# uart_resp_seq

uart_resp_seq, track usage over the die:
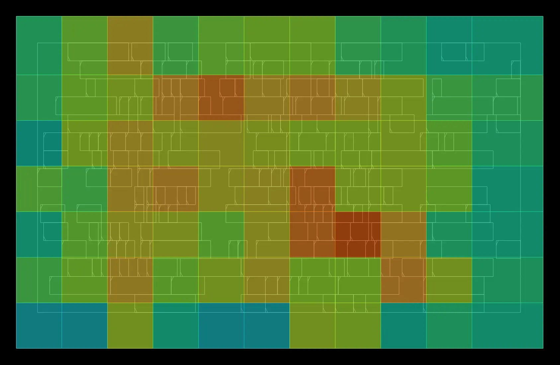

[src/rtl/uart_pkg.sv]
// Shared definitions for the uart_resp_seq command/response sequencer:
// FSM state encoding, command/reply ASCII constants and reply lengths.
package uart_pkg;

    typedef enum logic [2:0] {
        IDLE,
        REQ,
        SEND,
        GAP,
        GAP_LAST
    } state_t;

    localparam logic [7:0] CMD_1  = 8'h31;
    localparam logic [7:0] CMD_2  = 8'h32;
    localparam logic [7:0] CHAR_Q = 8'h3F;
    localparam logic [7:0] CR     = 8'h0D;
    localparam logic [7:0] LF     = 8'h0A;

    localparam logic [7:0] CHAR_C = 8'h43;
    localparam logic [7:0] CHAR_N = 8'h4E;
    localparam logic [7:0] CHAR_U = 8'h55;
    localparam logic [7:0] CHAR_P = 8'h50;
    localparam logic [7:0] CHAR_L = 8'h4C;
    localparam logic [7:0] CHAR_A = 8'h41;

    localparam int LEN_CMD  = 4;
    localparam int LEN_Q    = 1;
    localparam int LEN_TERM = 2;

    // Length of the tabled reply body, before any line terminator.
    function automatic int base_len(input logic [7:0] cmd);
        return (cmd == CMD_1 || cmd == CMD_2) ? LEN_CMD : LEN_Q;
    endfunction

endpackage

[src/rtl/uart_resp_rom.sv]
// Combinational reply table: (cmd, idx) -> reply byte and total reply length.
// With UART_RESP_CRLF_EN defined every reply gets a trailing CR LF.
module uart_resp_rom
    import uart_pkg::*;
#(
    parameter int IW = 3,
    parameter int LW = 4
) (
    input  logic [7:0]    cmd,
    input  logic [IW-1:0] idx,
    output logic [7:0]    rom_byte,
    output logic [LW-1:0] len
);

    // Length depends on cmd only; kept apart from the byte lookup so the
    // sequencer can use it to compute the next index without a comb loop.
    always_comb begin
`ifdef UART_RESP_CRLF_EN
        len = LW'(base_len(cmd) + LEN_TERM);
`else
        len = LW'(base_len(cmd));
`endif
    end

    always_comb begin
        int ext;
        int blen;
        ext      = int'(idx);
        blen     = base_len(cmd);
        rom_byte = 8'h00;
        if (cmd == CMD_1) begin
            case (ext)
                0, 1:    rom_byte = CHAR_C;
                2:       rom_byte = CHAR_N;
                3:       rom_byte = CHAR_U;
                default: rom_byte = 8'h00;
            endcase
        end else if (cmd == CMD_2) begin
            case (ext)
                0:       rom_byte = CHAR_P;
                1:       rom_byte = CHAR_L;
                2:       rom_byte = CHAR_A;
                3:       rom_byte = CHAR_C;
                default: rom_byte = 8'h00;
            endcase
        end else if (ext == 0) begin
            rom_byte = CHAR_Q;
        end
`ifdef UART_RESP_CRLF_EN
        if (ext == blen) begin
            rom_byte = CR;
        end else if (ext == blen + 1) begin
            rom_byte = LF;
        end
`endif
    end

endmodule

[src/rtl/uart_resp_seq.sv]
// Command/response sequencer between uart_rx and uart_tx; replies are paced
// by the tx_busy handshake plus GAP_CYCLES idle cycles. Option: UART_RESP_CRLF_EN.
module uart_resp_seq
    import uart_pkg::*;
#(
    parameter int GAP_CYCLES = 16,
    parameter int MAX_LEN    = 8
) (
    input  logic       clk,
    input  logic       rst_n,
    input  logic [7:0] rx_data,
    input  logic       rx_valid,
    input  logic       tx_busy,
    output logic [7:0] tx_data,
    output logic       tx_start,
    output logic       seq_busy,
    output logic       overrun
);

    localparam int IW = (MAX_LEN > 1) ? $clog2(MAX_LEN) : 1;
    localparam int LW = $clog2(MAX_LEN + 1);
    localparam int GW = (GAP_CYCLES > 0) ? $clog2(GAP_CYCLES + 1) : 1;
    localparam logic [GW-1:0] GAP_TERM = GW'(GAP_CYCLES - 1);

    state_t        state_q, state_d;
    logic [7:0]    cmd_q, cmd_d;
    logic [IW-1:0] idx_q, idx_d;
    logic [GW-1:0] gap_q, gap_d;
    logic          overrun_q, overrun_d;
    logic          tx_start_q, tx_start_d;
    logic          seq_busy_q, seq_busy_d;
    logic [7:0]    tx_data_q, tx_data_d;

    logic [7:0]    rom_byte;
    logic [LW-1:0] len;
    logic          last;

    // The ROM is addressed with next-state cmd/idx so tx_data is registered
    // in the same edge that raises tx_start.
    uart_resp_rom #(.IW(IW), .LW(LW)) u_rom (
        .cmd      (cmd_d),
        .idx      (idx_d),
        .rom_byte (rom_byte),
        .len      (len)
    );

    assign cmd_d = (state_q == IDLE && rx_valid) ? rx_data : cmd_q;
    assign last  = (LW'(idx_q) == len - LW'(1));

    always_comb begin
        state_d   = state_q;
        idx_d     = idx_q;
        gap_d     = gap_q;
        overrun_d = overrun_q;
        case (state_q)
            IDLE: begin
                if (rx_valid) begin
                    idx_d     = '0;
                    overrun_d = 1'b0;
                    state_d   = REQ;
                end
            end
            REQ: begin
                if (tx_busy) state_d = SEND;
            end
            SEND: begin
                if (!tx_busy) begin
                    if (last) begin
                        state_d = (GAP_CYCLES > 0) ? GAP_LAST : IDLE;
                    end else begin
                        idx_d   = idx_q + IW'(1);
                        state_d = (GAP_CYCLES > 0) ? GAP : REQ;
                    end
                end
            end
            GAP, GAP_LAST: begin
                if (gap_q == GAP_TERM) begin
                    gap_d   = '0;
                    state_d = (state_q == GAP) ? REQ : IDLE;
                end else begin
                    gap_d = gap_q + GW'(1);
                end
            end
            default: state_d = IDLE;
        endcase
        // Commands are only taken in IDLE; anything else is flagged and dropped.
        if (rx_valid && state_q != IDLE) overrun_d = 1'b1;
    end

    assign tx_start_d = (state_d == REQ);
    assign seq_busy_d = (state_d != IDLE);
    assign tx_data_d  = (state_d == REQ) ? rom_byte : tx_data_q;

    always_ff @(posedge clk or negedge rst_n) begin
        if (!rst_n) begin
            state_q    <= IDLE;
            cmd_q      <= '0;
            idx_q      <= '0;
            gap_q      <= '0;
            overrun_q  <= 1'b0;
            tx_start_q <= 1'b0;
            seq_busy_q <= 1'b0;
            tx_data_q  <= '0;
        end else begin
            state_q    <= state_d;
            cmd_q      <= cmd_d;
            idx_q      <= idx_d;
            gap_q      <= gap_d;
            overrun_q  <= overrun_d;
            tx_start_q <= tx_start_d;
            seq_busy_q <= seq_busy_d;
            tx_data_q  <= tx_data_d;
        end
    end

    assign tx_data  = tx_data_q;
    assign tx_start = tx_start_q;
    assign seq_busy = seq_busy_q;
    assign overrun  = overrun_q;

endmodule

[config.mk]
export PLATFORM = sky130hd
export DESIGN_NAME = uart_resp_seq
export DESIGN_NICKNAME = d
export VERILOG_FILES = /design/src/rtl/uart_pkg.sv /design/src/rtl/uart_resp_rom.sv /design/src/rtl/uart_resp_seq.sv
export SDC_FILE = /design/constraint.sdc
export NUM_CORES = 1
export LEC_CHECK = 0
export CORE_ASPECT_RATIO = 0.6
export CORE_MARGIN = 3
export CORE_UTILIZATION = 50
export CTS_CLUSTER_SIZE = 30
export DETAILED_ROUTE_END_ITERATION = 10
export PLACE_DENSITY = 0.74
export SYNTH_ARGS = -nofsm -noshare
export SYNTH_HDL_FRONTEND = slang
export SYNTH_SLANG_ARGS = --single-unit
[constraint.sdc]
create_clock -name clk -period 5.54 [get_ports clk]
set_input_delay 1.108 -clock clk [delete_from_list [all_inputs] [get_ports clk]]
set_output_delay 1.108 -clock clk [all_outputs]
set_load 0.01 [all_outputs]
# arb_requester

$ cat config.mk
export PLATFORM = sky130hd
export DESIGN_NAME = arb_requester
export DESIGN_NICKNAME = d
export VERILOG_FILES = /design/src/rtl/arb_requester.sv
export SDC_FILE = /design/constraint.sdc
export NUM_CORES = 1
export LEC_CHECK = 0
export CELL_PAD_IN_SITES_DETAIL_PLACEMENT = 0
export CELL_PAD_IN_SITES_GLOBAL_PLACEMENT = 2
export CORE_MARGIN = 3
export CORE_UTILIZATION = 35
export CTS_BUF_LIST = sky130_fd_sc_hd__clkbuf_4
export DETAILED_ROUTE_END_ITERATION = 10
export PLACE_DENSITY_LB_ADDON = 0.1
export SYNTH_ARGS = -nofsm -noshare
export SYNTH_HDL_FRONTEND = slang
export SYNTH_SLANG_ARGS = --single-unit
$ cat constraint.sdc
create_clock -name iClk -period 2.2 [get_ports iClk]
set_clock_uncertainty 0.15 [all_clocks]
set_input_delay 0.33 -clock iClk [delete_from_list [all_inputs] [get_ports iClk]]
set_output_delay 0.33 -clock iClk [all_outputs]
set_load 0.02 [all_outputs]
$ cat src/rtl/arb_requester.sv
// Single-channel requester for a fixed-priority arbiter: queues up to two
// burst commands and presents one request bit, counting beats while granted.
//
// state | meaning
// ------+-----------------------------------------------------------
// IDLE  | no burst in progress, waiting for a queued command
// REQ   | requesting, first beat of the head burst not yet granted
// OWN   | burst started, remaining beats issued whenever granted
// GAP   | one-cycle request drop between bursts
module arb_requester #(
  parameter int LEN_W      = 4,
  parameter int STARVE_LIM = 255
) (
  input  logic             iClk,
  input  logic             iRstN,
  input  logic             iCmdValid,
  output logic             oCmdReady,
  input  logic [LEN_W-1:0] iCmdLen,
  output logic             oRequest,
  input  logic             iGrant,
  output logic             oBeat,
  output logic             oLast,
  output logic             oBusy,
  output logic             oStarved
);

  typedef enum logic [1:0] {S_IDLE, S_REQ, S_OWN, S_GAP} state_t;

  localparam logic [15:0] LIM = 16'(STARVE_LIM);

  state_t           state;
  state_t           state_nxt;
  logic [LEN_W-1:0] fifo_mem [2];
  logic             wr_ptr;
  logic             rd_ptr;
  logic [1:0]       count;
  logic [1:0]       count_nxt;
  logic             fifo_empty;
  logic             push;
  logic             pop;
  logic             load_cnt;
  logic [LEN_W-1:0] beat_cnt;
  logic [15:0]      wait_cnt;
  logic [15:0]      wait_nxt;

  // Ready is registered and only high when not full, so a push while full
  // can never sneak in on the same cycle as a pop.
  assign push       = iCmdValid & oCmdReady;
  assign pop        = oLast;
  assign fifo_empty = (count == 2'd0);
  assign count_nxt  = count + 2'(push) - 2'(pop);

  // Request comes straight from the state register; grant only gates beats.
  assign oRequest = (state == S_REQ) || (state == S_OWN);
  assign oBeat    = oRequest & iGrant;
  assign oLast    = oBeat && (beat_cnt == '0);
  assign oBusy    = (state != S_IDLE) || !fifo_empty;

  // Command storage; contents need no reset since occupancy guards reads.
  always_ff @(posedge iClk) begin
    if (push) fifo_mem[wr_ptr] <= iCmdLen;
  end

  // FIFO pointers, occupancy and registered ready.
  always_ff @(posedge iClk) begin
    if (!iRstN) begin
      wr_ptr    <= 1'b0;
      rd_ptr    <= 1'b0;
      count     <= 2'd0;
      oCmdReady <= 1'b0;
    end else begin
      if (push) wr_ptr <= ~wr_ptr;
      if (pop)  rd_ptr <= ~rd_ptr;
      count     <= count_nxt;
      oCmdReady <= (count_nxt != 2'd2);
    end
  end

  // State register.
  always_ff @(posedge iClk) begin
    if (!iRstN) state <= S_IDLE;
    else        state <= state_nxt;
  end

  // Next-state decode and beat-counter load strobe.
  always_comb begin
    state_nxt = state;
    load_cnt  = 1'b0;
    case (state)
      S_IDLE:  if (!fifo_empty) state_nxt = S_REQ;
      S_REQ:   if (oBeat) state_nxt = oLast ? S_GAP : S_OWN;
      S_OWN:   if (oLast) state_nxt = S_GAP;
      S_GAP:   state_nxt = fifo_empty ? S_IDLE : S_REQ;
      default: state_nxt = S_IDLE;
    endcase
    load_cnt = (state_nxt == S_REQ) && (state != S_REQ);
  end

  // Remaining-beat counter: loaded with the head length when a burst starts,
  // decremented only on granted beats so preemption just pauses it.
  always_ff @(posedge iClk) begin
    if (!iRstN) begin
      beat_cnt <= '0;
    end else if (load_cnt) begin
      beat_cnt <= fifo_mem[rd_ptr];
    end else if (oBeat && (beat_cnt != '0)) begin
      beat_cnt <= beat_cnt - LEN_W'(1);
    end
  end

  // Wait-cycle count: grows while requesting without grant, saturates at
  // the limit, and clears on any beat or whenever not requesting.
  always_comb begin
    wait_nxt = wait_cnt;
    if (!oRequest || oBeat)  wait_nxt = '0;
    else if (wait_cnt != LIM) wait_nxt = wait_cnt + 16'd1;
  end

  // Wait counter and starvation flag; the flag drops the cycle after a beat.
  always_ff @(posedge iClk) begin
    if (!iRstN) begin
      wait_cnt <= '0;
      oStarved <= 1'b0;
    end else begin
      wait_cnt <= wait_nxt;
      if (oBeat)                oStarved <= 1'b0;
      else if (wait_nxt == LIM) oStarved <= 1'b1;
    end
  end

endmodule

# button_debouncer_flat

[config.mk]
export PLATFORM = sky130hd
export DESIGN_NAME = button_debouncer_flat
export DESIGN_NICKNAME = d
export VERILOG_FILES = /design/src/rtl/button_debouncer_pkg.sv /design/src/rtl/button_debouncer_if.sv /design/src/rtl/sample_tick_gen.sv /design/src/rtl/button_debouncer.sv /design/src/flat_wrapper.sv
export SDC_FILE = /design/constraint.sdc
export NUM_CORES = 1
export LEC_CHECK = 0
export ABC_CLOCK_PERIOD_IN_PS = 2600
export CAP_MARGIN = 20
export CORE_MARGIN = 2
export CORE_UTILIZATION = 61
export DETAILED_ROUTE_END_ITERATION = 12
export DONT_BUFFER_PORTS = 1
export PLACE_DENSITY = 0.75
export SETUP_SLACK_MARGIN = 0.05
export SKIP_CTS_REPAIR_TIMING = 1
export SLEW_MARGIN = 30
export SYNTH_ARGS = -nofsm -noshare
export SYNTH_HDL_FRONTEND = slang
export SYNTH_SLANG_ARGS = --single-unit
[constraint.sdc]
create_clock -name clk -period 2.6 [get_ports clk]
set_clock_uncertainty 0.2 [all_clocks]
set_input_delay 0.26 -clock clk [delete_from_list [all_inputs] [get_ports clk]]
set_output_delay 0.26 -clock clk [all_outputs]
set_load 0.005 [all_outputs]
[src/rtl/button_debouncer_pkg.sv]
// Shared debounce definitions: FSM state encoding and a counter-width helper.
//   db_state_e  : LOW=00, WAIT_HIGH=01, HIGH=11, WAIT_LOW=10
//   width_min1  : $clog2(n) clamped to at least one bit
package button_debouncer_pkg;

   typedef enum logic [1:0] {
      StLow      = 2'b00,
      StWaitHigh = 2'b01,
      StHigh     = 2'b11,
      StWaitLow  = 2'b10
   } db_state_e;

   localparam int unsigned MinSyncStages = 2;

   function automatic int unsigned width_min1(input int unsigned n);
      return (n > 1) ? $clog2(n) : 1;
   endfunction

endpackage

[src/rtl/button_debouncer_if.sv]
// Button debouncer signal bundle.
//   btn_in   : raw button level, asynchronous to clk
//   db_level : debounced, registered level
//   busy     : a candidate level change is being qualified
// master drives the raw button and observes the result; slave is the debouncer.
interface button_debouncer_if;

   logic btn_in;
   logic db_level;
   logic busy;

   modport master (
      output btn_in,
      input  db_level,
      input  busy
   );

   modport slave (
      input  btn_in,
      output db_level,
      output busy
   );

endinterface

[src/rtl/sample_tick_gen.sv]
// Free-running prescaler producing a one-cycle sample tick every TICK_DIV clk cycles.
//   clk     : system clock
//   reset_n : asynchronous, active-low reset
//   tick    : high in the cycle the counter sits at TICK_DIV-1 (always high for TICK_DIV=1)
module sample_tick_gen
   import button_debouncer_pkg::*;
#(
   parameter int unsigned TICK_DIV = 50000
) (
   input  logic clk,
   input  logic reset_n,
   output logic tick
);

   localparam int unsigned     CntW    = width_min1(TICK_DIV);
   localparam logic [CntW-1:0] CntLast = CntW'(TICK_DIV - 1);

   logic [CntW-1:0] cnt_q;
   logic [CntW-1:0] cnt_d;

   assign tick = (cnt_q == CntLast);

   always_comb begin
      cnt_d = tick ? '0 : cnt_q + CntW'(1);
   end

   always_ff @(posedge clk or negedge reset_n) begin
      if (!reset_n) begin
         cnt_q <= '0;
      end else begin
         cnt_q <= cnt_d;
      end
   end

endmodule

[src/rtl/button_debouncer.sv]
// Push-button conditioner: synchronises a raw button into clk and accepts a level change
// only after it has been stable for STABLE_TICKS sample ticks.
//   clk          : system clock
//   reset_n      : asynchronous, active-low reset
//   bus.btn_in   : raw button (async, active-high)
//   bus.db_level : debounced registered level, feeds the edge detector
//   bus.busy     : registered, high while the FSM is in a WAIT state
module button_debouncer
   import button_debouncer_pkg::*;
#(
   parameter int unsigned SYNC_STAGES  = 2,
   parameter int unsigned TICK_DIV     = 50000,
   parameter int unsigned STABLE_TICKS = 20
) (
   input  logic               clk,
   input  logic               reset_n,
   button_debouncer_if.slave  bus
);

   localparam int unsigned     CntW    = width_min1(STABLE_TICKS + 1);
   localparam logic [CntW-1:0] CntLast = CntW'(STABLE_TICKS - 1);

   logic [SYNC_STAGES-1:0] sync_q;
   logic                   btn_s;
   logic                   tick;

   db_state_e       state_q, state_d;
   logic [CntW-1:0] cnt_q, cnt_d;
   logic            db_level_q, db_level_d;
   logic            busy_q, busy_d;

   // Synchroniser chain; the last stage is the only one the FSM looks at.
   always_ff @(posedge clk or negedge reset_n) begin
      if (!reset_n) begin
         sync_q <= '0;
      end else begin
         sync_q <= {sync_q[SYNC_STAGES-2:0], bus.btn_in};
      end
   end

   assign btn_s = sync_q[SYNC_STAGES-1];

   sample_tick_gen #(
      .TICK_DIV (TICK_DIV)
   ) u_tick (
      .clk     (clk),
      .reset_n (reset_n),
      .tick    (tick)
   );

   // Abort is tested before acceptance so a revert on the final tick wins.
   always_comb begin
      state_d    = state_q;
      cnt_d      = cnt_q;
      db_level_d = db_level_q;

      unique case (state_q)
         StLow: begin
            if (btn_s) begin
               state_d = StWaitHigh;
               cnt_d   = '0;
            end
         end
         StWaitHigh: begin
            if (!btn_s) begin
               state_d = StLow;
            end else if (tick) begin
               if (cnt_q == CntLast) begin
                  state_d    = StHigh;
                  db_level_d = 1'b1;
               end else begin
                  cnt_d = cnt_q + CntW'(1);
               end
            end
         end
         StHigh: begin
            if (!btn_s) begin
               state_d = StWaitLow;
               cnt_d   = '0;
            end
         end
         StWaitLow: begin
            if (btn_s) begin
               state_d = StHigh;
            end else if (tick) begin
               if (cnt_q == CntLast) begin
                  state_d    = StLow;
                  db_level_d = 1'b0;
               end else begin
                  cnt_d = cnt_q + CntW'(1);
               end
            end
         end
         default: begin
            state_d = StLow;
         end
      endcase

      // Registered from the next state so busy tracks the state register exactly.
      busy_d = (state_d == StWaitHigh) || (state_d == StWaitLow);
   end

   always_ff @(posedge clk or negedge reset_n) begin
      if (!reset_n) begin
         state_q    <= StLow;
         cnt_q      <= '0;
         db_level_q <= 1'b0;
         busy_q     <= 1'b0;
      end else begin
         state_q    <= state_d;
         cnt_q      <= cnt_d;
         db_level_q <= db_level_d;
         busy_q     <= busy_d;
      end
   end

   assign bus.db_level = db_level_q;
   assign bus.busy     = busy_q;

endmodule
[src/flat_wrapper.sv]
// flat-port wrapper written by rule: the top's interface ports become plain ports
module button_debouncer_flat import button_debouncer_pkg::*;
#(
   parameter int unsigned SYNC_STAGES  = 2,
   parameter int unsigned TICK_DIV     = 50000,
   parameter int unsigned STABLE_TICKS = 20
)
  (clk, reset_n, bus_btn_in, bus_db_level, bus_busy);
  button_debouncer_if bus_i ();
  input  logic clk;
  input  logic reset_n;
  input wire logic [$bits(bus_i.btn_in)-1:0] bus_btn_in;
  output wire logic [$bits(bus_i.db_level)-1:0] bus_db_level;
  output wire logic [$bits(bus_i.busy)-1:0] bus_busy;
  assign bus_i.btn_in = bus_btn_in;
  assign bus_db_level = bus_i.db_level;
  assign bus_busy = bus_i.busy;
  button_debouncer #(.SYNC_STAGES(SYNC_STAGES), .TICK_DIV(TICK_DIV), .STABLE_TICKS(STABLE_TICKS)) u_core (.clk(clk), .reset_n(reset_n), .bus(bus_i));
endmodule
arb_requester, track usage over the die:
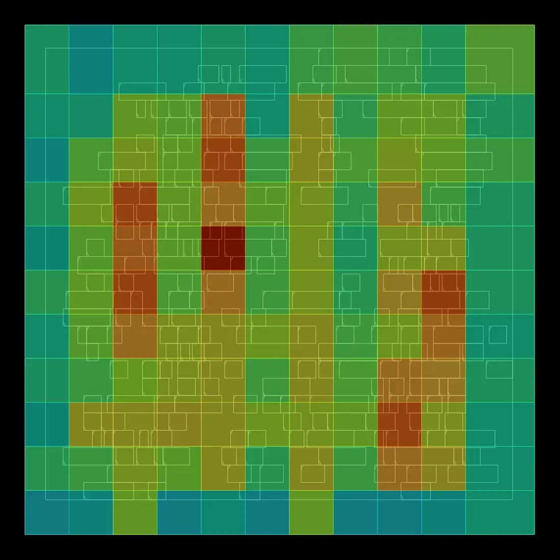
mean routed wirelength per cell: 13.5 um
layer with the highest usage after global routing: met2
Final Util: 50.7%
met1 demand-to-capacity share in global routing: 16.2%

==> notes.md, arb_requester <==
Results of the implementation run.

Compared with the post-synthesis result, the final layout area differs by 37.6%. The number of distinct library cells after synthesis came out at 45. Walking the worst path, the cells encountered are inv_2, ha_4, or3b_4, nor2_4, ha_4, inv_4, ha_4, xor2_2, xnor2_2, o21a_1.

The post-synthesis simple-gate area fraction is 26.1%. The run finished with clean final reports. The routed length on met2 came out at 2230 um. The remaining antenna violation count came out at 0.

Overall routing resource usage recorded by global route was 14.5%. The worst path setup slack after routing came out at 0.00928 ns. The ratio of cells with drive above 1 in the final layout came out at 34.7%. The commonest register cell is sky130_fd_sc_hd__dfxtp_1. Looking at the critical path, the single cell with the biggest stage delay is sky130_fd_sc_hd__or3b_4. Summing over every cut layer, the via total after detailed routing is 1,545. The max-capacitance violation count came out at 0. Looking at the group totals, the largest power group turns out to be registers. The actual transition at the worst max-transition pin came out at 0.424 ns. In this run the power density over the cells is 804 mW/mm^2.

The final timing report counts setup violations totalling 0. The global placement routability congestion came out at 0.851. The cell count after synthesis came out at 189.
==> arb_requester: how the worst min path moves through the flow <==
stage / depth (start not counted) / start / to
after detailed placement: 2 / oStarved$_SDFFE_PP0N_ / oStarved$_SDFFE_PP0N_
final: 2 / oStarved$_SDFFE_PP0N_ / oStarved$_SDFFE_PP0N_
after global placement: 2 / oStarved$_SDFFE_PP0N_ / oStarved$_SDFFE_PP0N_
after CTS: 2 / oStarved$_SDFFE_PP0N_ / oStarved$_SDFFE_PP0N_
after floorplan: 0 / iCmdLen[0] / fifo_mem[0][0]$_DFFE_PP_
after global routing: 1 / iCmdLen[1] / fifo_mem[1][1]$_DFFE_PP_
==> arb_requester: final cells by class <==
type / instances / area [um^2]
sequential: 37 / 830
clock inverter: 3 / 46.3
clock buffer: 5 / 37.5
inverter: 9 / 36.3
tap: 70 / 87.6
timing repair buffer: 53 / 432
fill: 500 / 2550
multi-input combinational: 138 / 1150
==> arb_requester: flip-flops by register name (all words and copies together) (netlist names), named ones only <==
register   cells
oStarved       1
oCmdReady      1
wr_ptr         1
count          2
rd_ptr         1
state          2
wait_cnt      16
fifo_mem       8
beat_cnt       4
button_debouncer_flat, routed metal per tile:
The die is cut into 10 by 10 equal tiles; white is low, dark blue is high, scaled to the fullest tile. Values are wire area over tile area, all layers added.
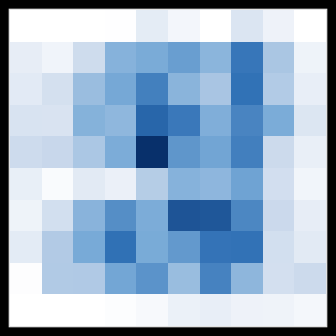
tiles over half the peak = 24%
mean over tiles = 0.14
emptiest ninth of the die = top left
densest ninth of the die = middle
fullest tile = 0.44
nearly empty tiles = 11%

button_debouncer_flat, metal layers overlaid:
Scale bar: 20 um. Two of the layers only.
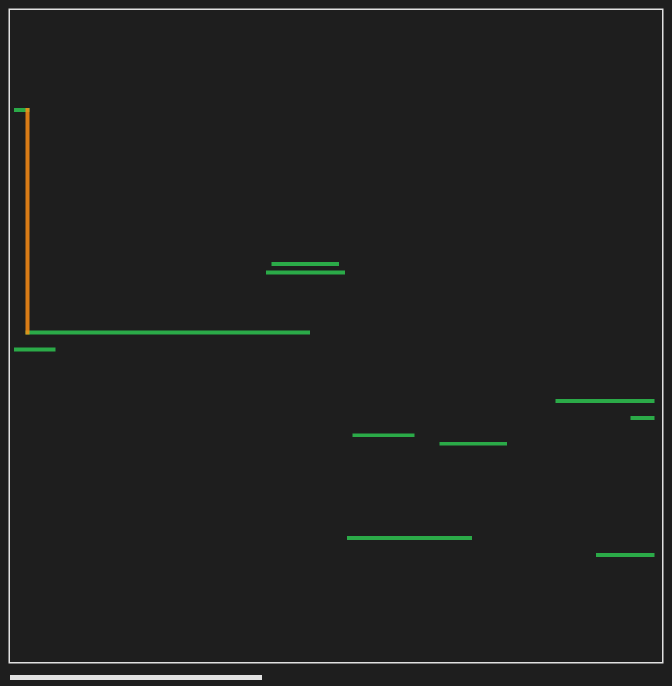
orange -> met4  # wire length 17.7 um
green -> met3  # wire length 70.2 um

==> notes.md, button_debouncer_flat <==
Results of the implementation run.

The critical path is of the flip-flop to flip-flop type. Each instance of the synthesized netlist takes up on average 10.0 um^2. The yosys cell count is 139. Looking at the reg2reg group, the worst path ends at u_core.cnt_q[4]$_DFFE_PN0P_. The warning total across the stage logs is 29.

The busiest layer in global routing is met2. Looking at the area split, the leading class of cells is multi-input combinational cells. The remaining antenna violation count came out at 0.

The HPWL after detailed placement came out at 1810 um. The number of buffers inserted by port buffering came out at 0. The cell leakage power came out at 0.690 nW.

After layout the clock buffers and inverters come to 1.83% of cell area. The ratio of cells with drive above 1 in the final layout came out at 7.53%. According to the timing report, the critical path is captured at u_core.cnt_q[4]$_DFFE_PN0P_. The cell count after synthesis came out at 139. The run finished with clean final reports. The largest fanout on the critical path is 10. The clock period minus final worst setup slack is 2.31 ns.
==> button_debouncer_flat: metrics by stage <==
stage,power (W),instances,hold WS (ns),worst slack (ns),util (%)
6_report,0.000783,174,0.160,0.294,68.6
5_1_grt,0.000825,174,0.170,0.201,68.6
4_1_cts,0.000773,170,-0.604,0.140,66.5
3_5_place_dp,0.000597,166,-0.235,0.192,65.2
3_3_place_gp,0.000590,166,-0.235,0.243,65.2
2_1_floorplan,0.000567,139,-0.236,0.376,-
==> button_debouncer_flat: worst max-delay path: cells and delay by family (launching register included) <==
| kind | cells | cell delay, ns |
|---|---|---|
| buffers and inverters | 1 | 0.21 |
| AND/OR/NAND/NOR | 5 | 1.41 |
| flip-flops | 1 | 0.43 |
==> button_debouncer_flat: state kept, by name (all words and copies together), names as in the netlist <==
signal,cells
u_core.bus.busy,1
u_core.bus.db_level,1
u_core.cnt_q,5
u_core.state_q,2
u_core.sync_q,2
u_core.u_tick.cnt_q,16
==> button_debouncer_flat: layer usage <==
layer	part of all wire (%)	vias up
met5	0	-
met4	0.68	0
met3	2.8	2
met2	48	15
met1	49	498
li1	-	496
uart_resp_seq, metal layers overlaid:
Scale bar: 20 um. Two of the layers only.
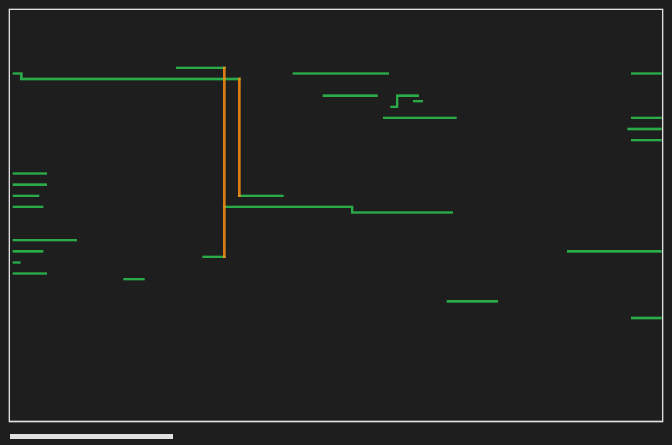
orange -> met4  # wire length 37.4 um
green -> met3  # wire length 170 um
All-Layer GR Usage: 19.3%
mean routed wirelength per cell: 14.2 um
via count of the routed design: 1,311
Final Routed Wirelength: 3360 um

uart_resp_seq, the metal 1 layer:
Scale bar: 20 um.
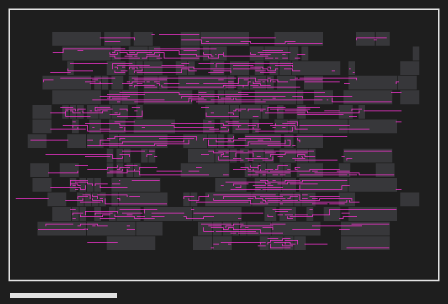
wire length on this layer = 1,770 um
main direction = horizontal
nets with wire on the layer = 182
share of all routed wire = 53%
longest straight run = 26.2 um
met1 demand-to-capacity share in global routing: 29.6%

About 'track usage over the die' of uart_resp_seq:
fraction of met3 tracks used by global routing: 5.20%
met2 track demand over resource in global routing: 25.2%

==> notes.md, uart_resp_seq <==
Results of the implementation run.

The clock-cell share of area is 4.12%. Ranking logic cells in the layout by count gives the top entries sky130_fd_sc_hd__nand2_1, sky130_fd_sc_hd__dfrtp_1, sky130_fd_sc_hd__clkdlybuf4s50_1. The maximum operating frequency came out at 272 MHz. The die outline area came out at 0.00401 mm^2. The category of cells accounting for the largest share of critical-path delay is simple AND/OR/NAND/NOR gates.

The global routing stage identified its most utilized layer as met1. The largest stage delay on the critical path came out at 0.63 ns. The flow ran to the end, and the final reports show no timing, DRC or antenna violations. The global placement routability congestion is 0.897. The path class of the tightest hold or removal check is flip-flop to flip-flop. The top cell type in the final layout, fill and taps aside, is sky130_fd_sc_hd__nand2_1. The sequential area share after synthesis is 44.4%. The number of gates resized after CTS was 0.

The final-layout non-clock buffer area share came out at 11.6%. The vertical die size came out at 50.3 um. In this run, the synthesized area fraction spent on adder and majority cells is recorded as 1.53%. The cell count after synthesis is 170. TritonCTS built the clock tree. IR analysis of the VDD net gives a maximum drop of 0.229 mV. All stages included, the depth of the critical timing path comes to 9.
[uart_resp_seq: path summary, 6_finish.rpt]
kind	from	to	slack, ns
worst max-delay path	rx_valid	tx_data[2]$_DFFE_PN0P_	1.87
worst min-delay path	cmd_q[2]$_DFF_PN0_	cmd_q[2]$_DFF_PN0_	0.48
worst max register to register	state_q[1]$_DFF_PN0_	tx_data[2]$_DFFE_PN0P_	2.65
worst min register to register	cmd_q[2]$_DFF_PN0_	cmd_q[2]$_DFF_PN0_	0.48
max in group asynchronous	rst_n	overrun$_DFFE_PN0P_	4.06
min in group asynchronous	rst_n	state_q[2]$_DFF_PN0_	1.21
[uart_resp_seq: power by group through the flow]
stage                     Clock (W)  Sequential (W)  Combinational, W
final                      0.000162        0.000378          0.000369
after CTS                  0.000167        0.000376          0.000371
after global routing       0.000181        0.000390          0.000414
after floorplan                   0        0.000360          0.000262
after global placement            0        0.000374          0.000361
after detailed placement          0        0.000378          0.000370
[uart_resp_seq: state kept, by name, indices dropped and copies added, names as in the netlist]
register	flops
cmd_q	8
gap_q	5
idx_q	3
overrun	1
seq_busy	1
state_q	3
tx_data	7
tx_start	1

==> layout pictures side by side <==
A small window of the routed layout.
shot_01.png
Scale bar: 5 um. Window x 50 to 70, y 28 to 48 um. Cells in gray, sequential cells in the stronger gray; small squares are vias.
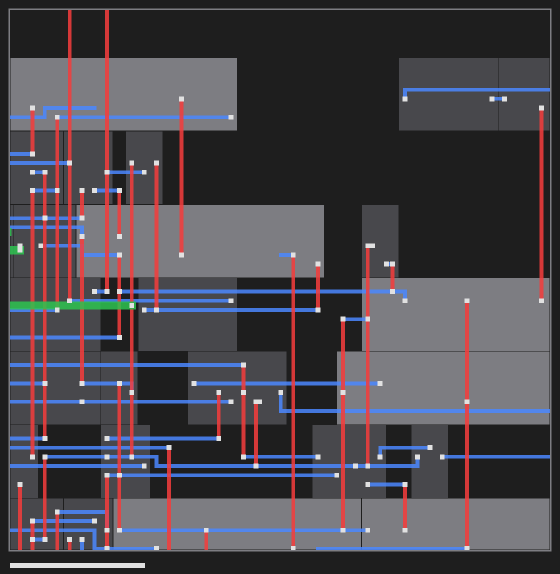
shot_02.png
Scale bar: 5 um. Window x 50 to 70, y 50 to 70 um. Cells in gray, sequential cells in the stronger gray; small squares are vias.
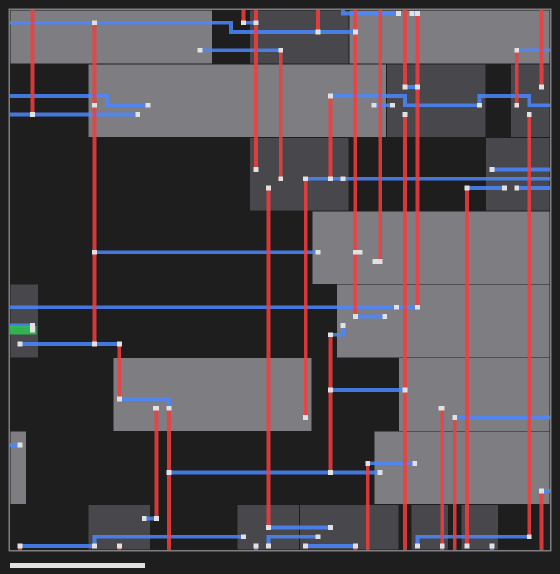
shot_03.png
Scale bar: 5 um. Window x 29 to 49, y 29 to 49 um. Cells in gray, sequential cells in the stronger gray; small squares are vias.
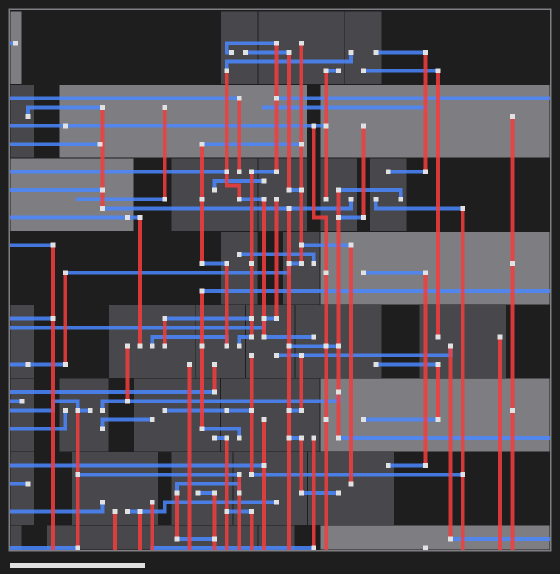
arb_requester: shot_02.png
button_debouncer_flat: shot_03.png
uart_resp_seq: shot_01.png

Key to shot_02.png:
red -> met2
blue -> met1
green -> met3
sequential cells in the window = 8
netlist names of flops here include = fifo_mem (5), beat_cnt (2)
most frequent = edfxtp_1 (5), mux2i_1 (4)
cells with their middle in the window = 17


# performance_counter_reader_flat

performance_counter_reader_flat, the metal 1 layer:
Scale bar: 100 um.
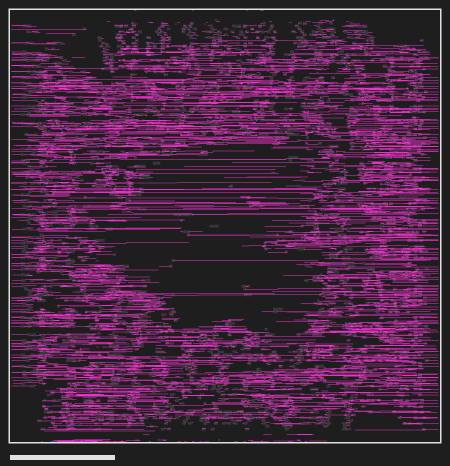

**src/rtl/performance_counter_reader_if.sv**
```systemverilog
// Register read port and dump stream bundle for performance_counter_reader.
// master = requester/consumer side, slave = reader block.
interface performance_counter_reader_if #(
  parameter int NUM_COUNTERS = 20
);
  localparam int IW = (NUM_COUNTERS > 1) ? $clog2(NUM_COUNTERS) : 1;

  logic          rd_en;
  logic [IW-1:0] rd_index;
  logic          rd_hi;
  logic [31:0]   rd_data;
  logic          rd_data_valid;

  logic          dump_start;
  logic          dump_busy;
  logic          dump_valid;
  logic [31:0]   dump_data;
  logic          dump_last;
  logic          dump_ready;

  modport master (
    output rd_en, rd_index, rd_hi,
    output dump_start, dump_ready,
    input  rd_data, rd_data_valid,
    input  dump_busy, dump_valid,
    input  dump_data, dump_last
  );

  modport slave (
    input  rd_en, rd_index, rd_hi,
    input  dump_start, dump_ready,
    output rd_data, rd_data_valid,
    output dump_busy, dump_valid,
    output dump_data, dump_last
  );
endinterface

```
**src/rtl/performance_counter_reader.sv**
```systemverilog
// Counter read-out: 32-bit register port with tear-free high half, plus dump stream.
// Define PERF_DUMP_HEADER_EN to prefix every dump with a header word.
module performance_counter_reader #(
  parameter int NUM_COUNTERS = 20,
  parameter int PRFC_WIDTH   = 48
) (
  input  logic                               clk,
  input  logic                               reset,
  input  logic [NUM_COUNTERS*PRFC_WIDTH-1:0] counter_values,
  performance_counter_reader_if.slave        bus
);

  localparam int IW    = (NUM_COUNTERS > 1) ? $clog2(NUM_COUNTERS) : 1;
  localparam int NSLOT = 1 << IW;

`ifdef PERF_DUMP_HEADER_EN
  // 'P' is not a hex digit; F stands in for it in the tag.
  localparam logic [15:0] HDR_TAG = 16'hFC0D;
`endif

  typedef enum logic [2:0] {
    S_IDLE,
    S_HEADER,
    S_CAPTURE,
    S_SEND_LO,
    S_SEND_HI
  } state_t;

  // Unused slots read as zero so any index is a legal select.
  logic [47:0] cnt [NSLOT];

  for (genvar g = 0; g < NSLOT; g++) begin : g_slot
    if (g < NUM_COUNTERS) begin : g_in
      assign cnt[g] = counter_values[g*PRFC_WIDTH +: PRFC_WIDTH];
    end else begin : g_out
      assign cnt[g] = '0;
    end
  end

  logic [31:0]   rd_data_q, rd_data_d;
  logic          rd_valid_q, rd_valid_d;
  logic [15:0]   hi_snap_q, hi_snap_d;
  state_t        state_q, state_d;
  logic [IW-1:0] idx_q, idx_d;
  logic [47:0]   shadow_q, shadow_d;

  logic [IW:0] rd_idx_ext;
  logic        rd_in_range;
  logic        idx_last;

  assign rd_idx_ext  = {1'b0, bus.rd_index};
  assign rd_in_range = rd_idx_ext < (IW+1)'(NUM_COUNTERS);
  assign idx_last    = idx_q == IW'(NUM_COUNTERS - 1);

  always_comb begin
    rd_data_d  = rd_data_q;
    rd_valid_d = 1'b0;
    hi_snap_d  = hi_snap_q;
    if (bus.rd_en) begin
      rd_valid_d = 1'b1;
      if (bus.rd_hi) begin
        rd_data_d = {16'h0, hi_snap_q};
      end else if (rd_in_range) begin
        rd_data_d = cnt[bus.rd_index][31:0];
        hi_snap_d = cnt[bus.rd_index][47:32];
      end else begin
        rd_data_d = '0;
        hi_snap_d = '0;
      end
    end
  end

  always_comb begin
    state_d  = state_q;
    idx_d    = idx_q;
    shadow_d = shadow_q;
    unique case (state_q)
      S_IDLE: begin
        if (bus.dump_start) begin
          idx_d = '0;
`ifdef PERF_DUMP_HEADER_EN
          state_d = S_HEADER;
`else
          state_d = S_CAPTURE;
`endif
        end
      end
      S_HEADER: begin
`ifdef PERF_DUMP_HEADER_EN
        if (bus.dump_ready) state_d = S_CAPTURE;
`else
        state_d = S_IDLE;
`endif
      end
      S_CAPTURE: begin
        shadow_d = cnt[idx_q];
        state_d  = S_SEND_LO;
      end
      S_SEND_LO: begin
        if (bus.dump_ready) state_d = S_SEND_HI;
      end
      S_SEND_HI: begin
        if (bus.dump_ready) begin
          if (idx_last) begin
            idx_d   = '0;
            state_d = S_IDLE;
          end else begin
            idx_d   = idx_q + IW'(1);
            state_d = S_CAPTURE;
          end
        end
      end
      default: state_d = S_IDLE;
    endcase
  end

  always_ff @(posedge clk or posedge reset) begin
    if (reset) begin
      rd_data_q  <= '0;
      rd_valid_q <= 1'b0;
      hi_snap_q  <= '0;
      state_q    <= S_IDLE;
      idx_q      <= '0;
      shadow_q   <= '0;
    end else begin
      rd_data_q  <= rd_data_d;
      rd_valid_q <= rd_valid_d;
      hi_snap_q  <= hi_snap_d;
      state_q    <= state_d;
      idx_q      <= idx_d;
      shadow_q   <= shadow_d;
    end
  end

  assign bus.rd_data       = rd_data_q;
  assign bus.rd_data_valid = rd_valid_q;
  assign bus.dump_busy     = state_q != S_IDLE;
  assign bus.dump_last     = (state_q == S_SEND_HI) && idx_last;

  always_comb begin
    bus.dump_valid = 1'b0;
    bus.dump_data  = '0;
    unique case (state_q)
`ifdef PERF_DUMP_HEADER_EN
      S_HEADER: begin
        bus.dump_valid = 1'b1;
        bus.dump_data  = {HDR_TAG, 16'(NUM_COUNTERS)};
      end
`endif
      S_SEND_LO: begin
        bus.dump_valid = 1'b1;
        bus.dump_data  = shadow_q[31:0];
      end
      S_SEND_HI: begin
        bus.dump_valid = 1'b1;
        bus.dump_data  = {16'h0, shadow_q[47:32]};
      end
      default: ;
    endcase
  end

endmodule

```
**src/flat_wrapper.sv**
```systemverilog
// flat-port wrapper written by rule: the top's interface ports become plain ports
module performance_counter_reader_flat 
#(
  parameter int NUM_COUNTERS = 20,
  parameter int PRFC_WIDTH   = 48
)
  (clk, reset, counter_values, bus_rd_en, bus_rd_index, bus_rd_hi, bus_dump_start, bus_dump_ready, bus_rd_data, bus_rd_data_valid, bus_dump_busy, bus_dump_valid, bus_dump_data, bus_dump_last);
  performance_counter_reader_if #(.NUM_COUNTERS(NUM_COUNTERS)) bus_i ();
  input  logic clk;
  input  logic reset;
  input  logic [NUM_COUNTERS*PRFC_WIDTH-1:0] counter_values;
  input wire logic [$bits(bus_i.rd_en)-1:0] bus_rd_en;
  input wire logic [$bits(bus_i.rd_index)-1:0] bus_rd_index;
  input wire logic [$bits(bus_i.rd_hi)-1:0] bus_rd_hi;
  input wire logic [$bits(bus_i.dump_start)-1:0] bus_dump_start;
  input wire logic [$bits(bus_i.dump_ready)-1:0] bus_dump_ready;
  output wire logic [$bits(bus_i.rd_data)-1:0] bus_rd_data;
  output wire logic [$bits(bus_i.rd_data_valid)-1:0] bus_rd_data_valid;
  output wire logic [$bits(bus_i.dump_busy)-1:0] bus_dump_busy;
  output wire logic [$bits(bus_i.dump_valid)-1:0] bus_dump_valid;
  output wire logic [$bits(bus_i.dump_data)-1:0] bus_dump_data;
  output wire logic [$bits(bus_i.dump_last)-1:0] bus_dump_last;
  assign bus_i.rd_en = bus_rd_en;
  assign bus_i.rd_index = bus_rd_index;
  assign bus_i.rd_hi = bus_rd_hi;
  assign bus_i.dump_start = bus_dump_start;
  assign bus_i.dump_ready = bus_dump_ready;
  assign bus_rd_data = bus_i.rd_data;
  assign bus_rd_data_valid = bus_i.rd_data_valid;
  assign bus_dump_busy = bus_i.dump_busy;
  assign bus_dump_valid = bus_i.dump_valid;
  assign bus_dump_data = bus_i.dump_data;
  assign bus_dump_last = bus_i.dump_last;
  performance_counter_reader #(.NUM_COUNTERS(NUM_COUNTERS), .PRFC_WIDTH(PRFC_WIDTH)) u_core (.clk(clk), .reset(reset), .counter_values(counter_values), .bus(bus_i));
endmodule
```
**config.mk**
```make
export PLATFORM = sky130hd
export DESIGN_NAME = performance_counter_reader_flat
export DESIGN_NICKNAME = d
export VERILOG_FILES = /design/src/rtl/performance_counter_reader_if.sv /design/src/rtl/performance_counter_reader.sv /design/src/flat_wrapper.sv
export SDC_FILE = /design/constraint.sdc
export NUM_CORES = 1
export LEC_CHECK = 0
export ABC_CLOCK_PERIOD_IN_PS = 3900
export CELL_PAD_IN_SITES_DETAIL_PLACEMENT = 1
export CELL_PAD_IN_SITES_GLOBAL_PLACEMENT = 1
export CORE_AREA = 10 10 399 401
export DETAILED_ROUTE_END_ITERATION = 10
export DIE_AREA = 0 0 409 411
export MAX_ROUTING_LAYER = met4
export PLACE_DENSITY_LB_ADDON = 0.08
export SYNTH_ARGS = -nofsm -noshare
export SYNTH_HDL_FRONTEND = slang
export SYNTH_SLANG_ARGS = --single-unit
```
**constraint.sdc**
```tcl
create_clock -name clk -period 3.9 [get_ports clk]
set_input_delay 0.39 -clock clk [delete_from_list [all_inputs] [get_ports clk]]
set_output_delay 0.39 -clock clk [all_outputs]
set_load 0.005 [all_outputs]
```
# button_press_decoder

==> src/rtl/button_pkg.sv <==
`default_nettype none
// ============================================================================
// button_pkg : shared types and defaults for button_press_decoder
// Revision   : 1.0
// ============================================================================
package button_pkg;

  localparam int unsigned TIMER_W = 32;

  // Defaults sized for a 100 MHz system clock
  localparam logic [TIMER_W-1:0] DEF_LONG_CYCLES   = 32'd50_000_000;
  localparam logic [TIMER_W-1:0] DEF_REPEAT_CYCLES = 32'd10_000_000;
  localparam logic [TIMER_W-1:0] DEF_DOUBLE_CYCLES = 32'd25_000_000;

  typedef enum logic [1:0] {
    IDLE    = 2'd0,
    PRESSED = 2'd1,
    LONG    = 2'd2,
    GAP     = 2'd3
  } btn_state_t;

endpackage
`default_nettype wire

==> src/rtl/cycle_timer.sv <==
`default_nettype none
// ============================================================================
// cycle_timer : clearable saturating up-counter with threshold hit flag
// Revision    : 1.0
// ============================================================================
module cycle_timer
  import button_pkg::*;
#(
  parameter int unsigned WIDTH = TIMER_W
) (
  input  logic             clk,
  input  logic             rst,
  input  logic             clear,
  input  logic             enable,
  input  logic [WIDTH-1:0] threshold,
  output logic             hit
);

  logic [WIDTH-1:0] count;

  always_ff @(posedge clk or posedge rst) begin
    if (rst) begin
      count <= '0;
    end else if (clear) begin
      count <= '0;
    end else if (enable && (count != threshold)) begin
      count <= count + 1'b1;
    end
  end

  assign hit = (count == threshold);

endmodule
`default_nettype wire

==> src/rtl/button_press_decoder.sv <==
`default_nettype none
// ============================================================================
// button_press_decoder : debounced button level -> registered gesture pulses
// Revision             : 1.0
// ============================================================================
module button_press_decoder
  import button_pkg::*;
#(
  parameter logic [31:0] LONG_CYCLES   = DEF_LONG_CYCLES,
  parameter logic [31:0] REPEAT_CYCLES = DEF_REPEAT_CYCLES,
  parameter logic [31:0] DOUBLE_CYCLES = DEF_DOUBLE_CYCLES,
  parameter int unsigned CNT_W         = 8
) (
  input  logic             clk,
  input  logic             rst,
  input  logic             btn_db,
  output logic             press_o,
  output logic             release_o,
  output logic             click_o,
  output logic             long_o,
  output logic             repeat_o,
  output logic             double_o,
  output logic [CNT_W-1:0] press_count
);

  btn_state_t         state, state_nx;
  logic               second, second_nx;
  logic [TIMER_W-1:0] threshold;
  logic               hit, timer_clear, timer_en;
  logic               press_nx, release_nx, click_nx, long_nx, repeat_nx, double_nx;

  // One timer serves every state; only its threshold changes
  always_comb begin
    threshold = '0;
    case (state)
      PRESSED: threshold = LONG_CYCLES - 32'd1;
      LONG:    threshold = REPEAT_CYCLES - 32'd1;
      GAP:     threshold = DOUBLE_CYCLES - 32'd1;
      default: threshold = '0;
    endcase
  end

  assign timer_en = (state != IDLE);

  cycle_timer #(
    .WIDTH(TIMER_W)
  ) u_timer (
    .clk      (clk),
    .rst      (rst),
    .clear    (timer_clear),
    .enable   (timer_en),
    .threshold(threshold),
    .hit      (hit)
  );

  always_comb begin
    state_nx    = state;
    second_nx   = second;
    timer_clear = 1'b0;
    press_nx    = 1'b0;
    release_nx  = 1'b0;
    click_nx    = 1'b0;
    long_nx     = 1'b0;
    repeat_nx   = 1'b0;
    double_nx   = 1'b0;
    case (state)
      IDLE: begin
        second_nx   = 1'b0;
        timer_clear = 1'b1;
        if (btn_db) begin
          state_nx = PRESSED;
          press_nx = 1'b1;
        end
      end
      PRESSED: begin
        // Release is tested first so it beats a coincident long threshold
        if (!btn_db) begin
          release_nx  = 1'b1;
          timer_clear = 1'b1;
          if (!second) begin
            click_nx = 1'b1;
            state_nx = GAP;
          end else begin
            state_nx = IDLE;
          end
        end else if (hit) begin
          state_nx    = LONG;
          long_nx     = 1'b1;
          timer_clear = 1'b1;
        end
      end
      LONG: begin
        if (!btn_db) begin
          state_nx    = IDLE;
          release_nx  = 1'b1;
          timer_clear = 1'b1;
        end else if (hit) begin
          repeat_nx   = 1'b1;
          timer_clear = 1'b1;
        end
      end
      GAP: begin
        // Press beats a coincident window expiry
        if (btn_db) begin
          state_nx    = PRESSED;
          second_nx   = 1'b1;
          press_nx    = 1'b1;
          double_nx   = 1'b1;
          timer_clear = 1'b1;
        end else if (hit) begin
          state_nx    = IDLE;
          timer_clear = 1'b1;
        end
      end
      default: begin
        state_nx    = IDLE;
        timer_clear = 1'b1;
      end
    endcase
  end

  always_ff @(posedge clk or posedge rst) begin
    if (rst) begin
      state       <= IDLE;
      second      <= 1'b0;
      press_o     <= 1'b0;
      release_o   <= 1'b0;
      click_o     <= 1'b0;
      long_o      <= 1'b0;
      repeat_o    <= 1'b0;
      double_o    <= 1'b0;
      press_count <= '0;
    end else begin
      state     <= state_nx;
      second    <= second_nx;
      press_o   <= press_nx;
      release_o <= release_nx;
      click_o   <= click_nx;
      long_o    <= long_nx;
      repeat_o  <= repeat_nx;
      double_o  <= double_nx;
      if (press_nx) begin
        press_count <= press_count + 1'b1;
      end
    end
  end

endmodule
`default_nettype wire
==> config.mk <==
export PLATFORM = sky130hd
export DESIGN_NAME = button_press_decoder
export DESIGN_NICKNAME = d
export VERILOG_FILES = /design/src/rtl/button_pkg.sv /design/src/rtl/cycle_timer.sv /design/src/rtl/button_press_decoder.sv
export SDC_FILE = /design/constraint.sdc
export NUM_CORES = 1
export LEC_CHECK = 0
export CORE_ASPECT_RATIO = 0.6
export CORE_MARGIN = 2
export CORE_UTILIZATION = 55
export DETAILED_ROUTE_END_ITERATION = 16
export PLACE_DENSITY = 0.75
export SETUP_SLACK_MARGIN = 0.3
export SYNTH_ARGS = -nofsm -noshare
export SYNTH_HDL_FRONTEND = slang
export SYNTH_SLANG_ARGS = --single-unit
export TNS_END_PERCENT = 5
==> constraint.sdc <==
create_clock -name clk -period 3.15 [get_ports clk]
set_input_delay 0.63 -clock clk [delete_from_list [all_inputs] [get_ports clk]]
set_output_delay 0.63 -clock clk [all_outputs]
set_load 0.1 [all_outputs]
# i2s_rx_deser_flat

**src/rtl/i2s_pkg.sv**
```systemverilog
// Shared I2S definitions: frame geometry, channel selectors and receiver state encoding.
// Reused by the RX deserialiser, the CDC FIFO and the TX serialiser.
package i2s_pkg;

  localparam int PKT_WIDTH = 16;
  localparam int SLOT_BITS = 16;

  localparam int CHAN_LEFT  = 0;
  localparam int CHAN_RIGHT = 1;
  localparam int CHAN_BOTH  = 2;

  typedef enum logic {
    SYNC_WAIT = 1'b0,
    RECEIVE   = 1'b1
  } i2sRxState_t;

  // Channel 0 is left (WS low), channel 1 is right (WS high).
  function automatic logic chanSelected(input int chanSel, input logic chan);
    return (chanSel == CHAN_BOTH) ||
           ((chanSel == CHAN_LEFT) && !chan) ||
           ((chanSel == CHAN_RIGHT) && chan);
  endfunction

endpackage

```
**src/rtl/i2s_rx_deser_if.sv**
```systemverilog
// Serial input and parallel packet bundle of the I2S receiver.
// master = stream source / packet consumer side, slave = the deserialiser.
interface i2s_rx_deser_if #(
  parameter int PKT_WIDTH = i2s_pkg::PKT_WIDTH
) ();

  logic                 i2sWS_i;
  logic                 i2sSD_i;
  logic                 errClr_i;
  logic [PKT_WIDTH-1:0] pktI2S_o;
  logic                 pktValidI2S_o;
  logic                 pktChan_o;
  logic                 syncErr_o;

  modport master (
    output i2sWS_i, i2sSD_i, errClr_i,
    input  pktI2S_o, pktValidI2S_o, pktChan_o, syncErr_o
  );

  modport slave (
    input  i2sWS_i, i2sSD_i, errClr_i,
    output pktI2S_o, pktValidI2S_o, pktChan_o, syncErr_o
  );

endinterface

```
**src/rtl/i2s_rx_deser.sv**
```systemverilog
// I2S serial-to-parallel receiver in the BCLK domain; emits one selected channel
// (or both) as a packet with a one-cycle valid strobe for the CDC write port.
module i2s_rx_deser
  import i2s_pkg::*;
#(
  parameter int PKT_WIDTH = i2s_pkg::PKT_WIDTH,  // must equal SLOT_BITS
  parameter int SLOT_BITS = i2s_pkg::SLOT_BITS,
  parameter int CHAN_SEL  = i2s_pkg::CHAN_LEFT
) (
  input  logic           clkI2SBit_i,
  input  logic           rstI2S_n_i,
  i2s_rx_deser_if.slave  i2sBus
);

  localparam int                CNT_W    = $clog2(2 * SLOT_BITS);
  localparam logic [CNT_W-1:0] CNT_MAX  = CNT_W'(2 * SLOT_BITS - 1);
  localparam logic [CNT_W-1:0] CNT_LAST = CNT_W'(SLOT_BITS - 1);

  i2sRxState_t          state;
  i2sRxState_t          stateNext;
  logic                 wsPrev;
  logic [CNT_W-1:0]     bitCnt;
  logic [PKT_WIDTH-2:0] shiftReg;  // the LSB arrives live on the edge cycle
  logic                 wsEdge;
  logic                 slotGood;
  logic                 emitPkt;
  logic                 setErr;
  logic [PKT_WIDTH-1:0] word;

  assign wsEdge = (i2sBus.i2sWS_i != wsPrev);
  assign word   = {shiftReg, i2sBus.i2sSD_i};

  always_ff @(posedge clkI2SBit_i or negedge rstI2S_n_i) begin
    if (!rstI2S_n_i) begin
      state <= SYNC_WAIT;
    end else begin
      state <= stateNext;
    end
  end

  always_comb begin
    // NOTE: every output of this block gets a default first, so no path can infer a latch.
    stateNext = state;
    slotGood  = 1'b0;
    emitPkt   = 1'b0;
    setErr    = 1'b0;
    unique case (state)
      SYNC_WAIT: begin
        // The slot closed by the first edge started before we were listening.
        if (wsEdge) stateNext = RECEIVE;
      end
      RECEIVE: begin
        if (wsEdge) begin
          slotGood = (bitCnt == CNT_LAST);
          emitPkt  = slotGood && chanSelected(CHAN_SEL, wsPrev);
          setErr   = !slotGood;
        end
      end
    endcase
  end

  always_ff @(posedge clkI2SBit_i or negedge rstI2S_n_i) begin
    // NOTE: sequential state uses non-blocking assignments so all registers update together.
    if (!rstI2S_n_i) begin
      wsPrev   <= 1'b0;
      bitCnt   <= '0;
      // NOTE: the shift register is reset too; it is a handful of flops, not a memory array.
      shiftReg <= '0;
    end else begin
      wsPrev   <= i2sBus.i2sWS_i;
      shiftReg <= word[PKT_WIDTH-2:0];
      if (wsEdge) begin
        bitCnt <= '0;
      end else if (bitCnt != CNT_MAX) begin
        bitCnt <= bitCnt + 1'b1;
      end
    end
  end

  always_ff @(posedge clkI2SBit_i or negedge rstI2S_n_i) begin
    if (!rstI2S_n_i) begin
      i2sBus.pktI2S_o      <= '0;
      i2sBus.pktValidI2S_o <= 1'b0;
      i2sBus.pktChan_o     <= 1'b0;
      i2sBus.syncErr_o     <= 1'b0;
    end else begin
      i2sBus.pktValidI2S_o <= emitPkt;
      if (emitPkt) begin
        i2sBus.pktI2S_o  <= word;
        i2sBus.pktChan_o <= wsPrev;
      end
      // A new error takes precedence over a coincident clear.
      if (setErr) begin
        i2sBus.syncErr_o <= 1'b1;
      end else if (i2sBus.errClr_i) begin
        i2sBus.syncErr_o <= 1'b0;
      end
    end
  end

endmodule
```
**src/flat_wrapper.sv**
```systemverilog
// flat-port wrapper written by rule: the top's interface ports become plain ports
module i2s_rx_deser_flat import i2s_pkg::*;
#(
  parameter int PKT_WIDTH = i2s_pkg::PKT_WIDTH,                         
  parameter int SLOT_BITS = i2s_pkg::SLOT_BITS,
  parameter int CHAN_SEL  = i2s_pkg::CHAN_LEFT
)
  (clkI2SBit_i, rstI2S_n_i, i2sBus_i2sWS_i, i2sBus_i2sSD_i, i2sBus_errClr_i, i2sBus_pktI2S_o, i2sBus_pktValidI2S_o, i2sBus_pktChan_o, i2sBus_syncErr_o);
  i2s_rx_deser_if #(.PKT_WIDTH(PKT_WIDTH)) i2sBus_i ();
  input  logic clkI2SBit_i;
  input  logic rstI2S_n_i;
  input wire logic [$bits(i2sBus_i.i2sWS_i)-1:0] i2sBus_i2sWS_i;
  input wire logic [$bits(i2sBus_i.i2sSD_i)-1:0] i2sBus_i2sSD_i;
  input wire logic [$bits(i2sBus_i.errClr_i)-1:0] i2sBus_errClr_i;
  output wire logic [$bits(i2sBus_i.pktI2S_o)-1:0] i2sBus_pktI2S_o;
  output wire logic [$bits(i2sBus_i.pktValidI2S_o)-1:0] i2sBus_pktValidI2S_o;
  output wire logic [$bits(i2sBus_i.pktChan_o)-1:0] i2sBus_pktChan_o;
  output wire logic [$bits(i2sBus_i.syncErr_o)-1:0] i2sBus_syncErr_o;
  assign i2sBus_i.i2sWS_i = i2sBus_i2sWS_i;
  assign i2sBus_i.i2sSD_i = i2sBus_i2sSD_i;
  assign i2sBus_i.errClr_i = i2sBus_errClr_i;
  assign i2sBus_pktI2S_o = i2sBus_i.pktI2S_o;
  assign i2sBus_pktValidI2S_o = i2sBus_i.pktValidI2S_o;
  assign i2sBus_pktChan_o = i2sBus_i.pktChan_o;
  assign i2sBus_syncErr_o = i2sBus_i.syncErr_o;
  i2s_rx_deser #(.PKT_WIDTH(PKT_WIDTH), .SLOT_BITS(SLOT_BITS), .CHAN_SEL(CHAN_SEL)) u_core (.clkI2SBit_i(clkI2SBit_i), .rstI2S_n_i(rstI2S_n_i), .i2sBus(i2sBus_i));
endmodule
```
**config.mk**
```make
export PLATFORM = sky130hd
export DESIGN_NAME = i2s_rx_deser_flat
export DESIGN_NICKNAME = d
export VERILOG_FILES = /design/src/rtl/i2s_pkg.sv /design/src/rtl/i2s_rx_deser_if.sv /design/src/rtl/i2s_rx_deser.sv /design/src/flat_wrapper.sv
export SDC_FILE = /design/constraint.sdc
export NUM_CORES = 1
export LEC_CHECK = 0
export ABC_AREA = 1
export ABC_CLOCK_PERIOD_IN_PS = 2050
export CELL_PAD_IN_SITES_DETAIL_PLACEMENT = 1
export CELL_PAD_IN_SITES_GLOBAL_PLACEMENT = 1
export CORE_MARGIN = 2
export CORE_UTILIZATION = 30
export DETAILED_ROUTE_END_ITERATION = 10
export PLACE_DENSITY = 0.61
export REMOVE_ABC_BUFFERS = 1
export SYNTH_ARGS = -nofsm -noshare
export SYNTH_HDL_FRONTEND = slang
export SYNTH_SLANG_ARGS = --single-unit
```
**constraint.sdc**
```tcl
create_clock -name clkI2SBit_i -period 2.05 [get_ports clkI2SBit_i]
set_input_delay 0.41 -clock clkI2SBit_i [delete_from_list [all_inputs] [get_ports clkI2SBit_i]]
set_output_delay 0.41 -clock clkI2SBit_i [all_outputs]
set_load 0.005 [all_outputs]
```
# layer_control

[src/rtl/layer_control.sv]
// Frame-synchronous layer-enable controller: round-robin config arbitration, shadow/commit at start of frame.
// Optional player blink sequencer enabled by defining LAYER_CTRL_BLINK_EN.
module layer_control #(
  parameter int unsigned BLINK_FRAMES  = 8,
  parameter int unsigned BLINK_TOGGLES = 6
) (
  input  logic       clk,
  input  logic       resetN,
  input  logic       startOfFrame,
  input  logic       cfgReqA,
  input  logic [3:0] cfgMaskA,
  output logic       cfgAckA,
  input  logic       cfgReqB,
  input  logic [3:0] cfgMaskB,
  output logic       cfgAckB,
  input  logic       blinkStart,
  output logic [3:0] layerEn,
  output logic       pendingCfg,
  output logic       blinkActive
);

  localparam int unsigned MASK_W = 4;
  localparam int unsigned CNT_W  = 8;

  logic              favour_a;
  logic              elig_a, elig_b, grant_a, grant_b;
  logic [MASK_W-1:0] shadow, shadow_d, active, active_d;
  logic              pending_d;
  logic              hide_d;

  // A requester with its ack in flight is still holding req; skip it for that cycle.
  always_comb begin
    elig_a  = cfgReqA & ~cfgAckA;
    elig_b  = cfgReqB & ~cfgAckB;
    grant_a = elig_a & (~elig_b | favour_a);
    grant_b = elig_b & ~grant_a;
  end

  // Commit uses the pre-cycle shadow; a same-cycle acceptance stays pending for the next frame.
  always_comb begin
    shadow_d  = shadow;
    active_d  = active;
    pending_d = pendingCfg;
    if (startOfFrame && pendingCfg) begin
      active_d  = shadow;
      pending_d = 1'b0;
    end
    if (grant_a) begin
      shadow_d  = cfgMaskA;
      pending_d = 1'b1;
    end else if (grant_b) begin
      shadow_d  = cfgMaskB;
      pending_d = 1'b1;
    end
  end

  always_ff @(posedge clk or negedge resetN) begin
    if (!resetN) begin
      shadow     <= 4'b1111;
      active     <= 4'b1111;
      layerEn    <= 4'b1111;
      pendingCfg <= 1'b0;
      cfgAckA    <= 1'b0;
      cfgAckB    <= 1'b0;
      favour_a   <= 1'b1;
    end else begin
      shadow     <= shadow_d;
      active     <= active_d;
      layerEn    <= active_d & {3'b111, ~hide_d};
      pendingCfg <= pending_d;
      cfgAckA    <= grant_a;
      cfgAckB    <= grant_b;
      if (grant_a)      favour_a <= 1'b0;
      else if (grant_b) favour_a <= 1'b1;
    end
  end

`ifdef LAYER_CTRL_BLINK_EN
  typedef enum logic [1:0] {IDLE, HIDE, SHOW} blink_state_t;

  blink_state_t     state, state_d;
  logic [CNT_W-1:0] frame_cnt, frame_d, toggle_cnt, toggle_d;

  always_ff @(posedge clk or negedge resetN) begin
    if (!resetN) begin
      state       <= IDLE;
      frame_cnt   <= '0;
      toggle_cnt  <= '0;
      blinkActive <= 1'b0;
    end else begin
      state       <= state_d;
      frame_cnt   <= frame_d;
      toggle_cnt  <= toggle_d;
      blinkActive <= (state_d != IDLE);
    end
  end

  // Restart has priority over frame counting.
  always_comb begin
    state_d  = state;
    frame_d  = frame_cnt;
    toggle_d = toggle_cnt;
    if (blinkStart) begin
      state_d  = HIDE;
      frame_d  = '0;
      toggle_d = '0;
    end else if ((state != IDLE) && startOfFrame) begin
      if (frame_cnt + CNT_W'(1) == CNT_W'(BLINK_FRAMES)) begin
        frame_d  = '0;
        toggle_d = toggle_cnt + CNT_W'(1);
        if (toggle_d == CNT_W'(BLINK_TOGGLES)) begin
          state_d  = IDLE;
          toggle_d = '0;
        end else begin
          state_d = (state == HIDE) ? SHOW : HIDE;
        end
      end else begin
        frame_d = frame_cnt + CNT_W'(1);
      end
    end
    hide_d = (state_d == HIDE);
  end
`else
  logic [CNT_W:0] unused_blink;

  assign unused_blink = {blinkStart, CNT_W'(BLINK_FRAMES ^ BLINK_TOGGLES)};
  assign hide_d       = 1'b0;
  assign blinkActive  = 1'b0;
`endif

endmodule

[config.mk]
export PLATFORM = sky130hd
export DESIGN_NAME = layer_control
export DESIGN_NICKNAME = d
export VERILOG_FILES = /design/src/rtl/layer_control.sv
export SDC_FILE = /design/constraint.sdc
export NUM_CORES = 1
export LEC_CHECK = 0
export ABC_AREA = 0
export CAP_MARGIN = 20
export CORE_ASPECT_RATIO = 0.9
export CORE_MARGIN = 10
export CORE_UTILIZATION = 37
export DETAILED_ROUTE_END_ITERATION = 7
export PLACE_DENSITY = 0.72
export SYNTH_ARGS = -nofsm -noshare
export SYNTH_HDL_FRONTEND = slang
export SYNTH_SLANG_ARGS = --single-unit
[constraint.sdc]
create_clock -name clk -period 0.96 [get_ports clk]
set_input_delay 0.096 -clock clk [delete_from_list [all_inputs] [get_ports clk]]
set_output_delay 0.096 -clock clk [all_outputs]
set_load 0.005 [all_outputs]
i2s_rx_deser_flat, a small window of the routed layout:
Scale bar: 5 um. Window x 45 to 65, y 45 to 65 um. Cells in gray, sequential cells in the stronger gray; small squares are vias.
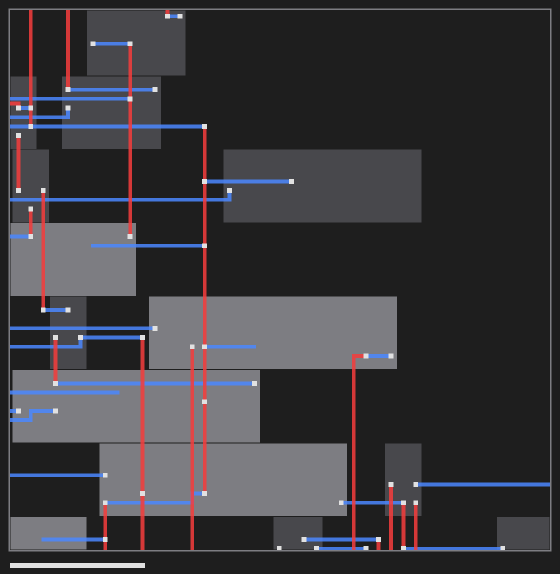
red -> met2
blue -> met1
cells with their middle in the window = 11
sequential cells in the window = 4
most frequent = nand2_1 (4), dfrtp_1 (4), clkdlybuf4s50_1 (2)

==> notes.md, i2s_rx_deser_flat <==
Results of the implementation run.

The flow ran to the end, and the final reports show no timing, DRC or antenna violations. The final number of setup-violating endpoints came out at 0. CTS reports a maximum clock tree buffer depth of 2. Looking at the critical path, the highest net fanout was 16. The signed area change from the synthesized netlist to the final layout came out at 26.9%. The die width is 73.6 um.

The global router's overall resource usage came out at 12.7%. The number of buffers added to fix hold violations after cts came out at 0. The warning total across the stage logs came out at 26.

Per the cell usage report, the commonest logic cell in the layout is sky130_fd_sc_hd__nand2_1. The number of distinct library cells after synthesis came out at 15. Per the detailed-route log, wirelength across all metal layers totals 2850 um. The filler cell count is 535. In the Yosys report the total cell count is 136. The area of all placed cells without fillers is 0.00185 mm^2. Before CTS, the worst setup slack after placement is 0.289 ns. The row count is 25. Per the log, the first TritonRoute iteration ended with a DRC count of 31. The hold slack is 0.0865 ns. The multi-input logic portion of the cell area came out at 20.4%.

In the final design, more cell area goes to registers than to any other class. The portion of synthesized cell area occupied by the leading cell type is 70.5%. The relative slew slack is 65.8%. Per the TritonCTS log, the buffer count is 5.

In the final layout, flip-flops and latches occupy 0.00103 mm^2. The critical path contains buffers and inverters numbering 2 combined. The clock-pin slew on the worst setup and hold paths is 0.08 ns. The largest registers in the layout are u_core.i2sBus.pktI2S_o x16, u_core.shiftReg x15, u_core.bitCnt x5. The final net count is 175.
[i2s_rx_deser_flat: path summary, 6_finish.rpt]
kind | startpoint | to | slack [ns] | cells after the start
max | u_core.bitCnt[1]$_DFFE_PN0P_ | u_core.i2sBus.pktI2S_o[1]$_DFFE_PN0P_ | 0.34 | 9
min in group clkI2SBit_i | u_core.shiftReg[12]$_DFF_PN0_ | u_core.shiftReg[13]$_DFF_PN0_ | 0.38 | 0
max in group asynchronous | rstI2S_n_i | u_core.shiftReg[9]$_DFF_PN0_ | 1.48 | 2
max reg2reg | u_core.bitCnt[1]$_DFFE_PN0P_ | u_core.i2sBus.pktI2S_o[1]$_DFFE_PN0P_ | 0.34 | 9
min | rstI2S_n_i | u_core.i2sBus.pktI2S_o[0]$_DFFE_PN0P_ | 0.09 | 1
min reg2reg | u_core.shiftReg[12]$_DFF_PN0_ | u_core.shiftReg[13]$_DFF_PN0_ | 0.38 | 0
[i2s_rx_deser_flat: routing by layer]
metal	wire length [um]	GRT usage, %	part of all wire (%)
met1	1370	16.3	48
met2	1360	20.5	48
met3	91	4.66	3.2
met4	27	3.03	0.95
met5	0	0	0
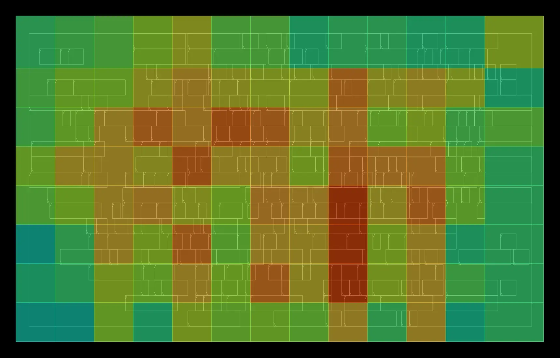
button_press_decoder: track usage over the die
Final Util: 65.1%
layer with the highest usage after global routing: met1
fraction of met3 tracks used by global routing: 4.76%

==> notes.md, button_press_decoder <==
Results of the implementation run.

The placement summary gives the final routability congestion estimate as 0.899. The area occupied by registers came out at 0.00123 mm^2. The iteration tally of the first detailed-router pass came out at 4. Looking at the hold checks, the worst path lands on press_count[7]$_DFFE_PP0P_.

The share of the cycle needed by the critical path after routing is 87.1%. Per the placement log, port buffering inserted 16 buffers. The power in combinational cells is 0.00127 W.

The worst path setup slack after routing came out at 0.405 ns. Counting along the longest clock path gives a buffer depth of 2. The initial detailed-routing violation count came out at 144. Per the post-synthesis report, the nets total 279. The yosys warning tally is 0. Compared with the post-synthesis result, the final layout area differs by 13.9%.

The number of cells on the worst hold path is listed as 1. The register bit total from synthesis is 49. The worst setup path is launched from a flip-flop.

The synthesis area per yosys is 0.00262 mm^2. The multi-input logic cell count came out at 204. The last timing report of the flow puts the setup violation total at 0. Non-clock buffers in the final layout number 24.

The flow ran to the end, and the final reports show no timing, DRC or antenna violations.
## button_press_decoder: kinds of logic (layout without fill, tap and decap cells)
group           Yosys count  in the layout  synth area share (%)
compound gates           24             24                  6.30
fa+ha+maj                 7              7                  3.34
simple gates            130            130                  26.3
flops                    49             49                  46.8
buf+inv                  16             39                  2.48
xor+xnor                 36             36                  12.0
mux                       7              7                  2.77
## button_press_decoder: cells in the mapped netlist (all sizes together) (5+ instances only)
library cell  number  share of area, %
nand3             12               2.3
ha                 7               3.3
xnor2             15               5.0
and3               7               1.7
clkbuf             5              0.72
nor4               7               1.7
o21ai              8               1.7
nand2             14               2.0
xor2              21               7.0
dfrtp             49                47
nor3               5              0.95
nor2              46               6.9
or3                6               1.6
a21oi              6               1.1
inv                7               1.0
mux2i              5               1.9
nand4             13               3.1
## button_press_decoder: routing by layer
metal	vias up	wire, um	global-route usage [%]
met3	4	394	4.76
met5	-	0	0
li1	993	-	-
met1	1000	2900	36.4
met2	71	2280	29.6
met4	0	17	4.41
## button_press_decoder: registers in the layout, summed over array words and instances, names as in the netlist
signal         flops
release_o          1
repeat_o           1
state              2
click_o            1
u_timer.count     32
press_o            1
second             1
double_o           1
long_o             1
press_count        8
layer_control, track usage over the die:
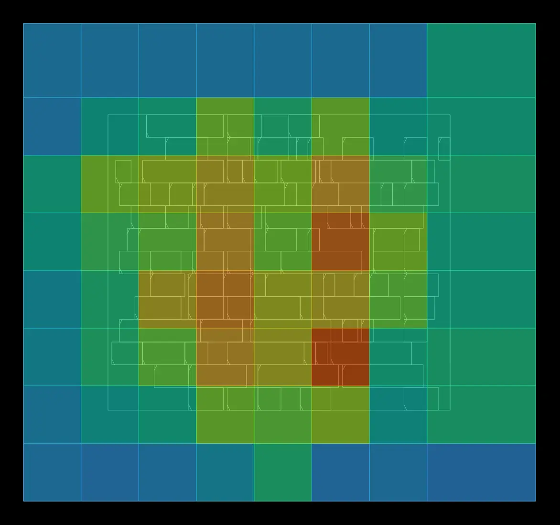
met1 demand-to-capacity share in global routing: 8.04%
met2 track demand over resource in global routing: 14.2%
fraction of met3 tracks used by global routing: 5.75%

layer_control, the metal 1 layer:
Scale bar: 20 um.
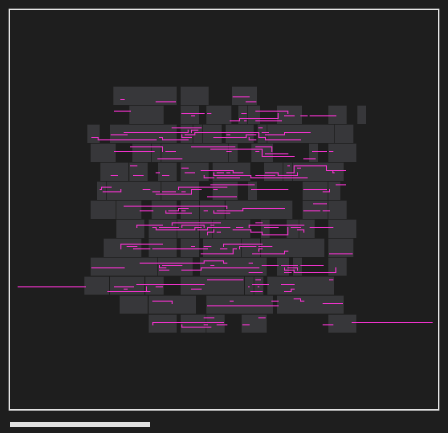
wire length on this layer = 551 um
main direction = horizontal
longest straight run = 14.7 um
nets with wire on the layer = 88
share of all routed wire = 36%
via count of the routed design: 490
Final Routed Wirelength: 1520 um

==> notes.md, layer_control <==
Results of the implementation run.

The run finished, with violations left. The final reports fail on negative setup slack. The die outline area came out at 0.00350 mm^2. The total count of hold-check failures in the final report is 0.

The row count came out at 13. Summed over all nets, the switching power comes to 0.000548 W. After filler insertion, the fill cell instance count of the layout stands at 116. The largest stage delay on the critical path is 0.40 ns. Counting the buffers created by CTS gives 3.

The core occupancy in the finished layout came out at 70.2%. The post-synthesis simple-gate area fraction came out at 16.3%. The number of post-CTS setup repair buffers came out at 7. The global placement routability congestion came out at 0.717. The multi-input logic portion of the cell area came out at 26.4%.

The yosys cell count is 49. The signed area change from the synthesized netlist to the final layout is 78.9%. The required time at the worst-slack endpoint came out at 1.15 ns.

On the critical path the largest part of the delay comes from flip-flops. The insertion delay to the later sink of the worst-skew pair came out at 0.27 ns. The logic depth of the worst setup path including buffers came out at 5. The wire length of the first global-routing pass came out at 2270 um. The final number of setup-violating endpoints came out at 13. The worst path setup slack after routing came out at -0.275 ns. The number of vias per cell is 4.71. The register bit total from synthesis came out at 12.

Per the layout report, the design carries 37 non-clock buffers.
layer_control: stage by stage:
| step | hold slack (ns) | area [um^2] | setup WS [ns] | power, W |
|---|---|---|---|---|
| floorplan | -0.200 | 573 | -0.0469 | 0.00104 |
| global placement | 0.412 | 820 | -0.274 | 0.00130 |
| detailed placement | 0.411 | 820 | -0.324 | 0.00132 |
| CTS | 0.119 | 931 | -0.219 | 0.00182 |
| global route | 0.140 | 1020 | -0.330 | 0.00204 |
| finish | 0.123 | 1020 | -0.275 | 0.00193 |
layer_control: sequential cells by signal, indices dropped and copies added (netlist names):
register and cells:
active 4, shadow 4, cfgAckA 1, cfgAckB 1
favour_a 1, pendingCfg 1
layer_control: metal layers:
metal / vias up / track usage (%) / routed length (um)
li1: 241 / - / -
met1: 233 / 8.04 / 550
met2: 16 / 14.2 / 792
met3: 0 / 5.75 / 178
met4: 0 / 1.95 / 0
met5: - / 0 / 0
layer_control: power groups by stage:
stage	registers (W)	clock network, W	logic (W)
global placement	0.000782	0	0.000519
floorplan	0.000788	0	0.000248
finish	0.000791	0.000401	0.000742
global route	0.000804	0.000440	0.000797
CTS	0.000783	0.000413	0.000621
detailed placement	0.000794	0	0.000526
performance_counter_reader_flat, track usage over the die:
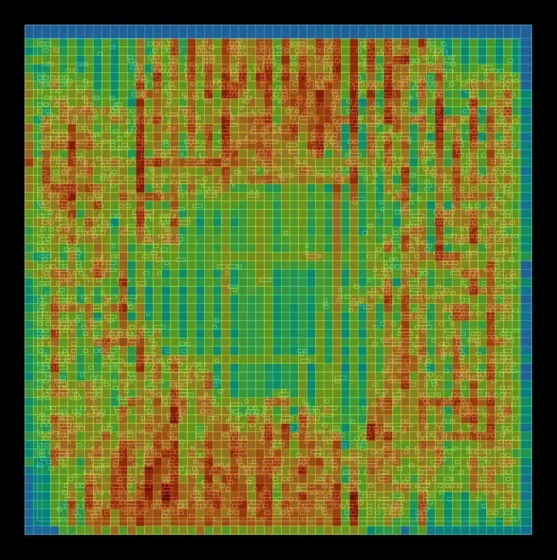
layer with the highest usage after global routing: met2
fraction of met3 tracks used by global routing: 5.86%

## Picture notes: 'the metal 1 layer' of performance_counter_reader_flat
nets with wire on the layer = 3,642
wire length on this layer = 77.6 mm
share of all routed wire = 41%
longest straight run = 212 um
main direction = horizontal

==> notes.md, performance_counter_reader_flat <==
Results of the implementation run.

The core occupancy in the finished layout is 21.9%. The max-slew violation count is 0. The area occupied by registers is 0.00264 mm^2. The routed design shows a via density per instance of 4.70.

TritonCTS built the clock tree. The flow ran to the end, and the final reports show no timing, DRC or antenna violations. The synthesis report names the predominant flop master as sky130_fd_sc_hd__dfrtp_1.

The non-clock inverter count in the final layout is 6. The cell area power density is 294 mW/mm^2. The cell at the root of the clock tree is sky130_fd_sc_hd__clkbuf_16. The synthesis run shows multiplexers occupying 53.5% of the cell area. The register bit total from synthesis is 105. The number of clock buffers in the layout came out at 9.

The largest stage delay on the critical path came out at 0.70 ns. The initial detailed-routing violation count came out at 1,677. The wire length of the first global-routing pass is 249,000 um. The endpoint kind of the worst setup timing path is an output pin.
performance_counter_reader_flat: kinds of logic (layout without fill, tap and decap cells):
logic type,count (synthesis),after routing
mux,769,769
compound gates,544,544
simple gates,334,334
buf+inv,251,1148
flops,105,105
fa+ha+maj,1,1
other cells,0,78
performance_counter_reader_flat: path summary, 6_finish.rpt:
check                                                  startpoint                           endpoint  slack [ns]  cells after the start
worst max-delay path                u_core.state_q[0]$_DFFE_PP0P_                  bus_dump_data[11]        0.64                      4
worst min-delay path                                        reset     u_core.shadow_q[1]$_DFFE_PP0N_        0.38                      2
worst max register to register        u_core.idx_q[0]$_DFFE_PP0P_    u_core.shadow_q[21]$_DFFE_PP0N_        1.09                      5
worst min register to register  u_core.bus.rd_data[0]$_DFFE_PP0P_  u_core.bus.rd_data[0]$_DFFE_PP0P_        0.51                      2
max in group asynchronous                                   reset    u_core.shadow_q[11]$_DFFE_PP0N_        2.65                      3
min in group clk                u_core.bus.rd_data[0]$_DFFE_PP0P_  u_core.bus.rd_data[0]$_DFFE_PP0P_        0.51                      2
performance_counter_reader_flat: report_power, final:
part	internal [W]	switching, W
Clock	0.000516	0.000620
Sequential	0.00144	0.000488
Combinational	0.00306	0.00359
Total	0.00501	0.00470

==> notes/layouts.md <==
Pictures saved along the way, in no particular order.

Metal layers overlaid.
image #1
Scale bar: 20 um. Two of the layers only.
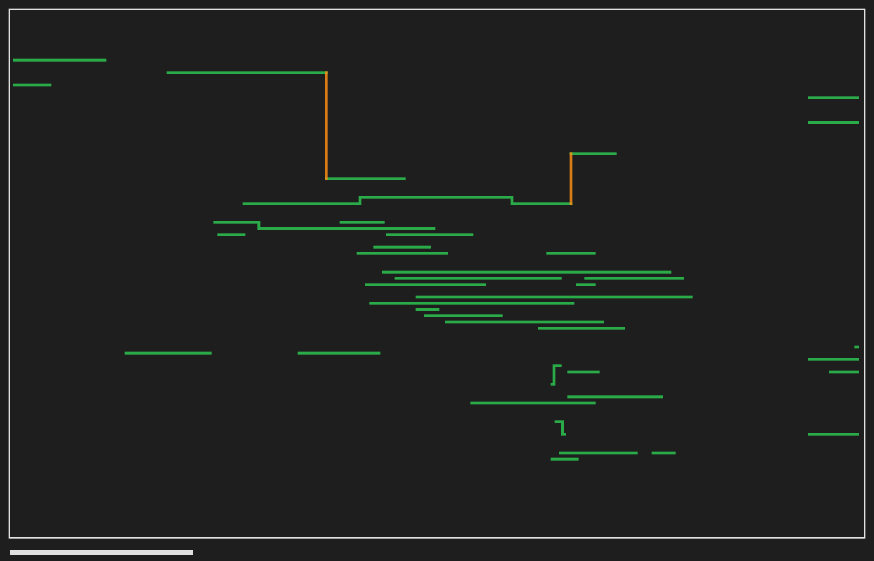
image #2
Scale bar: 100 um. Two of the layers only.
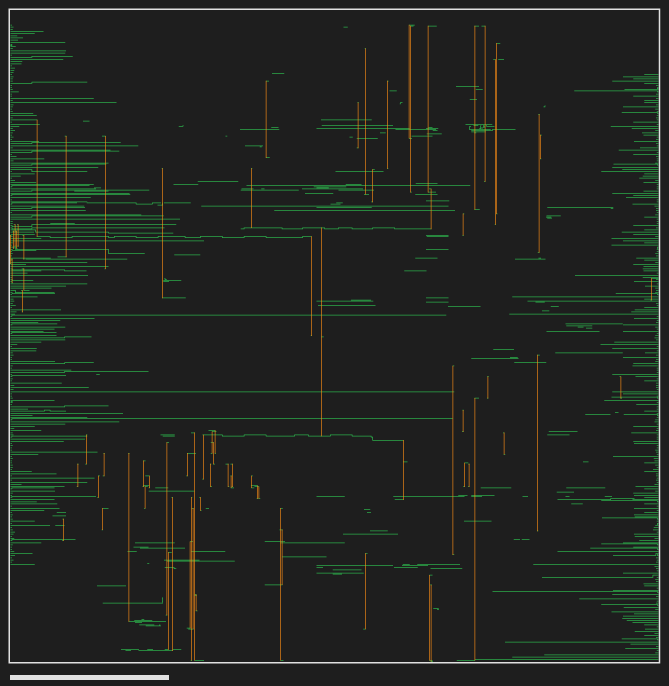
image #3
Scale bar: 20 um. Two of the layers only.
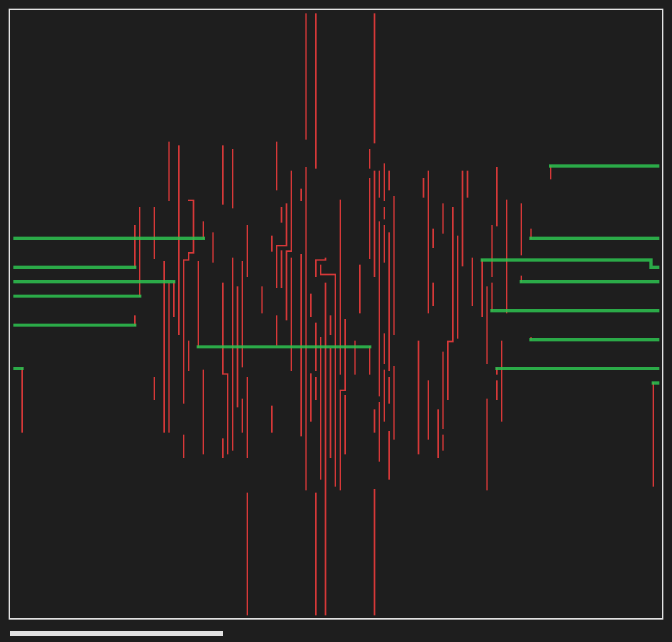
Of these, smallest die: image #3
Of these, most wire: image #2
Image #2 comes from performance_counter_reader_flat.
Image #3 comes from layer_control.
Image #1 comes from button_press_decoder.



==> screenshots <==
The metal 1 layer.
Scale bar: 20 um.
panel A
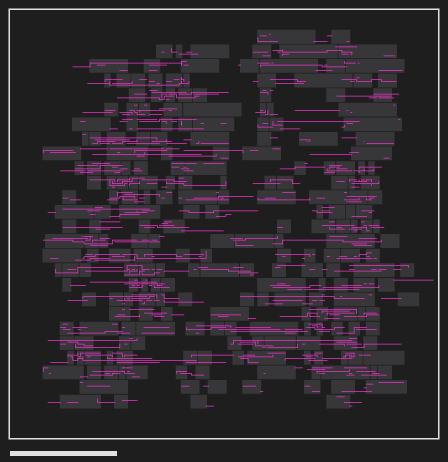
panel B
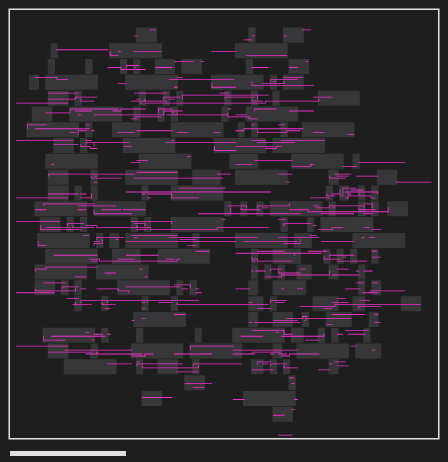
panel C
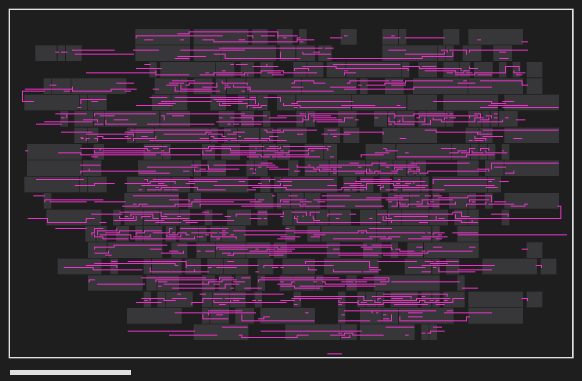
panel D
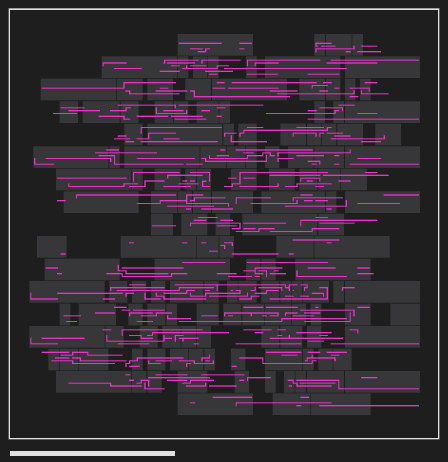
i2s_rx_deser_flat is panel B.
arb_requester is panel A.
button_press_decoder is panel C.
button_debouncer_flat is panel D.
The one with the largest die is panel A.
The one with the smallest die is panel D.


==> screenshots <==
Routed metal per tile.
Plate I
The die is cut into 16 by 16 equal tiles; white is low, dark blue is high, scaled to the fullest tile. Values are wire area over tile area, all layers added.
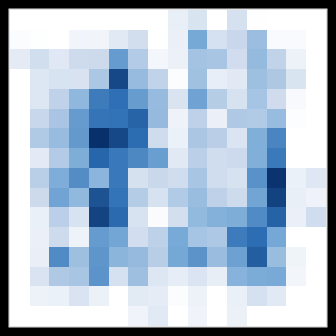
Plate II
The die is cut into 16 by 10 equal tiles; white is low, dark blue is high, scaled to the fullest tile. Values are wire area over tile area, all layers added.
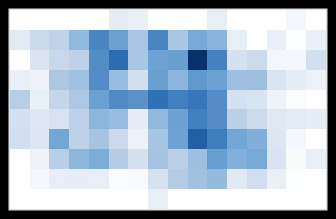
Plate III
The die is cut into 12 by 11 equal tiles; white is low, dark blue is high, scaled to the fullest tile. Values are wire area over tile area, all layers added.
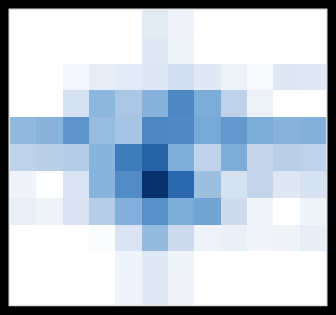
Plate IV
The die is cut into 19 by 11 equal tiles; white is low, dark blue is high, scaled to the fullest tile. Values are wire area over tile area, all layers added.
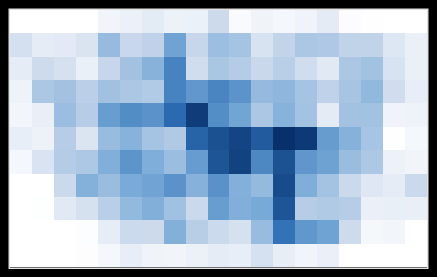
Plate V
The die is cut into 15 by 15 equal tiles; white is low, dark blue is high, scaled to the fullest tile. Values are wire area over tile area, all layers added.
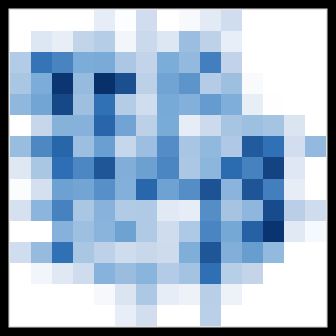
Plate VI
The die is cut into 20 by 21 equal tiles; white is low, dark blue is high, scaled to the fullest tile. Values are wire area over tile area, all layers added.
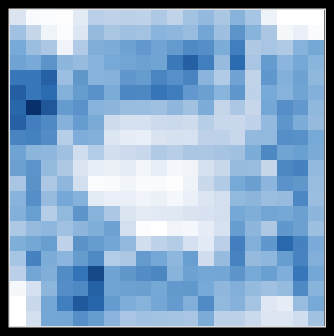
For performance_counter_reader_flat, see Plate VI.
For i2s_rx_deser_flat, see Plate V.
For layer_control, see Plate III.
For uart_resp_seq, see Plate II.
For button_press_decoder, see Plate IV.
For arb_requester, see Plate I.

No activity file was given, so power comes from the tool's default toggle rates.
